# ---- design 1 ----
### A small window of the routed layout, design 1

Scale bar: 20 microns. Region (14, 28) to (64, 78) microns. Cells in grey, sequential cells in the stronger grey; small squares are vias.
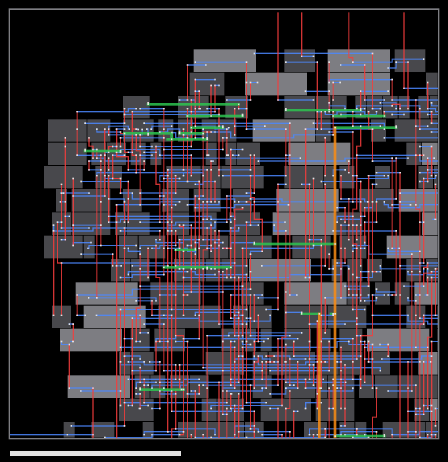

### config.mk
export PLATFORM = sky130hd
export DESIGN_NAME = sump_response_sender
export DESIGN_NICKNAME = d
export VERILOG_FILES = /design/src/rtl/sump_response_sender.sv
export SDC_FILE = /design/constraint.sdc
export NUM_CORES = 1
export LEC_CHECK = 0
export CORE_MARGIN = 3
export CORE_UTILIZATION = 36
export CTS_CLUSTER_SIZE = 16
export DETAILED_ROUTE_END_ITERATION = 6
export PLACE_DENSITY = 0.71
export SYNTH_ARGS = -nofsm -noshare
export SYNTH_HDL_FRONTEND = slang
export SYNTH_SLANG_ARGS = --single-unit
### constraint.sdc
create_clock -name clock -period 4.2 [get_ports clock]
set_input_delay 0.63 -clock clock [delete_from_list [all_inputs] [get_ports clock]]
set_output_delay 0.63 -clock clock [all_outputs]
set_load 0.05 [all_outputs]
### src/rtl/sump_response_sender.sv
`default_nettype none
// ============================================================================
// Module   : sump_response_sender
// Brief    : Streams SUMP/OLS ID, metadata or WORD responses into a UART TX,
//            one byte per handshake. Macro SUMP_WORD_RESP_EN enables WORD mode.
// Revision : 1.0 - initial release
// ============================================================================
module sump_response_sender #(
  parameter int SAMPLE_DEPTH    = 32768,
  parameter int MAX_SAMPLE_RATE = 200000000,
  parameter int NUM_PROBES      = 8,
  parameter int PROTOCOL_VER    = 2,
  parameter int WORD_BYTES      = 4
) (
  input  logic        clock,
  input  logic        reset,
  input  logic        start,
  input  logic [1:0]  resp_sel,
  input  logic [31:0] word_in,
  input  logic        abort,
  input  logic        tx_busy,
  output logic [7:0]  tx_byte,
  output logic        tx_start,
  output logic        busy,
  output logic        done,
  output logic        aborted
);

  localparam logic [2:0] ST_IDLE  = 3'd0;
  localparam logic [2:0] ST_SEND  = 3'd1;
  localparam logic [2:0] ST_ACK   = 3'd2;
  localparam logic [2:0] ST_DRAIN = 3'd3;
  localparam logic [2:0] ST_FIN   = 3'd4;

  localparam logic [1:0] RESP_ID   = 2'd0;
  localparam logic [1:0] RESP_META = 2'd1;
  localparam logic [1:0] RESP_WORD = 2'd2;

  localparam logic [31:0] DEPTH_W  = 32'(SAMPLE_DEPTH);
  localparam logic [31:0] RATE_W   = 32'(MAX_SAMPLE_RATE);
  localparam logic [7:0]  PROBES_B = 8'(NUM_PROBES);
  localparam logic [7:0]  PROTO_B  = 8'(PROTOCOL_VER);

  logic [2:0] state;
  logic [1:0] sel;
  logic [4:0] index;
  logic       abort_pending;
  logic [7:0] content;
  logic [4:0] last_index;
  logic       req_valid;

`ifdef SUMP_WORD_RESP_EN
  logic [31:0] word_reg;
  assign req_valid = (resp_sel == RESP_ID) || (resp_sel == RESP_META) || (resp_sel == RESP_WORD);
`else
  logic unused_word;
  assign unused_word = ^word_in;
  assign req_valid = (resp_sel == RESP_ID) || (resp_sel == RESP_META);
`endif

  // Response bytes are derived from parameters and the index; no stored table.
  always_comb begin
    content = 8'h00;
    case (sel)
      RESP_ID: begin
        case (index)
          5'd0:    content = 8'h41;
          5'd1:    content = 8'h43;
          5'd2:    content = 8'h53;
          5'd3:    content = 8'h50;
          default: content = 8'h00;
        endcase
      end
      RESP_META: begin
        case (index)
          5'd0:    content = 8'h01;
          5'd1:    content = 8'h41;
          5'd2:    content = 8'h43;
          5'd3:    content = 8'h53;
          5'd4:    content = 8'h50;
          5'd5:    content = 8'h00;
          5'd6:    content = 8'h02;
          5'd7:    content = 8'h31;
          5'd8:    content = 8'h2E;
          5'd9:    content = 8'h30;
          5'd10:   content = 8'h30;
          5'd11:   content = 8'h00;
          5'd12:   content = 8'h21;
          5'd13:   content = DEPTH_W[31:24];
          5'd14:   content = DEPTH_W[23:16];
          5'd15:   content = DEPTH_W[15:8];
          5'd16:   content = DEPTH_W[7:0];
          5'd17:   content = 8'h23;
          5'd18:   content = RATE_W[31:24];
          5'd19:   content = RATE_W[23:16];
          5'd20:   content = RATE_W[15:8];
          5'd21:   content = RATE_W[7:0];
          5'd22:   content = 8'h40;
          5'd23:   content = PROBES_B;
          5'd24:   content = 8'h41;
          5'd25:   content = PROTO_B;
          default: content = 8'h00;
        endcase
      end
`ifdef SUMP_WORD_RESP_EN
      RESP_WORD: begin
        case (index[1:0])
          2'd0:    content = word_reg[7:0];
          2'd1:    content = word_reg[15:8];
          2'd2:    content = word_reg[23:16];
          default: content = word_reg[31:24];
        endcase
      end
`endif
      default: content = 8'h00;
    endcase
  end

  always_comb begin
    last_index = 5'd0;
    case (sel)
      RESP_ID:   last_index = 5'd4;
      RESP_META: last_index = 5'd26;
`ifdef SUMP_WORD_RESP_EN
      RESP_WORD: last_index = 5'(WORD_BYTES - 1);
`endif
      default:   last_index = 5'd0;
    endcase
  end

  always_ff @(posedge clock) begin
    if (reset) begin
      state         <= ST_IDLE;
      sel           <= RESP_ID;
      index         <= 5'd0;
      abort_pending <= 1'b0;
      tx_byte       <= 8'h00;
      tx_start      <= 1'b0;
      busy          <= 1'b0;
      done          <= 1'b0;
      aborted       <= 1'b0;
`ifdef SUMP_WORD_RESP_EN
      word_reg      <= 32'h0;
`endif
    end else begin
      tx_start <= 1'b0;
      done     <= 1'b0;
      aborted  <= 1'b0;
      case (state)
        ST_IDLE: begin
          if (start) begin
            if (req_valid) begin
              sel           <= resp_sel;
              index         <= 5'd0;
              abort_pending <= 1'b0;
              busy          <= 1'b1;
              state         <= ST_SEND;
`ifdef SUMP_WORD_RESP_EN
              word_reg      <= word_in;
`endif
            end else begin
              done <= 1'b1;
            end
          end
        end
        ST_SEND: begin
          if (abort) begin
            done    <= 1'b1;
            aborted <= 1'b1;
            state   <= ST_FIN;
          end else if (!tx_busy) begin
            tx_byte  <= content;
            tx_start <= 1'b1;
            state    <= ST_ACK;
          end
        end
        ST_ACK: begin
          if (abort) abort_pending <= 1'b1;
          if (tx_busy) state <= ST_DRAIN;
        end
        ST_DRAIN: begin
          if (!tx_busy) begin
            if (abort || abort_pending) begin
              done    <= 1'b1;
              aborted <= 1'b1;
              state   <= ST_FIN;
            end else if (index == last_index) begin
              done  <= 1'b1;
              state <= ST_FIN;
            end else begin
              index <= index + 5'd1;
              state <= ST_SEND;
            end
          end else if (abort) begin
            abort_pending <= 1'b1;
          end
        end
        ST_FIN: begin
          busy  <= 1'b0;
          state <= ST_IDLE;
        end
        default: begin
          busy  <= 1'b0;
          state <= ST_IDLE;
        end
      endcase
    end
  end

endmodule
`default_nettype wire

# ---- design 2 ----
## src/rtl/nec_ir_receiver.sv

```systemverilog
// NEC infrared frame decoder: synchronizes the raw receiver line, measures level widths
// and delivers validated key codes, repeat pulses and a hold window.
module nec_ir_receiver #(
    parameter int LEAD_LOW_MIN    = 400000,
    parameter int LEAD_HIGH_MIN   = 200000,
    parameter int REPEAT_HIGH_MIN = 100000,
    parameter int BIT_ONE_MIN     = 56000,
    parameter int TIMEOUT         = 700000,
    parameter int REPEAT_WINDOW   = 6000000,
    parameter int CNT_W           = 24
) (
    input  logic       clk,
    input  logic       rst,
    input  logic       ir_in,
    output logic       key_valid,
    output logic [7:0] key_code,
    output logic [7:0] addr,
    output logic       repeat_pulse,
    output logic       key_held,
    output logic       frame_error
);

    localparam logic [CNT_W-1:0] LEAD_LOW_C    = CNT_W'(LEAD_LOW_MIN);
    localparam logic [CNT_W-1:0] LEAD_HIGH_C   = CNT_W'(LEAD_HIGH_MIN);
    localparam logic [CNT_W-1:0] REPEAT_HIGH_C = CNT_W'(REPEAT_HIGH_MIN);
    localparam logic [CNT_W-1:0] BIT_ONE_C     = CNT_W'(BIT_ONE_MIN);
    localparam logic [CNT_W-1:0] TIMEOUT_C     = CNT_W'(TIMEOUT);
    localparam logic [CNT_W-1:0] WINDOW_C      = CNT_W'(REPEAT_WINDOW);

    typedef enum logic [2:0] {
        IDLE, LEAD_LOW, LEAD_HIGH, BIT_MARK, BIT_SPACE, STOP_MARK, REPEAT_MARK
    } state_t;

    state_t           state;
    logic             sync1, sync2, prev;
    logic             rise, fall, timeout;
    logic [CNT_W-1:0] level_cnt;
    logic [CNT_W-1:0] window_cnt;
    logic [31:0]      data;
    logic [4:0]       bit_idx;

    assign rise     = sync2 & ~prev;
    assign fall     = ~sync2 & prev;
    assign timeout  = (state != IDLE) && (level_cnt == TIMEOUT_C);
    assign key_held = (window_cnt != '0);

    // Line idles high, so the synchronizer resets to 1 to avoid a false fall.
    always_ff @(posedge clk or posedge rst) begin
        if (rst) begin
            sync1     <= 1'b1;
            sync2     <= 1'b1;
            prev      <= 1'b1;
            level_cnt <= '0;
        end else begin
            sync1 <= ir_in;
            sync2 <= sync1;
            prev  <= sync2;
            if (rise || fall)
                level_cnt <= '0;
            else if (level_cnt != TIMEOUT_C)
                level_cnt <= level_cnt + CNT_W'(1);
        end
    end

    always_ff @(posedge clk or posedge rst) begin
        if (rst) begin
            state        <= IDLE;
            data         <= '0;
            bit_idx      <= '0;
            window_cnt   <= '0;
            key_valid    <= 1'b0;
            key_code     <= '0;
            addr         <= '0;
            repeat_pulse <= 1'b0;
            frame_error  <= 1'b0;
        end else begin
            key_valid    <= 1'b0;
            repeat_pulse <= 1'b0;
            frame_error  <= 1'b0;
            // A reload issued below overrides this decrement.
            if (window_cnt != '0)
                window_cnt <= window_cnt - CNT_W'(1);

            if (timeout) begin
                frame_error <= 1'b1;
                state       <= IDLE;
            end else begin
                case (state)
                    IDLE:
                        if (fall) state <= LEAD_LOW;
                    LEAD_LOW:
                        if (rise) state <= (level_cnt >= LEAD_LOW_C) ? LEAD_HIGH : IDLE;
                    LEAD_HIGH:
                        if (fall) begin
                            if (level_cnt >= LEAD_HIGH_C) begin
                                bit_idx <= '0;
                                state   <= BIT_MARK;
                            end else if (level_cnt >= REPEAT_HIGH_C) begin
                                state <= REPEAT_MARK;
                            end else begin
                                frame_error <= 1'b1;
                                state       <= IDLE;
                            end
                        end
                    BIT_MARK:
                        if (rise) state <= BIT_SPACE;
                    BIT_SPACE:
                        if (fall) begin
                            data[bit_idx] <= (level_cnt >= BIT_ONE_C);
                            if (bit_idx == 5'd31) begin
                                state <= STOP_MARK;
                            end else begin
                                bit_idx <= bit_idx + 5'd1;
                                state   <= BIT_MARK;
                            end
                        end
                    STOP_MARK:
                        if (rise) begin
                            // Only the command byte carries a checked complement.
                            if (data[31:24] == ~data[23:16]) begin
                                key_code   <= data[23:16];
                                addr       <= data[7:0];
                                key_valid  <= 1'b1;
                                window_cnt <= WINDOW_C;
                            end else begin
                                frame_error <= 1'b1;
                            end
                            state <= IDLE;
                        end
                    REPEAT_MARK:
                        if (rise) begin
                            if (key_held) begin
                                repeat_pulse <= 1'b1;
                                window_cnt   <= WINDOW_C;
                            end
                            state <= IDLE;
                        end
                    default:
                        state <= IDLE;
                endcase
            end
        end
    end

endmodule

```

## config.mk

```make
export PLATFORM = sky130hd
export DESIGN_NAME = nec_ir_receiver
export DESIGN_NICKNAME = d
export VERILOG_FILES = /design/src/rtl/nec_ir_receiver.sv
export SDC_FILE = /design/constraint.sdc
export NUM_CORES = 1
export LEC_CHECK = 0
export CAP_MARGIN = 10
export CORE_MARGIN = 2
export CORE_UTILIZATION = 30
export CTS_CLUSTER_SIZE = 25
export DETAILED_ROUTE_END_ITERATION = 8
export GPL_TIMING_DRIVEN = 1
export SLEW_MARGIN = 5
export SYNTH_ARGS = -nofsm -noshare
export SYNTH_HDL_FRONTEND = slang
export SYNTH_SLANG_ARGS = --single-unit
export TNS_END_PERCENT = 30
```

## constraint.sdc

```tcl
create_clock -name clk -period 3.3 [get_ports clk]
set_input_delay 0.33 -clock clk [delete_from_list [all_inputs] [get_ports clk]]
set_output_delay 0.33 -clock clk [all_outputs]
set_load 0.01 [all_outputs]
```

# ---- design 3 ----
File: config.mk
export PLATFORM = sky130hd
export DESIGN_NAME = io_flag_unit_flat
export DESIGN_NICKNAME = d
export VERILOG_FILES = /design/src/rtl/cpu_io_pkg.sv /design/src/rtl/io_flag_unit_if.sv /design/src/rtl/io_sync_fifo.sv /design/src/rtl/io_flag_unit.sv /design/src/flat_wrapper.sv
export SDC_FILE = /design/constraint.sdc
export NUM_CORES = 1
export LEC_CHECK = 0
export CAP_MARGIN = 40
export CORE_MARGIN = 10
export CORE_UTILIZATION = 50
export DETAILED_ROUTE_END_ITERATION = 8
export PLACE_DENSITY_LB_ADDON = 0.05
export SYNTH_ARGS = -nofsm -noshare
export SYNTH_HDL_FRONTEND = slang
export SYNTH_SLANG_ARGS = --single-unit
File: constraint.sdc
create_clock -name clk -period 3 [get_ports clk]
set_input_delay 0.45 -clock clk [delete_from_list [all_inputs] [get_ports clk]]
set_output_delay 0.45 -clock clk [all_outputs]
set_load 0.01 [all_outputs]
File: src/rtl/cpu_io_pkg.sv
// Shared constants and types for the CPU I/O flag unit.
// The default data width and input buffer depth live here, along with the OUTR state encoding.
package cpu_io_pkg;

    localparam int DEF_DATA_W   = 16;
    localparam int DEF_IN_DEPTH = 4;
    localparam int PTR_W        = $clog2(DEF_IN_DEPTH);

    typedef enum logic [0:0] {
        ST_FREE = 1'b0,
        ST_BUSY = 1'b1
    } outr_state_e;

endpackage

File: src/rtl/io_flag_unit_if.sv
// Device and CPU-facing signals of the I/O flag unit, bundled as one interface.
// The slave modport is the unit itself; the master modport is the CPU/device side.
interface io_flag_unit_if #(
    parameter int DATA_W = cpu_io_pkg::DEF_DATA_W
);
    logic [DATA_W-1:0] dev_in_data;
    logic              dev_in_valid;
    logic              dev_in_ready;
    logic [DATA_W-1:0] inpr;
    logic              fgi;
    logic              inp_ack;
    logic              out_load;
    logic [DATA_W-1:0] out_data;
    logic              fgo;
    logic [DATA_W-1:0] dev_out_data;
    logic              dev_out_valid;
    logic              dev_out_ready;
    logic              ion;
    logic              iof;
    logic              int_ack;
    logic              ien;
    logic              irq;
    logic              out_ovf;

    modport slave (
        input  dev_in_data, dev_in_valid, inp_ack, out_load, out_data,
               dev_out_ready, ion, iof, int_ack,
        output dev_in_ready, inpr, fgi, fgo, dev_out_data, dev_out_valid,
               ien, irq, out_ovf
    );

    modport master (
        output dev_in_data, dev_in_valid, inp_ack, out_load, out_data,
               dev_out_ready, ion, iof, int_ack,
        input  dev_in_ready, inpr, fgi, fgo, dev_out_data, dev_out_valid,
               ien, irq, out_ovf
    );
endinterface

File: src/rtl/io_sync_fifo.sv
// Input word buffer: synchronous FIFO with a registered count and a zero head when empty.
// Also exports the next-cycle count so the parent can register flags from next-state values.
module io_sync_fifo
    import cpu_io_pkg::*;
#(
    parameter int DATA_W   = DEF_DATA_W,
    parameter int IN_DEPTH = DEF_IN_DEPTH
) (
    input  logic                          clk,
    input  logic                          rst,
    input  logic                          push,
    input  logic                          pop,
    input  logic [DATA_W-1:0]             wdata,
    output logic [DATA_W-1:0]             rdata,
    output logic [$clog2(IN_DEPTH):0]     count,
    output logic [$clog2(IN_DEPTH):0]     count_next
);
    localparam int AW = $clog2(IN_DEPTH);
    localparam int CW = AW + 1;

    logic [DATA_W-1:0] mem_q [IN_DEPTH];
    logic [AW-1:0]     wr_ptr_q;
    logic [AW-1:0]     wr_ptr_d;
    logic [AW-1:0]     rd_ptr_q;
    logic [AW-1:0]     rd_ptr_d;
    logic [CW-1:0]     count_q;
    logic [CW-1:0]     count_d;
    logic              full;
    logic              empty;
    logic              do_push;
    logic              do_pop;

    assign full    = (count_q == CW'(IN_DEPTH));
    assign empty   = (count_q == {CW{1'b0}});
    assign do_push = push & ~full;
    assign do_pop  = pop & ~empty;

    // Pointer and occupancy next-state; pointers wrap naturally since depth is a power of two.
    always_comb begin
        wr_ptr_d = wr_ptr_q;
        rd_ptr_d = rd_ptr_q;
        count_d  = count_q;
        if (do_push) begin
            wr_ptr_d = wr_ptr_q + AW'(1);
        end else begin
            wr_ptr_d = wr_ptr_q;
        end
        if (do_pop) begin
            rd_ptr_d = rd_ptr_q + AW'(1);
        end else begin
            rd_ptr_d = rd_ptr_q;
        end
        case ({do_push, do_pop})
            2'b10:   count_d = count_q + CW'(1);
            2'b01:   count_d = count_q - CW'(1);
            default: count_d = count_q;
        endcase
    end

    // Pointer and count registers.
    always_ff @(posedge clk) begin
        if (rst) begin
            wr_ptr_q <= {AW{1'b0}};
            rd_ptr_q <= {AW{1'b0}};
            count_q  <= {CW{1'b0}};
        end else begin
            wr_ptr_q <= wr_ptr_d;
            rd_ptr_q <= rd_ptr_d;
            count_q  <= count_d;
        end
    end

    // Storage array; contents need no reset because the head is masked while empty.
    always_ff @(posedge clk) begin
        if (do_push) begin
            mem_q[wr_ptr_q] <= wdata;
        end
    end

    // Head word, forced to zero when nothing is buffered.
    always_comb begin
        rdata = {DATA_W{1'b0}};
        if (empty) begin
            rdata = {DATA_W{1'b0}};
        end else begin
            rdata = mem_q[rd_ptr_q];
        end
    end

    assign count      = count_q;
    assign count_next = count_d;

endmodule

File: src/rtl/io_flag_unit.sv
// I/O stage of the hardwired CPU: input buffer with FGI, OUTR with FGO, IEN and the interrupt request.
// irq is registered from next-state ien/fgi/fgo so it tracks the flags with no extra cycle of lag.
module io_flag_unit
    import cpu_io_pkg::*;
#(
    parameter int DATA_W   = DEF_DATA_W,
    parameter int IN_DEPTH = DEF_IN_DEPTH
) (
    input  logic           clk,
    input  logic           rst,
    io_flag_unit_if.slave  bus
);
    localparam int CW = $clog2(IN_DEPTH) + 1;

    logic [DATA_W-1:0] fifo_rdata;
    logic [CW-1:0]     fifo_count;
    logic [CW-1:0]     fifo_count_next;
    logic              fifo_full;
    logic              fifo_empty;
    logic              fifo_empty_next;
    logic              fifo_push;
    logic              fifo_pop;

    outr_state_e       state_q;
    outr_state_e       state_d;
    logic [DATA_W-1:0] outr_q;
    logic [DATA_W-1:0] outr_d;
    logic              out_ovf_q;
    logic              out_ovf_d;
    logic              ien_q;
    logic              ien_d;
    logic              irq_q;
    logic              irq_d;

    assign fifo_full       = (fifo_count == CW'(IN_DEPTH));
    assign fifo_empty      = (fifo_count == {CW{1'b0}});
    assign fifo_empty_next = (fifo_count_next == {CW{1'b0}});
    assign fifo_push       = bus.dev_in_valid & ~fifo_full;
    assign fifo_pop        = bus.inp_ack & ~fifo_empty;

    io_sync_fifo #(
        .DATA_W   (DATA_W),
        .IN_DEPTH (IN_DEPTH)
    ) u_in_fifo (
        .clk        (clk),
        .rst        (rst),
        .push       (fifo_push),
        .pop        (fifo_pop),
        .wdata      (bus.dev_in_data),
        .rdata      (fifo_rdata),
        .count      (fifo_count),
        .count_next (fifo_count_next)
    );

    // OUTR handshake, overflow pulse, IEN priority and interrupt request next-state.
    always_comb begin
        state_d   = state_q;
        outr_d    = outr_q;
        out_ovf_d = 1'b0;
        case (state_q)
            ST_FREE: begin
                if (bus.out_load) begin
                    outr_d  = bus.out_data;
                    state_d = ST_BUSY;
                end else begin
                    state_d = ST_FREE;
                end
            end
            ST_BUSY: begin
                // A load arriving with dev_out_ready is still rejected: fgo was 0 when it was issued.
                out_ovf_d = bus.out_load;
                if (bus.dev_out_ready) begin
                    state_d = ST_FREE;
                end else begin
                    state_d = ST_BUSY;
                end
            end
            default: begin
                state_d = ST_FREE;
            end
        endcase

        if (bus.iof | bus.int_ack) begin
            ien_d = 1'b0;
        end else if (bus.ion) begin
            ien_d = 1'b1;
        end else begin
            ien_d = ien_q;
        end

        irq_d = ien_d & (~fifo_empty_next | (state_d == ST_FREE));
    end

    // OUTR state machine and flag registers.
    always_ff @(posedge clk) begin
        if (rst) begin
            state_q   <= ST_FREE;
            outr_q    <= {DATA_W{1'b0}};
            out_ovf_q <= 1'b0;
            ien_q     <= 1'b0;
            irq_q     <= 1'b0;
        end else begin
            state_q   <= state_d;
            outr_q    <= outr_d;
            out_ovf_q <= out_ovf_d;
            ien_q     <= ien_d;
            irq_q     <= irq_d;
        end
    end

    assign bus.dev_in_ready  = ~fifo_full;
    assign bus.inpr          = fifo_rdata;
    assign bus.fgi           = ~fifo_empty;
    assign bus.fgo           = (state_q == ST_FREE);
    assign bus.dev_out_valid = (state_q == ST_BUSY);
    assign bus.dev_out_data  = outr_q;
    assign bus.ien           = ien_q;
    assign bus.irq           = irq_q;
    assign bus.out_ovf       = out_ovf_q;

endmodule

File: src/flat_wrapper.sv
// flat-port wrapper written by rule: the top's interface ports become plain ports
module io_flag_unit_flat import cpu_io_pkg::*;
#(
    parameter int DATA_W   = DEF_DATA_W,
    parameter int IN_DEPTH = DEF_IN_DEPTH
)
  (clk, rst, bus_dev_in_data, bus_dev_in_valid, bus_inp_ack, bus_out_load, bus_out_data, bus_dev_out_ready, bus_ion, bus_iof, bus_int_ack, bus_dev_in_ready, bus_inpr, bus_fgi, bus_fgo, bus_dev_out_data, bus_dev_out_valid, bus_ien, bus_irq, bus_out_ovf);
  io_flag_unit_if #(.DATA_W(DATA_W)) bus_i ();
  input  logic clk;
  input  logic rst;
  input wire logic [$bits(bus_i.dev_in_data)-1:0] bus_dev_in_data;
  input wire logic [$bits(bus_i.dev_in_valid)-1:0] bus_dev_in_valid;
  input wire logic [$bits(bus_i.inp_ack)-1:0] bus_inp_ack;
  input wire logic [$bits(bus_i.out_load)-1:0] bus_out_load;
  input wire logic [$bits(bus_i.out_data)-1:0] bus_out_data;
  input wire logic [$bits(bus_i.dev_out_ready)-1:0] bus_dev_out_ready;
  input wire logic [$bits(bus_i.ion)-1:0] bus_ion;
  input wire logic [$bits(bus_i.iof)-1:0] bus_iof;
  input wire logic [$bits(bus_i.int_ack)-1:0] bus_int_ack;
  output wire logic [$bits(bus_i.dev_in_ready)-1:0] bus_dev_in_ready;
  output wire logic [$bits(bus_i.inpr)-1:0] bus_inpr;
  output wire logic [$bits(bus_i.fgi)-1:0] bus_fgi;
  output wire logic [$bits(bus_i.fgo)-1:0] bus_fgo;
  output wire logic [$bits(bus_i.dev_out_data)-1:0] bus_dev_out_data;
  output wire logic [$bits(bus_i.dev_out_valid)-1:0] bus_dev_out_valid;
  output wire logic [$bits(bus_i.ien)-1:0] bus_ien;
  output wire logic [$bits(bus_i.irq)-1:0] bus_irq;
  output wire logic [$bits(bus_i.out_ovf)-1:0] bus_out_ovf;
  assign bus_i.dev_in_data = bus_dev_in_data;
  assign bus_i.dev_in_valid = bus_dev_in_valid;
  assign bus_i.inp_ack = bus_inp_ack;
  assign bus_i.out_load = bus_out_load;
  assign bus_i.out_data = bus_out_data;
  assign bus_i.dev_out_ready = bus_dev_out_ready;
  assign bus_i.ion = bus_ion;
  assign bus_i.iof = bus_iof;
  assign bus_i.int_ack = bus_int_ack;
  assign bus_dev_in_ready = bus_i.dev_in_ready;
  assign bus_inpr = bus_i.inpr;
  assign bus_fgi = bus_i.fgi;
  assign bus_fgo = bus_i.fgo;
  assign bus_dev_out_data = bus_i.dev_out_data;
  assign bus_dev_out_valid = bus_i.dev_out_valid;
  assign bus_ien = bus_i.ien;
  assign bus_irq = bus_i.irq;
  assign bus_out_ovf = bus_i.out_ovf;
  io_flag_unit #(.DATA_W(DATA_W), .IN_DEPTH(IN_DEPTH)) u_core (.clk(clk), .rst(rst), .bus(bus_i));
endmodule
# ---- design 4 ----
===== src/rtl/l2_cache_ctrl_burst.sv =====
// Control FSM for the N-way unified L2 cache: lookup, multi-beat writeback/refill bursts,
// write-around on write miss (optional), and saturating hit/miss/writeback counters.
module l2_cache_ctrl_burst #(
    parameter int NUM_WAYS      = 4,
    parameter int BURST_LEN     = 4,
    parameter int LOOKUP_CYCLES = 1,
    parameter int WRITE_ALLOC   = 1,
    parameter int CNT_W         = 16,
    parameter int WAY_W         = (NUM_WAYS > 1) ? $clog2(NUM_WAYS) : 1,
    parameter int BEAT_W        = (BURST_LEN > 1) ? $clog2(BURST_LEN) : 1
) (
    input  logic              clk,
    input  logic              rst,
    input  logic              mem_read,
    input  logic              mem_write,
    output logic              mem_resp,
    input  logic              is_hit,
    input  logic [WAY_W-1:0]  hit_way,
    input  logic              is_dirty,
    input  logic [WAY_W-1:0]  victim_way,
    output logic              pmem_read,
    output logic              pmem_write,
    input  logic              pmem_resp,
    output logic [BEAT_W-1:0] beat_idx,
    output logic              pmem_addr_sel,
    output logic [WAY_W-1:0]  way_sel,
    output logic              load_data,
    output logic              load_tag,
    output logic              load_valid,
    output logic              load_dirty,
    output logic              load_plru,
    output logic              valid_in,
    output logic              dirty_in,
    output logic              is_allocate,
    output logic              busy,
    output logic [CNT_W-1:0]  hit_cnt,
    output logic [CNT_W-1:0]  miss_cnt,
    output logic [CNT_W-1:0]  wb_cnt
);
    localparam int LK_W = (LOOKUP_CYCLES > 1) ? $clog2(LOOKUP_CYCLES) : 1;
    localparam logic [LK_W-1:0]   LK_LAST   = LK_W'(LOOKUP_CYCLES - 1);
    localparam logic [BEAT_W-1:0] BEAT_LAST = BEAT_W'(BURST_LEN - 1);
    localparam logic [CNT_W-1:0]  CNT_MAX   = {CNT_W{1'b1}};

    typedef enum logic [2:0] {
        IDLE         = 3'd0,
        LOOKUP       = 3'd1,
        WRITE_BACK   = 3'd2,
        ALLOCATE     = 3'd3,
        WRITE_AROUND = 3'd4
    } state_t;

    state_t            state_r;
    logic [LK_W-1:0]   lk_cnt_r;
    logic [BEAT_W-1:0] beat_cnt_r;
    logic [WAY_W-1:0]  victim_q_r;
    logic              relook_r;
    logic [CNT_W-1:0]  hit_cnt_r;
    logic [CNT_W-1:0]  miss_cnt_r;
    logic [CNT_W-1:0]  wb_cnt_r;
    logic              lk_done_s;
    logic              last_beat_s;

    function automatic logic [CNT_W-1:0] sat_inc(input logic [CNT_W-1:0] c);
        sat_inc = (c == CNT_MAX) ? c : c + CNT_W'(1);
    endfunction

    assign lk_done_s   = (state_r == LOOKUP) && (lk_cnt_r == LK_LAST);
    assign last_beat_s = (beat_cnt_r == BEAT_LAST);
    assign hit_cnt     = hit_cnt_r;
    assign miss_cnt    = miss_cnt_r;
    assign wb_cnt      = wb_cnt_r;

    // State, lookup/beat counters, frozen victim and performance counters
    always_ff @(posedge clk or posedge rst) begin
        if (rst) begin
            state_r    <= IDLE;
            lk_cnt_r   <= '0;
            beat_cnt_r <= '0;
            victim_q_r <= '0;
            relook_r   <= 1'b0;
            hit_cnt_r  <= '0;
            miss_cnt_r <= '0;
            wb_cnt_r   <= '0;
        end else begin
            case (state_r)
                IDLE: begin
                    if (mem_read ^ mem_write) begin
                        state_r  <= LOOKUP;
                        lk_cnt_r <= '0;
                        relook_r <= 1'b0;
                    end
                end
                LOOKUP: begin
                    lk_cnt_r <= lk_cnt_r + LK_W'(1);
                    if (lk_done_s) begin
                        lk_cnt_r <= '0;
                        // The re-lookup after a refill must not be counted twice
                        if (is_hit) begin
                            state_r  <= IDLE;
                            relook_r <= 1'b0;
                            if (!relook_r) hit_cnt_r <= sat_inc(hit_cnt_r);
                        end else if (mem_write && (WRITE_ALLOC == 0)) begin
                            state_r <= WRITE_AROUND;
                            if (!relook_r) miss_cnt_r <= sat_inc(miss_cnt_r);
                        end else begin
                            victim_q_r <= victim_way;
                            beat_cnt_r <= '0;
                            state_r    <= is_dirty ? WRITE_BACK : ALLOCATE;
                            if (!relook_r) miss_cnt_r <= sat_inc(miss_cnt_r);
                        end
                    end
                end
                WRITE_BACK: begin
                    if (pmem_resp) begin
                        if (last_beat_s) begin
                            beat_cnt_r <= '0;
                            wb_cnt_r   <= sat_inc(wb_cnt_r);
                            state_r    <= ALLOCATE;
                        end else begin
                            beat_cnt_r <= beat_cnt_r + BEAT_W'(1);
                        end
                    end
                end
                ALLOCATE: begin
                    if (pmem_resp) begin
                        if (last_beat_s) begin
                            beat_cnt_r <= '0;
                            lk_cnt_r   <= '0;
                            relook_r   <= 1'b1;
                            state_r    <= LOOKUP;
                        end else begin
                            beat_cnt_r <= beat_cnt_r + BEAT_W'(1);
                        end
                    end
                end
                WRITE_AROUND: begin
                    if (pmem_resp) state_r <= IDLE;
                end
                default: state_r <= IDLE;
            endcase
        end
    end

    // Output decode from current state and datapath/pmem inputs
    always_comb begin
        mem_resp      = 1'b0;
        pmem_read     = 1'b0;
        pmem_write    = 1'b0;
        beat_idx      = '0;
        pmem_addr_sel = 1'b0;
        way_sel       = '0;
        load_data     = 1'b0;
        load_tag      = 1'b0;
        load_valid    = 1'b0;
        load_dirty    = 1'b0;
        load_plru     = 1'b0;
        valid_in      = 1'b0;
        dirty_in      = 1'b0;
        is_allocate   = 1'b0;
        busy          = (state_r != IDLE);
        case (state_r)
            IDLE: begin
                busy = 1'b0;
            end
            LOOKUP: begin
                if (lk_done_s && is_hit) begin
                    mem_resp  = 1'b1;
                    load_plru = 1'b1;
                    way_sel   = hit_way;
                    if (mem_write) begin
                        load_data  = 1'b1;
                        load_dirty = 1'b1;
                        dirty_in   = 1'b1;
                    end else begin
                        load_data  = 1'b0;
                    end
                end else begin
                    mem_resp = 1'b0;
                end
            end
            WRITE_BACK: begin
                pmem_write    = 1'b1;
                pmem_addr_sel = 1'b1;
                way_sel       = victim_q_r;
                beat_idx      = beat_cnt_r;
            end
            ALLOCATE: begin
                pmem_read   = 1'b1;
                is_allocate = 1'b1;
                way_sel     = victim_q_r;
                beat_idx    = beat_cnt_r;
                load_data   = pmem_resp;
                // Tag/valid/dirty commit together with the final data beat
                if (pmem_resp && last_beat_s) begin
                    load_tag   = 1'b1;
                    load_valid = 1'b1;
                    load_dirty = 1'b1;
                    valid_in   = 1'b1;
                end else begin
                    load_tag   = 1'b0;
                end
            end
            WRITE_AROUND: begin
                pmem_write = 1'b1;
                mem_resp   = pmem_resp;
            end
            default: begin
                busy = 1'b0;
            end
        endcase
    end
endmodule


===== config.mk =====
export PLATFORM = sky130hd
export DESIGN_NAME = l2_cache_ctrl_burst
export DESIGN_NICKNAME = d
export VERILOG_FILES = /design/src/rtl/l2_cache_ctrl_burst.sv
export SDC_FILE = /design/constraint.sdc
export NUM_CORES = 1
export LEC_CHECK = 0
export CELL_PAD_IN_SITES_DETAIL_PLACEMENT = 1
export CELL_PAD_IN_SITES_GLOBAL_PLACEMENT = 2
export CORE_MARGIN = 8
export CORE_UTILIZATION = 27
export CTS_CLUSTER_DIAMETER = 200
export CTS_CLUSTER_SIZE = 20
export DETAILED_ROUTE_END_ITERATION = 16
export GPL_TIMING_DRIVEN = 0
export PLACE_DENSITY = 0.8
export RECOVER_POWER = 50
export SLEW_MARGIN = 5
export SYNTH_ARGS = -nofsm -noshare
export SYNTH_HDL_FRONTEND = slang
export SYNTH_SLANG_ARGS = --single-unit

===== constraint.sdc =====
create_clock -name clk -period 2 [get_ports clk]
set_input_delay 0.3 -clock clk [delete_from_list [all_inputs] [get_ports clk]]
set_output_delay 0.3 -clock clk [all_outputs]
set_load 0.05 [all_outputs]


## Gallery

M1 wires.
panel A
Scale bar: 20 microns.
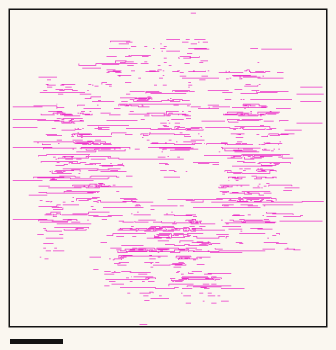
panel B
Scale bar: 20 microns.
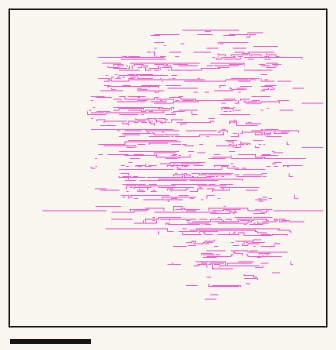
panel C
Scale bar: 50 microns.
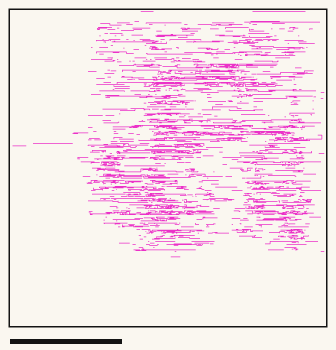
panel D
Scale bar: 20 microns.
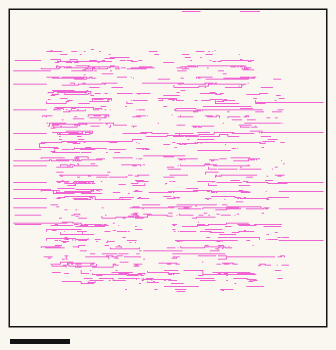
- design 1 = panel B
- design 2 = panel C
- design 4 = panel A
- design 3 = panel D
The one with the smallest die is panel B.

Key to panel B:
share of all routed wire	46%
longest straight run	20.7 microns
main direction	horizontal
nets with wire on the layer	226
wire length on this layer	1930 microns

### Sequential cells grouped by signal name, design 2

Scale bar: 50 microns.
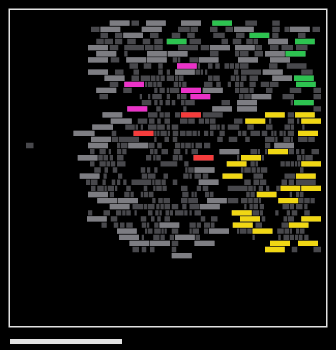
colour	name in the netlist	flops
red	state	3
magenta	bit_idx	5
yellow	window_cnt	24
green	key_code	8
not coloured	62
Seq power: 1360 uW
FF/Latch Area: 0.00256 sq mm
Seq/total area: 0.406
Final Core Density: 0.347

==> ci_impl_report.md, design 2 <==
### Yosys + OpenROAD results

| Metric | Value |
|---|---|
| Relative max-transition margin | 0.311 |
| Status | finished clean |
| Clock network power share | 0.374 |
| Biggest area cells | dfrtp_1, mux2_2, xor2_1 |
| Crit-path cells | nor4_1 -> and2_1 -> nand3_1 -> clkdlybuf4s50_1 |
| Synthesis-to-layout area growth | 12.8% |
| Worst path required time | 2.97 ns |
| Min-delay src | sync1 |
| Critical Path Start Type | flip-flop |
| Fin. Hold Viols | 0 |
| Aoi share | 0.0889 |
| Max Cap Viol | 0 |
| Synth Flop Type | dfrtp_1 |
| Comb power | 357 uW |
| CP Class | flip-flop to output port |
| Fmax | 338 MHz |
| Cts repair resizes | 0 |
| RR Endpoint | addr[0] |
| Logic area | 0.00282 sq mm |
| TritonCTS buffer count | 9 |
| VDD IR max | 0.269 mV |
| P_sw | 742 uW |
| Final setup viols | 0 |
| Top Layout Cells | dfrtp_1, mux2_2, nand4_1 |
| # Taps | 229 |
==> design 2: worst max path at each step <==
stage / start / end / slack, ns / depth (start not counted)
after global routing: window_cnt[8] / key_held / 0.14 / 4
final: window_cnt[8] / key_held / 0.34 / 4
after floorplan: rst / addr[0] / 0.30 / 1
after CTS: window_cnt[8] / key_held / 0.33 / 4
after global placement: state[0] / addr[6] / 0.53 / 5
after detailed placement: state[0] / addr[5] / 0.38 / 5
==> design 2: sequential cells by signal, summed over array words and instances (netlist names) <==
register	count
window_cnt	24
level_cnt	24
state	3
data	24
repeat_pulse	1
prev	1
key_code	8
sync1	1
sync2	1
bit_idx	5
key_valid	1
frame_error	1
addr	8
==> design 2: metal layers <==
metal,GRT usage,wire [microns],part of all wire,vias to the layer above
li1,-,-,-,1982
met1,0.175,5840,0.48,2113
met2,0.196,5750,0.48,80
met3,0.0212,332,0.028,9
met4,0.0416,124,0.010,0
met5,0,0,0,-
==> design 2: per-stage QoR <==
stage                util  instances  hold WS [ns]  setup slack [ns]
floorplan               -        544         0.334             0.299
global placement    0.331        767         0.348             0.535
detailed placement  0.331        767         0.348             0.385
CTS                 0.347        783         0.358             0.329
global route        0.347        783         0.358             0.136
finish              0.347        783         0.356             0.337
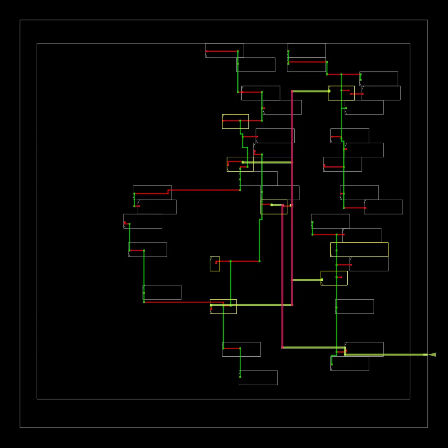
*Clock nets, design 1*
CLK BUF: 6
Seq cells: 31
clock sink count: 31
Clock Skew: 0.00852 ns
TritonCTS buffer count: 5

## Picture notes: 'A small window of the routed layout' of design 1
colour	layer
blue	metal 1
orange	metal 4
red	metal 2
green	metal 3
cells with their middle in the window	156
netlist names of flops here include	index (4), tx_byte (4)
sequential cells in the window	17
most frequent	dfxtp_1 (17), nor2_1 (12)

==> ci_impl_report.md, design 1 <==
### Yosys + OpenROAD results

| Metric | Value |
|---|---|
| Initial antenna violation count | 0 |
| Ys flops | 31 |
| Area leader, netlist | dfxtp_1 |
| Synth top cells by count | dfxtp_1, nor2_1, nand2_1 |
| Met3 Wirelength | ~230 microns |
| Total global-route track usage | 0.150 |
| PortBufs | 18 |
| Latency at later pin | 0.28 ns |
| Final setup viols | 0 |
| Root buffer cell | clkbuf_8 |
| Htree depth | 2 |
| Mapped Area | 0.00186 sq mm |
| Die Y | 77.9 microns |
| Net count, final | 284 |
| Slew Limit Fails | 0 |
| Status | finished clean |
[design 1: how the worst max path moves through the flow]
stage,from,to,slack (ns),depth (start not counted)
CTS,tx_busy,flip-flop,0.65,11
global route,tx_busy,flip-flop,0.44,12
finish,tx_busy,flip-flop,0.64,12
floorplan,tx_busy,flip-flop,1.02,10
global placement,tx_busy,flip-flop,0.35,12
detailed placement,tx_busy,flip-flop,0.36,11
[design 1: cells by family after synthesis]
group           count (synthesis)
simple gates                   91
compound gates                 61
flops                          31
buf+inv                        20
fa+ha+maj                      10
mux                             4
xor+xnor                        1
[design 1: cell usage in the layout, fill, tap and decap left out, drive strengths merged, types with 3 or more instances in the layout]
cell	count
clkbuf	6
o22ai	7
nand3	8
nor2	20
nand3b	3
nor2b	3
o21ai	11
nor4	3
and3	5
and2	7
ha	10
a21o	4
a21oi	17
clkdlybuf4s50	18
inv	8
nor3	12
nand2b	5
buf	4
nand2	16
dfxtp	31
[design 1: report_power, final]
group	total (uW)	switching [uW]	leakage [uW]	internal (uW)
logic	57.2	34.8	0.000605	22.4
clock network	304	113	0.0000612	192
registers	304	5.79	0.000251	298
total	666	153	0.000916	513
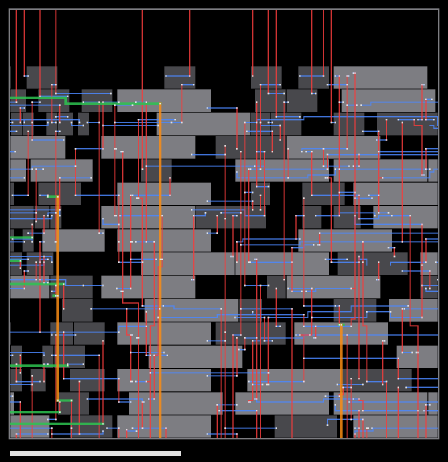
*A small window of the routed layout, design 3*
Scale bar: 20 microns. Region (28, 49) to (78, 99) microns. Cells in grey, sequential cells in the stronger grey; small squares are vias.
colour	layer
green	metal 3
red	metal 2
orange	metal 4
blue	metal 1
most frequent	edfxtp_1 (30), clkdlybuf4s50_1 (17), nand2_1 (9)
sequential cells in the window	35
netlist names of flops here include	u_core.u_in_fifo.mem_q (30), u_core.bus.dev_out_data (5)
cells with their middle in the window	86

==> ci_impl_report.md, design 3 <==
### Yosys + OpenROAD results

| Metric | Value |
|---|---|
| Max Used Layer | met4 |
| Layout cell share with drive strength beyond 1 | 0.125 |
| Die Y | about 110 microns |
| Cts hold-fix bufs | 0 |
| Worst path required time | 2.55 ns |
| Number of enable flip-flop cells | 64 |
| Status | finished clean |
| Mapped Area | 0.00362 sq mm |
| Sum Neg Setup Slack | 0 ns |
| Die W | around 110 microns |
| P_leak | 0.00166 uW |
| Top-area cell share | 0.531 |
| R2R Setup Slk | 0.72 ns |
| Worst-Margin Slew | ~0.58 ns |
| DP Area | roughly 0.0045 sq mm |
| TritonCTS buffer count | 9 |
| Die area | 0.0110 sq mm |
| Largest Register | u_core.u_in_fifo.mem_q |
| RSZ-0062 raised after global routing | no |
| Worst path depth | 4 |
| Power share of the sequential group | 0.438 |
| Largest net degree at the start of global routing | 28 |
| Final setup viols | 0 |
| Max reg flops | 64 |
| Htree depth | 3 |
| Relative max-transition margin | 0.614 |
| PortBufs | 79 |
-- design 3: cells in the mapped netlist (2+ instances only) --
master	instances
and3_1	4
buf_2	4
clkbuf_1	5
inv_1	7
nand2_1	37
mux4_1	6
mux4_2	10
ha_1	5
xor2_1	3
a21oi_1	16
nor2_1	11
and2_4	2
edfxtp_1	64
xnor2_1	2
dfxtp_1	29
buf_6	2
and2_1	16
-- design 3: power by group through the flow --
stage	Combinational [uW]	Sequential, uW	Clock (uW)
floorplan	760	1610	0
global placement	1270	1640	0
detailed placement	1280	1640	0
CTS	1280	1610	843
global route	1370	1630	893
finish	1240	1610	823
-- design 3: cells by family after synthesis --
logic type,count (synthesis),share of synthesized area
muxes,17,0.109
xor gates and xnor gates,6,0.0166
AOI/OAI and AO/OA,20,0.0304
buffers and inverters,20,0.0308
and+or+nand+nor,75,0.0992
adders and majority gates,6,0.0228
DFF,93,0.691
-- design 3: layout make-up --
type,instances,area (sq um)
tap,96,120
inverter,8,30.0
timing repair buffer,88,871
fill,525,2180
multi-input combinational,124,1010
clock buffer,10,128
sequential,93,2500
clock inverter,6,68.8
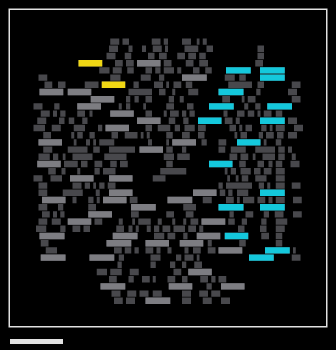
*Sequential cells grouped by signal name, design 4*
Scale bar: 20 microns.
colour	name in the netlist	flops
yellow	victim_q_r	2
cyan	wb_cnt	16
not coloured	38
FF/Latch Area: 0.00143 sq mm
Seq/total area: 0.326
Final Core Density: 0.422
Seq power: 1560 uW

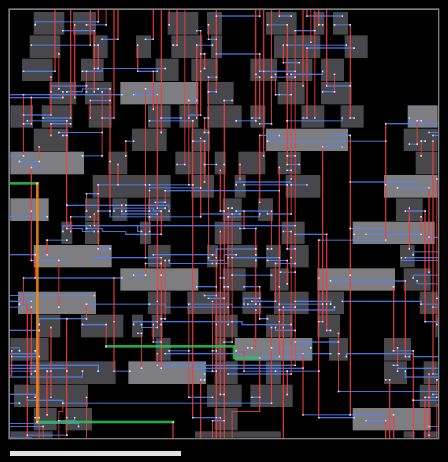
*A small window of the routed layout, design 4*
Scale bar: 20 microns. Region (35, 59) to (85, 109) microns. Cells in grey, sequential cells in the stronger grey; small squares are vias.
colour	layer
green	metal 3
red	metal 2
orange	metal 4
blue	metal 1
most frequent	buf_4 (17), dfrtp_1 (9), clkdlybuf4s50_1 (7)
netlist names of flops here include	wb_cnt (4), beat_cnt_r (2), state_r (2)
sequential cells in the window	12
cells with their middle in the window	109

==> ci_impl_report.md, design 4 <==
### Yosys + OpenROAD results

| Metric | Value |
|---|---|
| Status | complete, but fails checks |
| Failing checks | negative setup slack |
| Most numerous cell in the Yosys netlist | dfrtp_1 |
| Largest net degree at the start of global routing | 37 |
| RR Endpoint | miss_cnt[10] |
| CLK BUF | 7 |
| Clock buf/inv share | 0.0186 |
| RSZ-0062 raised after global routing | yes |
| Syn_area_per_cell | a little over 10 sq um |
| Clock network power share | 0.143 |
| First-pass GRT wire length | 14.1 mm |
| Postcts setup bufs | 6 |
| Yosys xor share | 0.115 |
| DRC violations left | 0 |
| Die Y | 119 microns |
| Final WS setup | -0.215 ns |
| Synth mux share | 0.0347 |
| Final setup viols | 5 |
-- design 4: stage by stage --
step                      hold WS (ns)  TNS, ns  cell area [sq um]
after floorplan                  0.450   -0.851               2970
after global placement           0.477   -70.28               3880
after detailed placement         0.486   -18.64               3900
after CTS                        0.349    -2.58               4080
after global routing             0.421    -2.02               4380
final                            0.431   -0.730               4380
-- design 4: cell usage in the layout (no fill, tap or decap), types with 3 or more instances in the layout --
master and count:
clkbuf_1 4, nor2_1 8, dlygate4sd2_1 3, o21ai_0 4, nor3_1 6, and3_1 8, nor4_1 6, xor2_1 12
xnor2_1 26, nor4_2 5, a21oi_1 5, dfrtp_1 34, mux2_2 6, buf_4 37, dfrtp_2 22, nand2_1 17
dlymetal6s2s_1 4, nand4_1 16, buf_2 5, nand3_1 22, o2111ai_1 4, clkbuf_8 6, nor4_4 4, clkdlybuf4s50_1 51
inv_1 6
-- design 4: registers in the layout, indices dropped and copies added (netlist names) --
| register | cells |
|---|---|
| hit_cnt | 16 |
| wb_cnt | 16 |
| victim_q_r | 2 |
| beat_cnt_r | 2 |
| relook_r | 1 |
| miss_cnt | 16 |
| lk_cnt_r | 1 |
| state_r | 2 |

# ---- design 5 ----
### M1 wires, design 5

Scale bar: 20 microns.
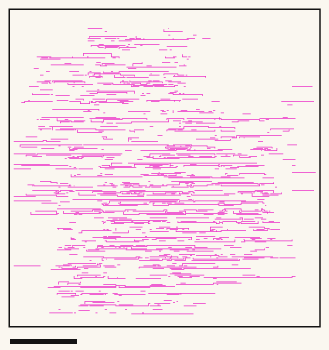

--- src/rtl/indicator_pkg.sv ---
// Shared types and helpers for the bar-graph level meter (indicator_peak_hold).
package indicator_pkg;

   localparam int unsigned DEFAULT_SEGMENTS  = 16;
   localparam int unsigned DEFAULT_POS_WIDTH = 5;
   localparam int unsigned MAX_MASK_WIDTH    = 64;

   typedef enum logic {
      ST_COLLECT = 1'b0,
      ST_UPDATE  = 1'b1
   } indicator_state_t;

   // Bit k set iff k < level; callers cast down to their segment count.
   function automatic logic [MAX_MASK_WIDTH-1:0] thermo_mask(input int unsigned level);
      logic [MAX_MASK_WIDTH-1:0] mask;
      mask = '0;
      for (int unsigned k = 0; k < MAX_MASK_WIDTH; k++) begin
         mask[k] = (k < level);
      end
      return mask;
   endfunction

endpackage

--- src/rtl/indicator_tick_divider.sv ---
// Display-period prescaler: one-cycle tick every TICK_DIVIDE clocks.
module indicator_tick_divider
   import indicator_pkg::*;
#(
   parameter int unsigned TICK_DIVIDE = 100000
) (
   input  logic clk,
   input  logic reset,
   output logic tick
);

   localparam int unsigned CW = $clog2(TICK_DIVIDE);

   logic [CW-1:0] count;

   assign tick = (count == CW'(TICK_DIVIDE - 1));

   always_ff @(posedge clk) begin
      if (!reset) begin
         count <= '0;
      end else if (tick) begin
         count <= '0;
      end else begin
         count <= count + CW'(1);
      end
   end

endmodule

--- src/rtl/indicator_peak_hold.sv ---
// Bar-graph meter: per-period max, decaying bar, peak-hold marker.
// Peak-hold feature enabled by defining INDICATOR_PEAK_HOLD_EN.
module indicator_peak_hold
   import indicator_pkg::*;
#(
   parameter int unsigned SEGMENTS    = DEFAULT_SEGMENTS,
   parameter int unsigned POS_WIDTH   = DEFAULT_POS_WIDTH,
   parameter int unsigned TICK_DIVIDE = 100000,
   parameter int unsigned HOLD_TICKS  = 30
) (
   input  logic                 clk,
   input  logic                 reset,
   input  logic                 i_valid,
   output logic                 i_ready,
   input  logic [POS_WIDTH-1:0] position,
   output logic                 o_valid,
   input  logic                 o_ready,
   output logic [SEGMENTS-1:0]  bar,
   output logic [POS_WIDTH-1:0] peak
);

   localparam logic [POS_WIDTH-1:0] SEG_MAX = POS_WIDTH'(SEGMENTS);

   indicator_state_t     state, state_next;
   logic                 tick;
   logic                 do_update;
   logic [POS_WIDTH-1:0] clamped;
   logic [POS_WIDTH-1:0] max_in;
   logic [POS_WIDTH-1:0] level, level_next;
   logic [POS_WIDTH-1:0] peak_frame;

   indicator_tick_divider #(
      .TICK_DIVIDE(TICK_DIVIDE)
   ) u_tick (
      .clk  (clk),
      .reset(reset),
      .tick (tick)
   );

   always_ff @(posedge clk) begin
      if (!reset) state <= ST_COLLECT;
      else        state <= state_next;
   end

   always_comb begin
      state_next = state;
      case (state)
         ST_COLLECT: if (tick) state_next = ST_UPDATE;
         ST_UPDATE:  state_next = ST_COLLECT;
         default:    state_next = ST_COLLECT;
      endcase
   end

   // i_ready is gated by reset so it reads 0 while reset is held.
   always_comb begin
      i_ready   = 1'b0;
      do_update = 1'b0;
      case (state)
         ST_COLLECT: i_ready   = reset;
         ST_UPDATE:  do_update = 1'b1;
         default:    ;
      endcase
   end

   assign clamped = (position > SEG_MAX) ? SEG_MAX : position;

   always_ff @(posedge clk) begin
      if (!reset) begin
         max_in <= '0;
      end else if (do_update) begin
         max_in <= '0;
      end else if (i_valid && i_ready && (clamped > max_in)) begin
         max_in <= clamped;
      end
   end

   // level - 1 only taken when max_in < level, so it cannot underflow.
   assign level_next = (max_in >= level) ? max_in : level - POS_WIDTH'(1);

   always_ff @(posedge clk) begin
      if (!reset)         level <= '0;
      else if (do_update) level <= level_next;
   end

`ifdef INDICATOR_PEAK_HOLD_EN
   localparam int unsigned HOLD_W = $clog2(HOLD_TICKS + 1);

   logic [POS_WIDTH-1:0] peak_r, peak_next, peak_dec;
   logic [HOLD_W-1:0]    hold_cnt, hold_next;

   assign peak_dec = peak_r - POS_WIDTH'(1);

   always_comb begin
      peak_next = peak_r;
      hold_next = hold_cnt;
      if (level_next >= peak_r) begin
         peak_next = level_next;
         hold_next = HOLD_W'(HOLD_TICKS);
      end else if (hold_cnt != '0) begin
         hold_next = hold_cnt - HOLD_W'(1);
      end else begin
         peak_next = (level_next > peak_dec) ? level_next : peak_dec;
      end
   end

   always_ff @(posedge clk) begin
      if (!reset) begin
         peak_r   <= '0;
         hold_cnt <= '0;
      end else if (do_update) begin
         peak_r   <= peak_next;
         hold_cnt <= hold_next;
      end
   end

   assign peak_frame = peak_next;
`else
   assign peak_frame = level_next;
`endif

   // A new frame always wins; a same-cycle o_ready retires the old one.
   always_ff @(posedge clk) begin
      if (!reset) begin
         o_valid <= 1'b0;
         bar     <= '0;
         peak    <= '0;
      end else if (do_update) begin
         o_valid <= 1'b1;
         bar     <= SEGMENTS'(thermo_mask(32'(level_next)));
         peak    <= peak_frame;
      end else if (o_valid && o_ready) begin
         o_valid <= 1'b0;
      end
   end

endmodule

--- config.mk ---
export PLATFORM = sky130hd
export DESIGN_NAME = indicator_peak_hold
export DESIGN_NICKNAME = d
export VERILOG_FILES = /design/src/rtl/indicator_pkg.sv /design/src/rtl/indicator_tick_divider.sv /design/src/rtl/indicator_peak_hold.sv
export SDC_FILE = /design/constraint.sdc
export NUM_CORES = 1
export LEC_CHECK = 0
export ABC_CLOCK_PERIOD_IN_PS = 2500
export CAP_MARGIN = 20
export CELL_PAD_IN_SITES_DETAIL_PLACEMENT = 1
export CELL_PAD_IN_SITES_GLOBAL_PLACEMENT = 2
export CORE_AREA = 2 2 90 92
export CTS_BUF_LIST = sky130_fd_sc_hd__clkbuf_4 sky130_fd_sc_hd__clkbuf_8
export CTS_CLUSTER_DIAMETER = 120
export DETAILED_ROUTE_END_ITERATION = 6
export DIE_AREA = 0 0 92 94
export HOLD_SLACK_MARGIN = 0.15
export PLACE_DENSITY = 0.87
export RECOVER_POWER = 25
export SLEW_MARGIN = 15
export SYNTH_ARGS = -nofsm -noshare
export SYNTH_HDL_FRONTEND = slang
export SYNTH_SLANG_ARGS = --single-unit
export TNS_END_PERCENT = 20
--- constraint.sdc ---
create_clock -name clk -period 2.5 [get_ports clk]
set_input_delay 0.375 -clock clk [delete_from_list [all_inputs] [get_ports clk]]
set_output_delay 0.375 -clock clk [all_outputs]
set_load 0.02 [all_outputs]
# ---- design 6 ----
[config.mk]
export PLATFORM = sky130hd
export DESIGN_NAME = uart_tx
export DESIGN_NICKNAME = d
export VERILOG_FILES = /design/src/rtl/uart_pkg.sv /design/src/rtl/uart_tx_fifo.sv /design/src/rtl/uart_tx.sv
export SDC_FILE = /design/constraint.sdc
export NUM_CORES = 1
export LEC_CHECK = 0
export CORE_ASPECT_RATIO = 1.5
export CORE_MARGIN = 2
export CORE_UTILIZATION = 53
export CTS_BUF_LIST = sky130_fd_sc_hd__clkbuf_8
export DETAILED_ROUTE_END_ITERATION = 10
export GPL_TIMING_DRIVEN = 0
export PLACE_DENSITY = 0.82
export SYNTH_ARGS = -nofsm -noshare
export SYNTH_HDL_FRONTEND = slang
export SYNTH_SLANG_ARGS = --single-unit
[constraint.sdc]
create_clock -name i_clk -period 4.8 [get_ports i_clk]
set_input_delay 0.72 -clock i_clk [delete_from_list [all_inputs] [get_ports i_clk]]
set_output_delay 0.72 -clock i_clk [all_outputs]
set_load 0.005 [all_outputs]
[src/rtl/uart_pkg.sv]
// uart_pkg: shared UART types, default timing constants and frame-length helper
//   tx_state_e          transmitter FSM states
//   DEF_CLKS_PER_BIT    clocks per bit at 3.2256 MHz / 115200 baud
//   DEF_DATA_BITS       payload bits per frame
//   frame_cycles()      total clocks in one start+data+stop frame
package uart_pkg;
  typedef enum logic [1:0] {IDLE, START, DATA, STOP} tx_state_e;
  localparam int DEF_CLKS_PER_BIT = 28;
  localparam int DEF_DATA_BITS = 8;
  function automatic int frame_cycles(input int data_bits, input int stop_bits, input int clks_per_bit);
    return (1 + data_bits + stop_bits) * clks_per_bit;
  endfunction
endpackage

[src/rtl/uart_tx_fifo.sv]
// uart_tx_fifo: synchronous byte FIFO feeding the UART transmitter
//   i_clk, i_rst_n   clock, asynchronous active-low reset (flushes pointers/count)
//   i_push, i_data   write request and data; ignored while full
//   i_pop, o_data    read request and head-of-queue data; ignored while empty
//   o_full, o_empty  occupancy flags
//   o_count          occupancy, one bit wider than the pointers
module uart_tx_fifo #(
  parameter int DEPTH = 4,
  parameter int WIDTH = 8
) (
  input  logic                     i_clk,
  input  logic                     i_rst_n,
  input  logic                     i_push,
  input  logic [WIDTH-1:0]         i_data,
  input  logic                     i_pop,
  output logic [WIDTH-1:0]         o_data,
  output logic                     o_full,
  output logic                     o_empty,
  output logic [$clog2(DEPTH):0]   o_count
);
  localparam int AW = $clog2(DEPTH);
  logic [WIDTH-1:0] mem [DEPTH];
  logic [AW-1:0] wr_ptr, rd_ptr;
  logic push_ok, pop_ok;
  // full is judged before this edge's pop, so a full FIFO never accepts
  assign o_full = o_count == (AW+1)'(DEPTH);
  assign o_empty = o_count == '0;
  assign push_ok = i_push && !o_full;
  assign pop_ok = i_pop && !o_empty;
  assign o_data = mem[rd_ptr];
  always_ff @(posedge i_clk or negedge i_rst_n)
    if (!i_rst_n) begin
      wr_ptr <= '0;
      rd_ptr <= '0;
      o_count <= '0;
    end else begin
      wr_ptr <= wr_ptr + AW'(push_ok);
      rd_ptr <= rd_ptr + AW'(pop_ok);
      o_count <= o_count + (AW+1)'(push_ok) - (AW+1)'(pop_ok);
    end
  always_ff @(posedge i_clk)
    if (push_ok) mem[wr_ptr] <= i_data;
endmodule

[src/rtl/uart_tx.sv]
// uart_tx: buffered 8N1 UART transmitter, LSB first, line idles high
//   i_clk, i_rst_n   UART clock, asynchronous active-low reset (aborts any frame)
//   i_data, i_valid  byte to send; accepted when i_valid && o_ready at posedge
//   o_ready          FIFO not full
//   o_tx             registered serial line
//   o_busy           frame in progress or bytes queued
//   o_fifo_cnt       FIFO occupancy
module uart_tx import uart_pkg::*; #(
  parameter int CLKS_PER_BIT = DEF_CLKS_PER_BIT,
  parameter int DATA_BITS = DEF_DATA_BITS,
  parameter int STOP_BITS = 1,
  parameter int FIFO_DEPTH = 4
) (
  input  logic                          i_clk,
  input  logic                          i_rst_n,
  input  logic [DATA_BITS-1:0]          i_data,
  input  logic                          i_valid,
  output logic                          o_ready,
  output logic                          o_tx,
  output logic                          o_busy,
  output logic [$clog2(FIFO_DEPTH):0]   o_fifo_cnt
);
  localparam int BW = $clog2(STOP_BITS * CLKS_PER_BIT);
  localparam int IW = $clog2(DATA_BITS);
  localparam logic [BW-1:0] BIT_LAST = BW'(CLKS_PER_BIT - 1);
  localparam logic [BW-1:0] STOP_LAST = BW'(STOP_BITS * CLKS_PER_BIT - 1);
  localparam logic [IW-1:0] IDX_LAST = IW'(DATA_BITS - 1);
  tx_state_e state;
  logic [BW-1:0] baud;
  logic [IW-1:0] idx;
  logic [DATA_BITS-1:0] shift, head;
  logic full, empty, pop, baud_end;
  assign baud_end = baud == (state == STOP ? STOP_LAST : BIT_LAST);
  // pop from IDLE, or at the last stop cycle so the next start bit follows without a gap
  assign pop = !empty && (state == IDLE || (state == STOP && baud_end));
  assign o_ready = !full;
  assign o_busy = state != IDLE || !empty;
  uart_tx_fifo #(.DEPTH(FIFO_DEPTH), .WIDTH(DATA_BITS)) fifo (
    .i_clk(i_clk),
    .i_rst_n(i_rst_n),
    .i_push(i_valid),
    .i_data(i_data),
    .i_pop(pop),
    .o_data(head),
    .o_full(full),
    .o_empty(empty),
    .o_count(o_fifo_cnt)
  );
  // o_tx is updated on the same edge as the state so it always matches the bit being sent
  always_ff @(posedge i_clk or negedge i_rst_n)
    if (!i_rst_n) begin
      state <= IDLE;
      baud <= '0;
      idx <= '0;
      shift <= '0;
      o_tx <= 1'b1;
    end else if (pop) begin
      state <= START;
      baud <= '0;
      shift <= head;
      o_tx <= 1'b0;
    end else if (state != IDLE) begin
      baud <= baud_end ? '0 : baud + 1'b1;
      if (baud_end)
        case (state)
          START: begin
            state <= DATA;
            idx <= '0;
            o_tx <= shift[0];
          end
          DATA:
            if (idx == IDX_LAST) begin
              state <= STOP;
              o_tx <= 1'b1;
            end else begin
              idx <= idx + 1'b1;
              shift <= shift >> 1;
              o_tx <= shift[1];
            end
          default: begin
            state <= IDLE;
            o_tx <= 1'b1;
          end
        endcase
    end
endmodule

# ---- design 7 ----
### config.mk
export PLATFORM = sky130hd
export DESIGN_NAME = spi_host_master
export DESIGN_NICKNAME = d
export VERILOG_FILES = /design/src/rtl/spi_host_master.sv
export SDC_FILE = /design/constraint.sdc
export NUM_CORES = 1
export LEC_CHECK = 0
export CELL_PAD_IN_SITES_DETAIL_PLACEMENT = 1
export CELL_PAD_IN_SITES_GLOBAL_PLACEMENT = 1
export CORE_MARGIN = 2
export CORE_UTILIZATION = 41
export CTS_CLUSTER_SIZE = 20
export DETAILED_ROUTE_END_ITERATION = 6
export PLACE_DENSITY = 0.75
export SLEW_MARGIN = 20
export SYNTH_ARGS = -nofsm -noshare
export SYNTH_HDL_FRONTEND = slang
export SYNTH_SLANG_ARGS = --single-unit
export TNS_END_PERCENT = 5
### constraint.sdc
create_clock -name clk -period 2.3 [get_ports clk]
set_clock_uncertainty 0.1 [all_clocks]
set_input_delay 0.345 -clock clk [delete_from_list [all_inputs] [get_ports clk]]
set_output_delay 0.345 -clock clk [all_outputs]
set_load 0.05 [all_outputs]
### src/rtl/spi_host_master.sv
// spi_host_master: mode-0 SPI master that shifts bytes MSB first and holds SS across chained bytes
module spi_host_master #(
  parameter int CLK_DIV = 4,
  parameter int CS_IDLE = 4
) (
  input  logic       clk,
  input  logic       rst,
  input  logic       tx_valid,
  output logic       tx_ready,
  input  logic [7:0] tx_data,
  input  logic       tx_last,
  output logic       rx_valid,
  output logic [7:0] rx_data,
  output logic       busy,
  output logic       SPI_CLK,
  output logic       SPI_MOSI,
  input  logic       SPI_MISO,
  output logic       SPI_SS
);
  localparam int DW = $clog2(256);
  localparam int BW = $clog2(16);
  typedef enum logic [2:0] {IDLE, SHIFT, WAIT, HOLD, GAP} state_t;
  state_t r_state, w_state;
  logic [DW-1:0] r_div, w_div;
  logic [BW-1:0] r_half, w_half;
  logic [7:0] r_tx, w_tx, r_rx_sh, w_rx_sh, r_rx_data, w_rx_data;
  logic r_last, w_last, r_rx_valid, w_rx_valid, r_sclk, w_sclk, r_mosi, w_mosi, r_ss, w_ss;
  logic w_accept, w_div_end, w_gap_end;
  assign tx_ready  = (r_state == IDLE) || (r_state == WAIT);
  assign busy      = r_state != IDLE;
  assign w_accept  = tx_valid && tx_ready;
  assign w_div_end = r_div == DW'(CLK_DIV - 1);
  assign w_gap_end = r_div == DW'(CS_IDLE - 1);
  assign rx_valid  = r_rx_valid;
  assign rx_data   = r_rx_data;
  assign SPI_CLK   = r_sclk;
  assign SPI_MOSI  = r_mosi;
  assign SPI_SS    = r_ss;
  // next-state and next pin values; the divider doubles as the HOLD and GAP timer
  always_comb begin
    w_state    = r_state;
    w_div      = r_div + DW'(1);
    w_half     = r_half;
    w_tx       = r_tx;
    w_last     = r_last;
    w_rx_sh    = r_rx_sh;
    w_rx_data  = r_rx_data;
    w_rx_valid = 1'b0;
    w_sclk     = r_sclk;
    w_mosi     = r_mosi;
    w_ss       = r_ss;
    case (r_state)
      IDLE, WAIT: begin
        w_div = '0;
        if (w_accept) begin
          w_state = SHIFT;
          w_tx    = tx_data;
          w_last  = tx_last;
          w_mosi  = tx_data[7];
          w_ss    = 1'b0;
          w_half  = '0;
        end
      end
      SHIFT: begin
        if (w_div_end) begin
          w_div  = '0;
          w_sclk = ~r_sclk;
          w_half = r_half == BW'(15) ? r_half : r_half + BW'(1);
          if (!r_sclk) begin
            w_rx_sh = {r_rx_sh[6:0], SPI_MISO};
          end else if (r_half != BW'(15)) begin
            w_mosi = r_tx[6];
            w_tx   = {r_tx[6:0], 1'b0};
          end else begin
            w_rx_valid = 1'b1;
            w_rx_data  = r_rx_sh;
            w_half     = '0;
            w_state    = r_last ? HOLD : WAIT;
          end
        end
      end
      HOLD: begin
        if (w_div_end) begin
          w_div   = '0;
          w_ss    = 1'b1;
          w_state = GAP;
        end
      end
      GAP: begin
        if (w_gap_end) begin
          w_div   = '0;
          w_state = IDLE;
        end
      end
      default: w_state = IDLE;
    endcase
  end
  // register everything so the pins come straight from flops
  always_ff @(posedge clk) begin
    if (rst) begin
      r_state    <= IDLE;
      r_div      <= '0;
      r_half     <= '0;
      r_tx       <= '0;
      r_last     <= 1'b0;
      r_rx_sh    <= '0;
      r_rx_data  <= '0;
      r_rx_valid <= 1'b0;
      r_sclk     <= 1'b0;
      r_mosi     <= 1'b0;
      r_ss       <= 1'b1;
    end else begin
      r_state    <= w_state;
      r_div      <= w_div;
      r_half     <= w_half;
      r_tx       <= w_tx;
      r_last     <= w_last;
      r_rx_sh    <= w_rx_sh;
      r_rx_data  <= w_rx_data;
      r_rx_valid <= w_rx_valid;
      r_sclk     <= w_sclk;
      r_mosi     <= w_mosi;
      r_ss       <= w_ss;
    end
  end
endmodule

### Pin map, design 5

Scale bar: 20 microns. Pins as bars across the die edge, other pins in grey.
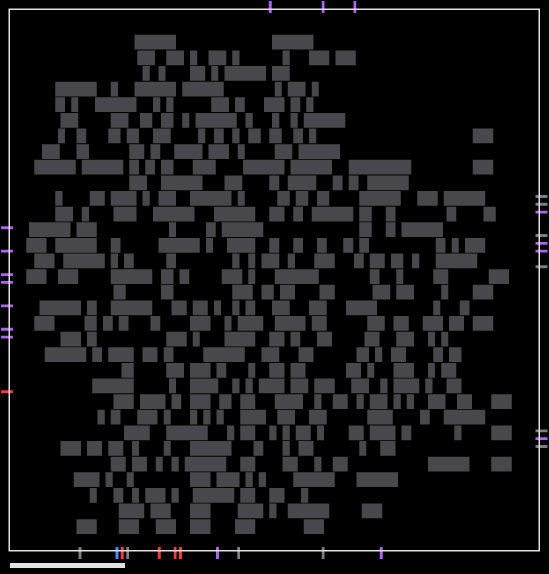
colour	port	pins	direction	edge
purple	bar	16	output	7 west, 4 east, 3 north, 2 south
blue	i_valid	1	input	south
red	position	5	input	4 south, 1 west
all pins by edge	11 south, 10 east, 8 west, 3 north
Die W: 92 microns
PortBufs: 31

## Picture notes: 'M1 wires' of design 5
longest straight run	38.2 microns
share of all routed wire	49%
main direction	horizontal
nets with wire on the layer	338
wire length on this layer	3500 microns
routed wire length: 7.13 mm
met1 GRT Util: 0.234

==> ci_impl_report.md, design 5 <==
### Yosys + OpenROAD results

| Metric | Value |
|---|---|
| Clock buf/inv share | 0.0373 |
| Slowest Stage Delay on Critical Path | between 0.4 and 0.5 ns |
| Logic area | 0.00146 sq mm |
| Status | finished clean |
| Max Cap Viol | 0 |
| P_leak | ~0.0012 uW |
| Cts repair resizes | 0 |
| # Taps | between 100 and 150 |
| Critical Path Start Type | flip-flop |
| Worst Hold End | bar[8] |
| Distinct lib cells | 59 |
| Most numerous cell in the Yosys netlist | dfxtp_1 |
| Met3 GRT Util | 0.0233 |
| Clock Skew | 0.00718 ns |
| Biggest area cells | dfxtp_1, ha_1, nor2_1 |
| Vias per cell | 5.22 |
| Logic share of the area | 0.471 |
| Synthesis area per yosys | 0.00254 sq mm |
| Power share of the sequential group | 0.465 |
| Cells after synthesis | between 300 and 400 |
| Bufs and invs on worst path | 1 |
| Routed Antenna Nets | 0 |
| OpenROAD warning count | 26 |
| Endpoint class of the critical path | flip-flop |
| Detailed router's first-iteration violation count | 137 |
| Ys flops | 44 |
| Worst Path Max Fanout | 10 |
| DP Area | 0.00297 sq mm |
## design 5: routing by layer
| metal | vias to the layer above | wire (microns) |
|---|---|---|
| met4 | 0 | 110 |
| met2 | 46 | 3340 |
| met5 | - | 0 |
| met1 | 1120 | 3500 |
| met3 | 8 | 180 |
| li1 | 1135 | - |
## design 5: power groups by stage
stage	logic (uW)	clock network, uW	registers [uW]
2_1_floorplan	178	0	737
3_3_place_gp	245	0	735
3_5_place_dp	250	0	736
4_1_cts	251	586	719
5_1_grt	275	618	721
6_report	252	574	719
## design 5: per-stage QoR
step | utilization | std cells | worst slack (ns)
2_1_floorplan | - | 301 | 0.394
3_3_place_gp | 0.391 | 434 | 0.185
3_5_place_dp | 0.391 | 434 | 0.0886
4_1_cts | 0.406 | 442 | 0.202
5_1_grt | 0.406 | 442 | 0.0585
6_report | 0.406 | 442 | 0.182
## design 5: cells by family after synthesis
logic type	count (synthesis)	share of synthesized area
xor gates and xnor gates	19	0.0656
AOI/OAI and AO/OA	71	0.203
DFF	44	0.347
muxes	9	0.0355
buffers and inverters	37	0.0789
adders and majority gates	12	0.0592
and+or+nand+nor	109	0.210
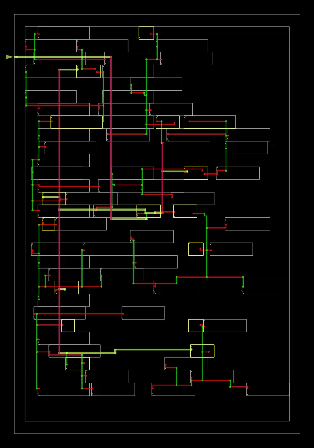
*Clock nets, design 6*
Clock Skew: 0.00742 ns
clock network power: 501 uW
TritonCTS buffer count: 9
Latency at later pin: 0.34 ns
clock sink count: 58

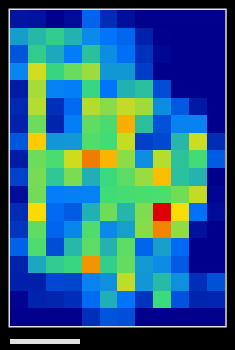
*Routed metal per tile, design 6*
Scale bar: 20 microns. 12 x 18 tiles, from dark blue (low) to red (high), scaled to the fullest tile. Values are wire area over tile area, all layers added.
nearly empty tiles	19%
mean over tiles	0.12
tiles over half the peak	25%
emptiest ninth of the die	north-east
densest ninth of the die	centre
fullest tile	0.41
total global-route track usage: 0.186
Routed WL per cell: 15.3 microns
via count: 1467
routed wire length: 4.21 mm

==> ci_impl_report.md, design 6 <==
### Yosys + OpenROAD results

| Metric | Value |
|---|---|
| DRC violations left | 0 |
| Cells in synth_stat.txt | 178 |
| Bufs and invs on worst path | 3 |
| Simple-Gate Area Share | 0.0839 |
| Worst path depth | 5 |
| Reg2Reg Depth | 10 |
| Synth mux share | 0.0964 |
| Relative max-transition margin | 0.0952 |
| RR Endpoint | fifo.o_count[2] |
| Largest net degree at the start of global routing | 27 |
| Seq/Total Area, Yosys | 0.621 |
| Net Sw Frac | 0.328 |
| Synth top cells by count | edfxtp_1, dfrtp_1, inv_1, nand2_1 |
| Die W | 61.1 microns |
| Seq cells | 58 |
| Row cnt | 31 |
| Comb power frac | 0.350 |
| Root buffer cell | clkbuf_8 |
| Reg2reg start | baud[0] |
| P_sw | roughly 650 uW |
| Most numerous cell in the Yosys netlist | edfxtp_1 |
| Worst Path Max Fanout | 8 |
| Seq/total area | 0.525 |
| Status | finished clean |
design 6: sequential cells by signal, indices dropped and copies added, names as in the netlist:
| register | cells |
|---|---|
| fifo.o_count | 3 |
| fifo.mem | 32 |
| shift | 8 |
| fifo.rd_ptr | 2 |
| state | 2 |
| baud | 5 |
| o_tx | 1 |
| fifo.wr_ptr | 2 |
| idx | 3 |
design 6: per-stage QoR:
stage	utilization	hold slack (ns)	cells	setup slack, ns
floorplan	-	0.424	178	2.55
CTS	0.642	0.491	276	2.05
finish	0.643	0.487	276	2.10
detailed placement	0.595	0.478	260	2.00
global placement	0.595	0.462	260	2.03
global route	0.643	0.513	276	1.94
design 6: power by group through the flow:
stage          registers [uW]  logic [uW]  clock network, uW
2_1_floorplan             763         528                  0
3_3_place_gp              778         672                  0
3_5_place_dp              789         693                  0
4_1_cts                   779         700                511
5_1_grt                   796         777                533
6_report                  778         689                501
design 6: metal layers:
layer	part of all wire	track usage	vias up
met5	0	0	-
met4	0.026	0.0960	0
met3	0.033	0.0518	10
met2	0.52	0.284	26
met1	0.42	0.235	720
li1	-	-	711
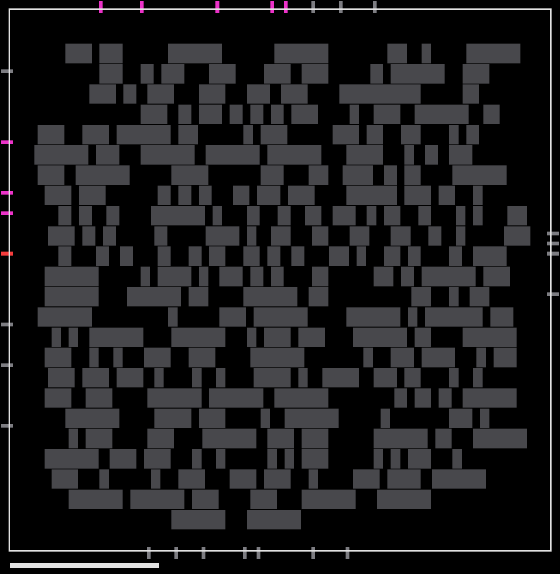
*Pin map, design 7*
Scale bar: 20 microns. Pins as bars across the die edge, other pins in grey.
colour	port	pins	direction	edge
red	SPI_CLK	1	output	west
magenta	tx_data	8	input	5 north, 3 west
all pins by edge	8 west, 8 north, 7 south, 4 east
Die Y: 72.5 microns
PortBufs: 26

==> ci_impl_report.md, design 7 <==
### Yosys + OpenROAD results

| Metric | Value |
|---|---|
| Root buffer cell | clkbuf_8 |
| Total global-route track usage | 0.185 |
| Fp util | 0.433 |
| Seq power | 897 uW |
| Fin. Hold Viols | 0 |
| N_diodes | 0 |
| Yosys Warn Count | 0 |
| Crit-path cells | ha_1 -> nor3b_2 -> a31o_2 -> a21oi_1 -> a311oi_1 |
| Worst Hold End | r_div[0] |
| Seq/total area | 0.366 |
| R2R Setup Slk | 0.24 ns |
| Vias in the first global route | roughly 1700 |
| Cts repair resizes | 0 |
| Status | finished clean |
| OpenROAD warning count | 26 |
| RSZ-0062 raised after global routing | no |
| Postcts setup bufs | 0 |
| Bufs and invs on worst path | 0 |
## design 7: registers in the layout, indices dropped and copies added, names as in the netlist
signal	flops
SPI_SS	1
rx_valid	1
r_rx_sh	8
r_last	1
r_state	3
r_tx	7
rx_data	8
SPI_MOSI	1
SPI_CLK	1
r_half	4
r_div	8
## design 7: layer usage
metal	vias up	wire length, microns	global-route usage
met2	29	2080	0.310
met1	753	1910	0.223
met3	9	186	0.0458
met5	-	0	0
li1	800	-	-
met4	0	106	0.0823
## design 7: cells by family (layout without fill, tap and decap cells)
group           Yosys count  in the layout  synth area share
xor+xnor                  6              6            0.0273
mux                      24             24             0.125
compound gates           49             49             0.156
flops                    43             43             0.448
buf+inv                  19             47            0.0436
fa+ha+maj                 3              3            0.0195
simple gates             65             65             0.181
## design 7: how the worst max path moves through the flow
stage                     cells after the start  slack (ns)        to       start
after floorplan                               3        0.11      busy  r_state[2]
after global placement                        5        0.31   r_tx[2]    tx_valid
after detailed placement                      5        0.11   r_tx[2]   r_half[0]
after CTS                                     2        0.04  tx_ready  r_state[2]
after global routing                          5        0.10   r_tx[2]    r_div[0]
final                                         5        0.24   r_tx[2]    r_div[0]


==> notes/layouts.md <==
Pictures saved along the way, in no particular order.

Pin map.
(a)
Scale bar: 50 microns. Pins as bars across the die edge, other pins in grey.
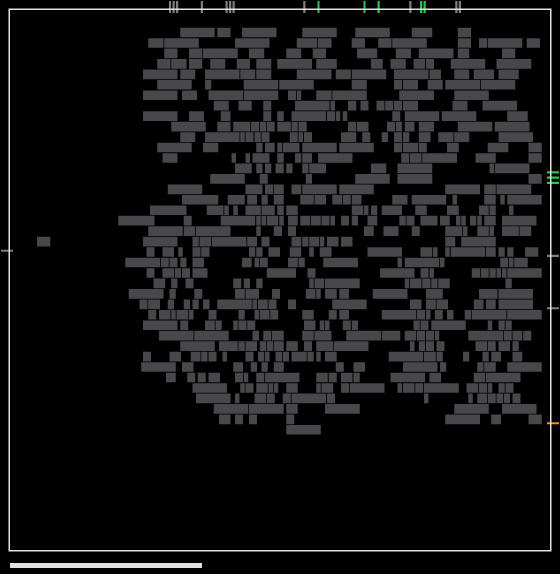
(b)
Scale bar: 20 microns. Pins as bars across the die edge, other pins in grey.
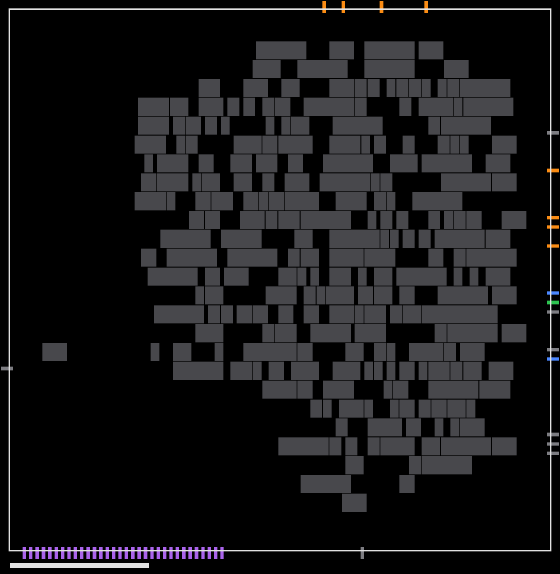
(c)
Scale bar: 20 microns. Pins as bars across the die edge, other pins in grey.
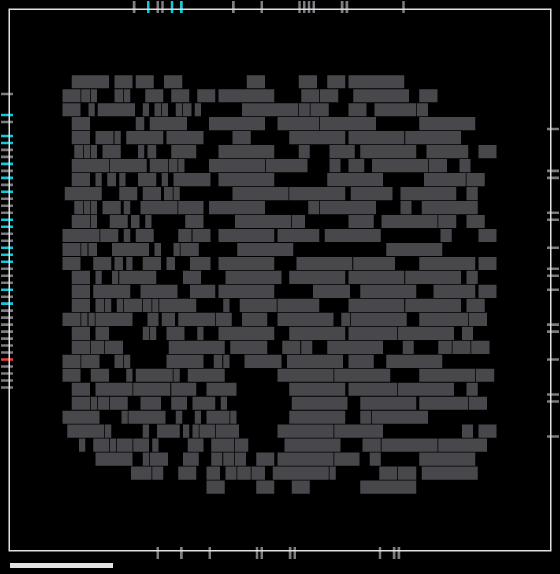
(d)
Scale bar: 20 microns. Pins as bars across the die edge, other pins in grey.
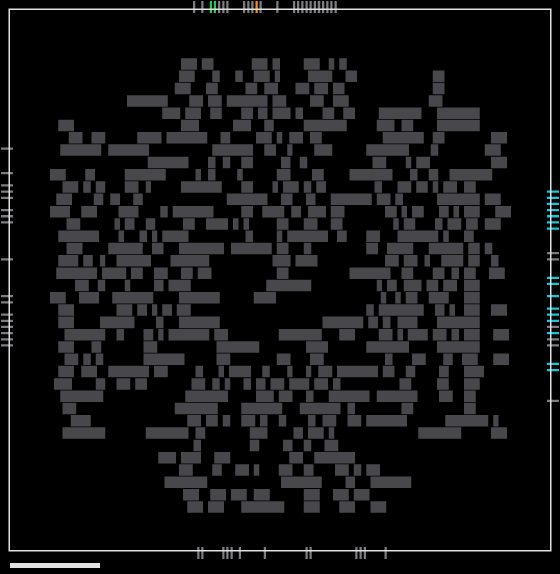
(e)
Scale bar: 20 microns. Pins as bars across the die edge, other pins in grey.
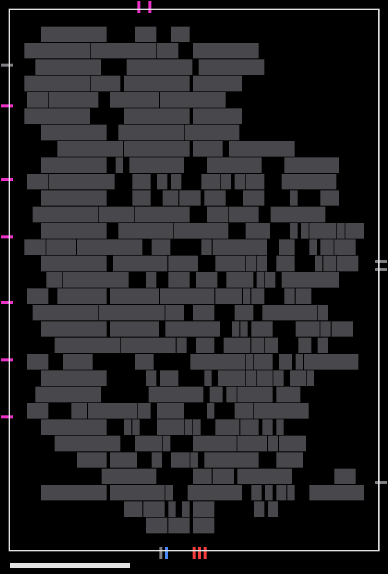
(c): design 3
(a): design 2
(d): design 4
(e): design 6
(b): design 1
Of these, fewest pins: (e)


## Gallery

Clock nets.
picture 1
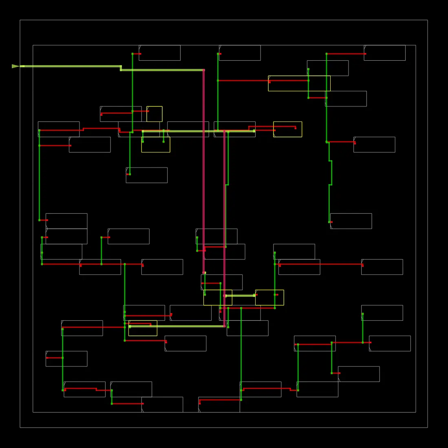
picture 2
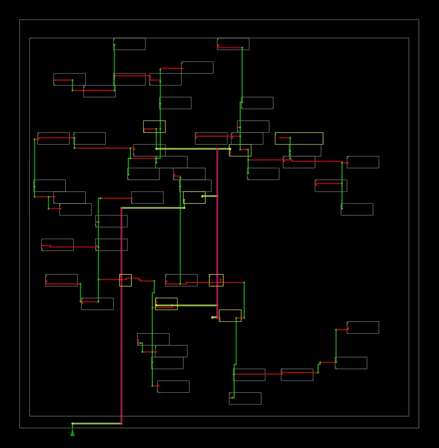
picture 3
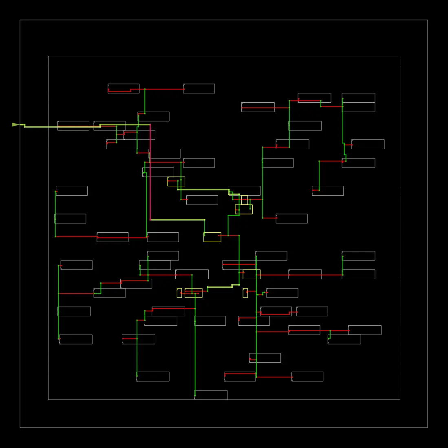
picture 4
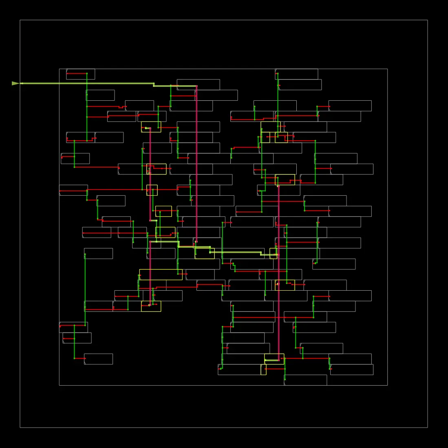
picture 5
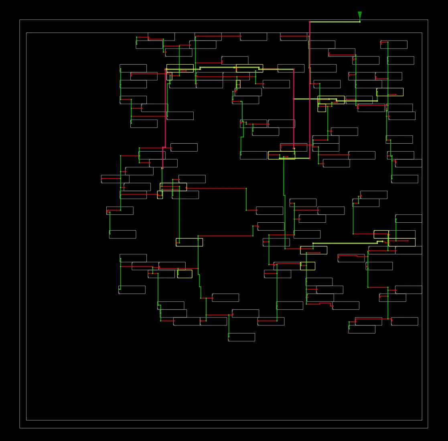
picture 5: design 2
picture 4: design 3
picture 2: design 5
picture 3: design 4
picture 1: design 7

No activity file was given, so power comes from the tool's default toggle rates.
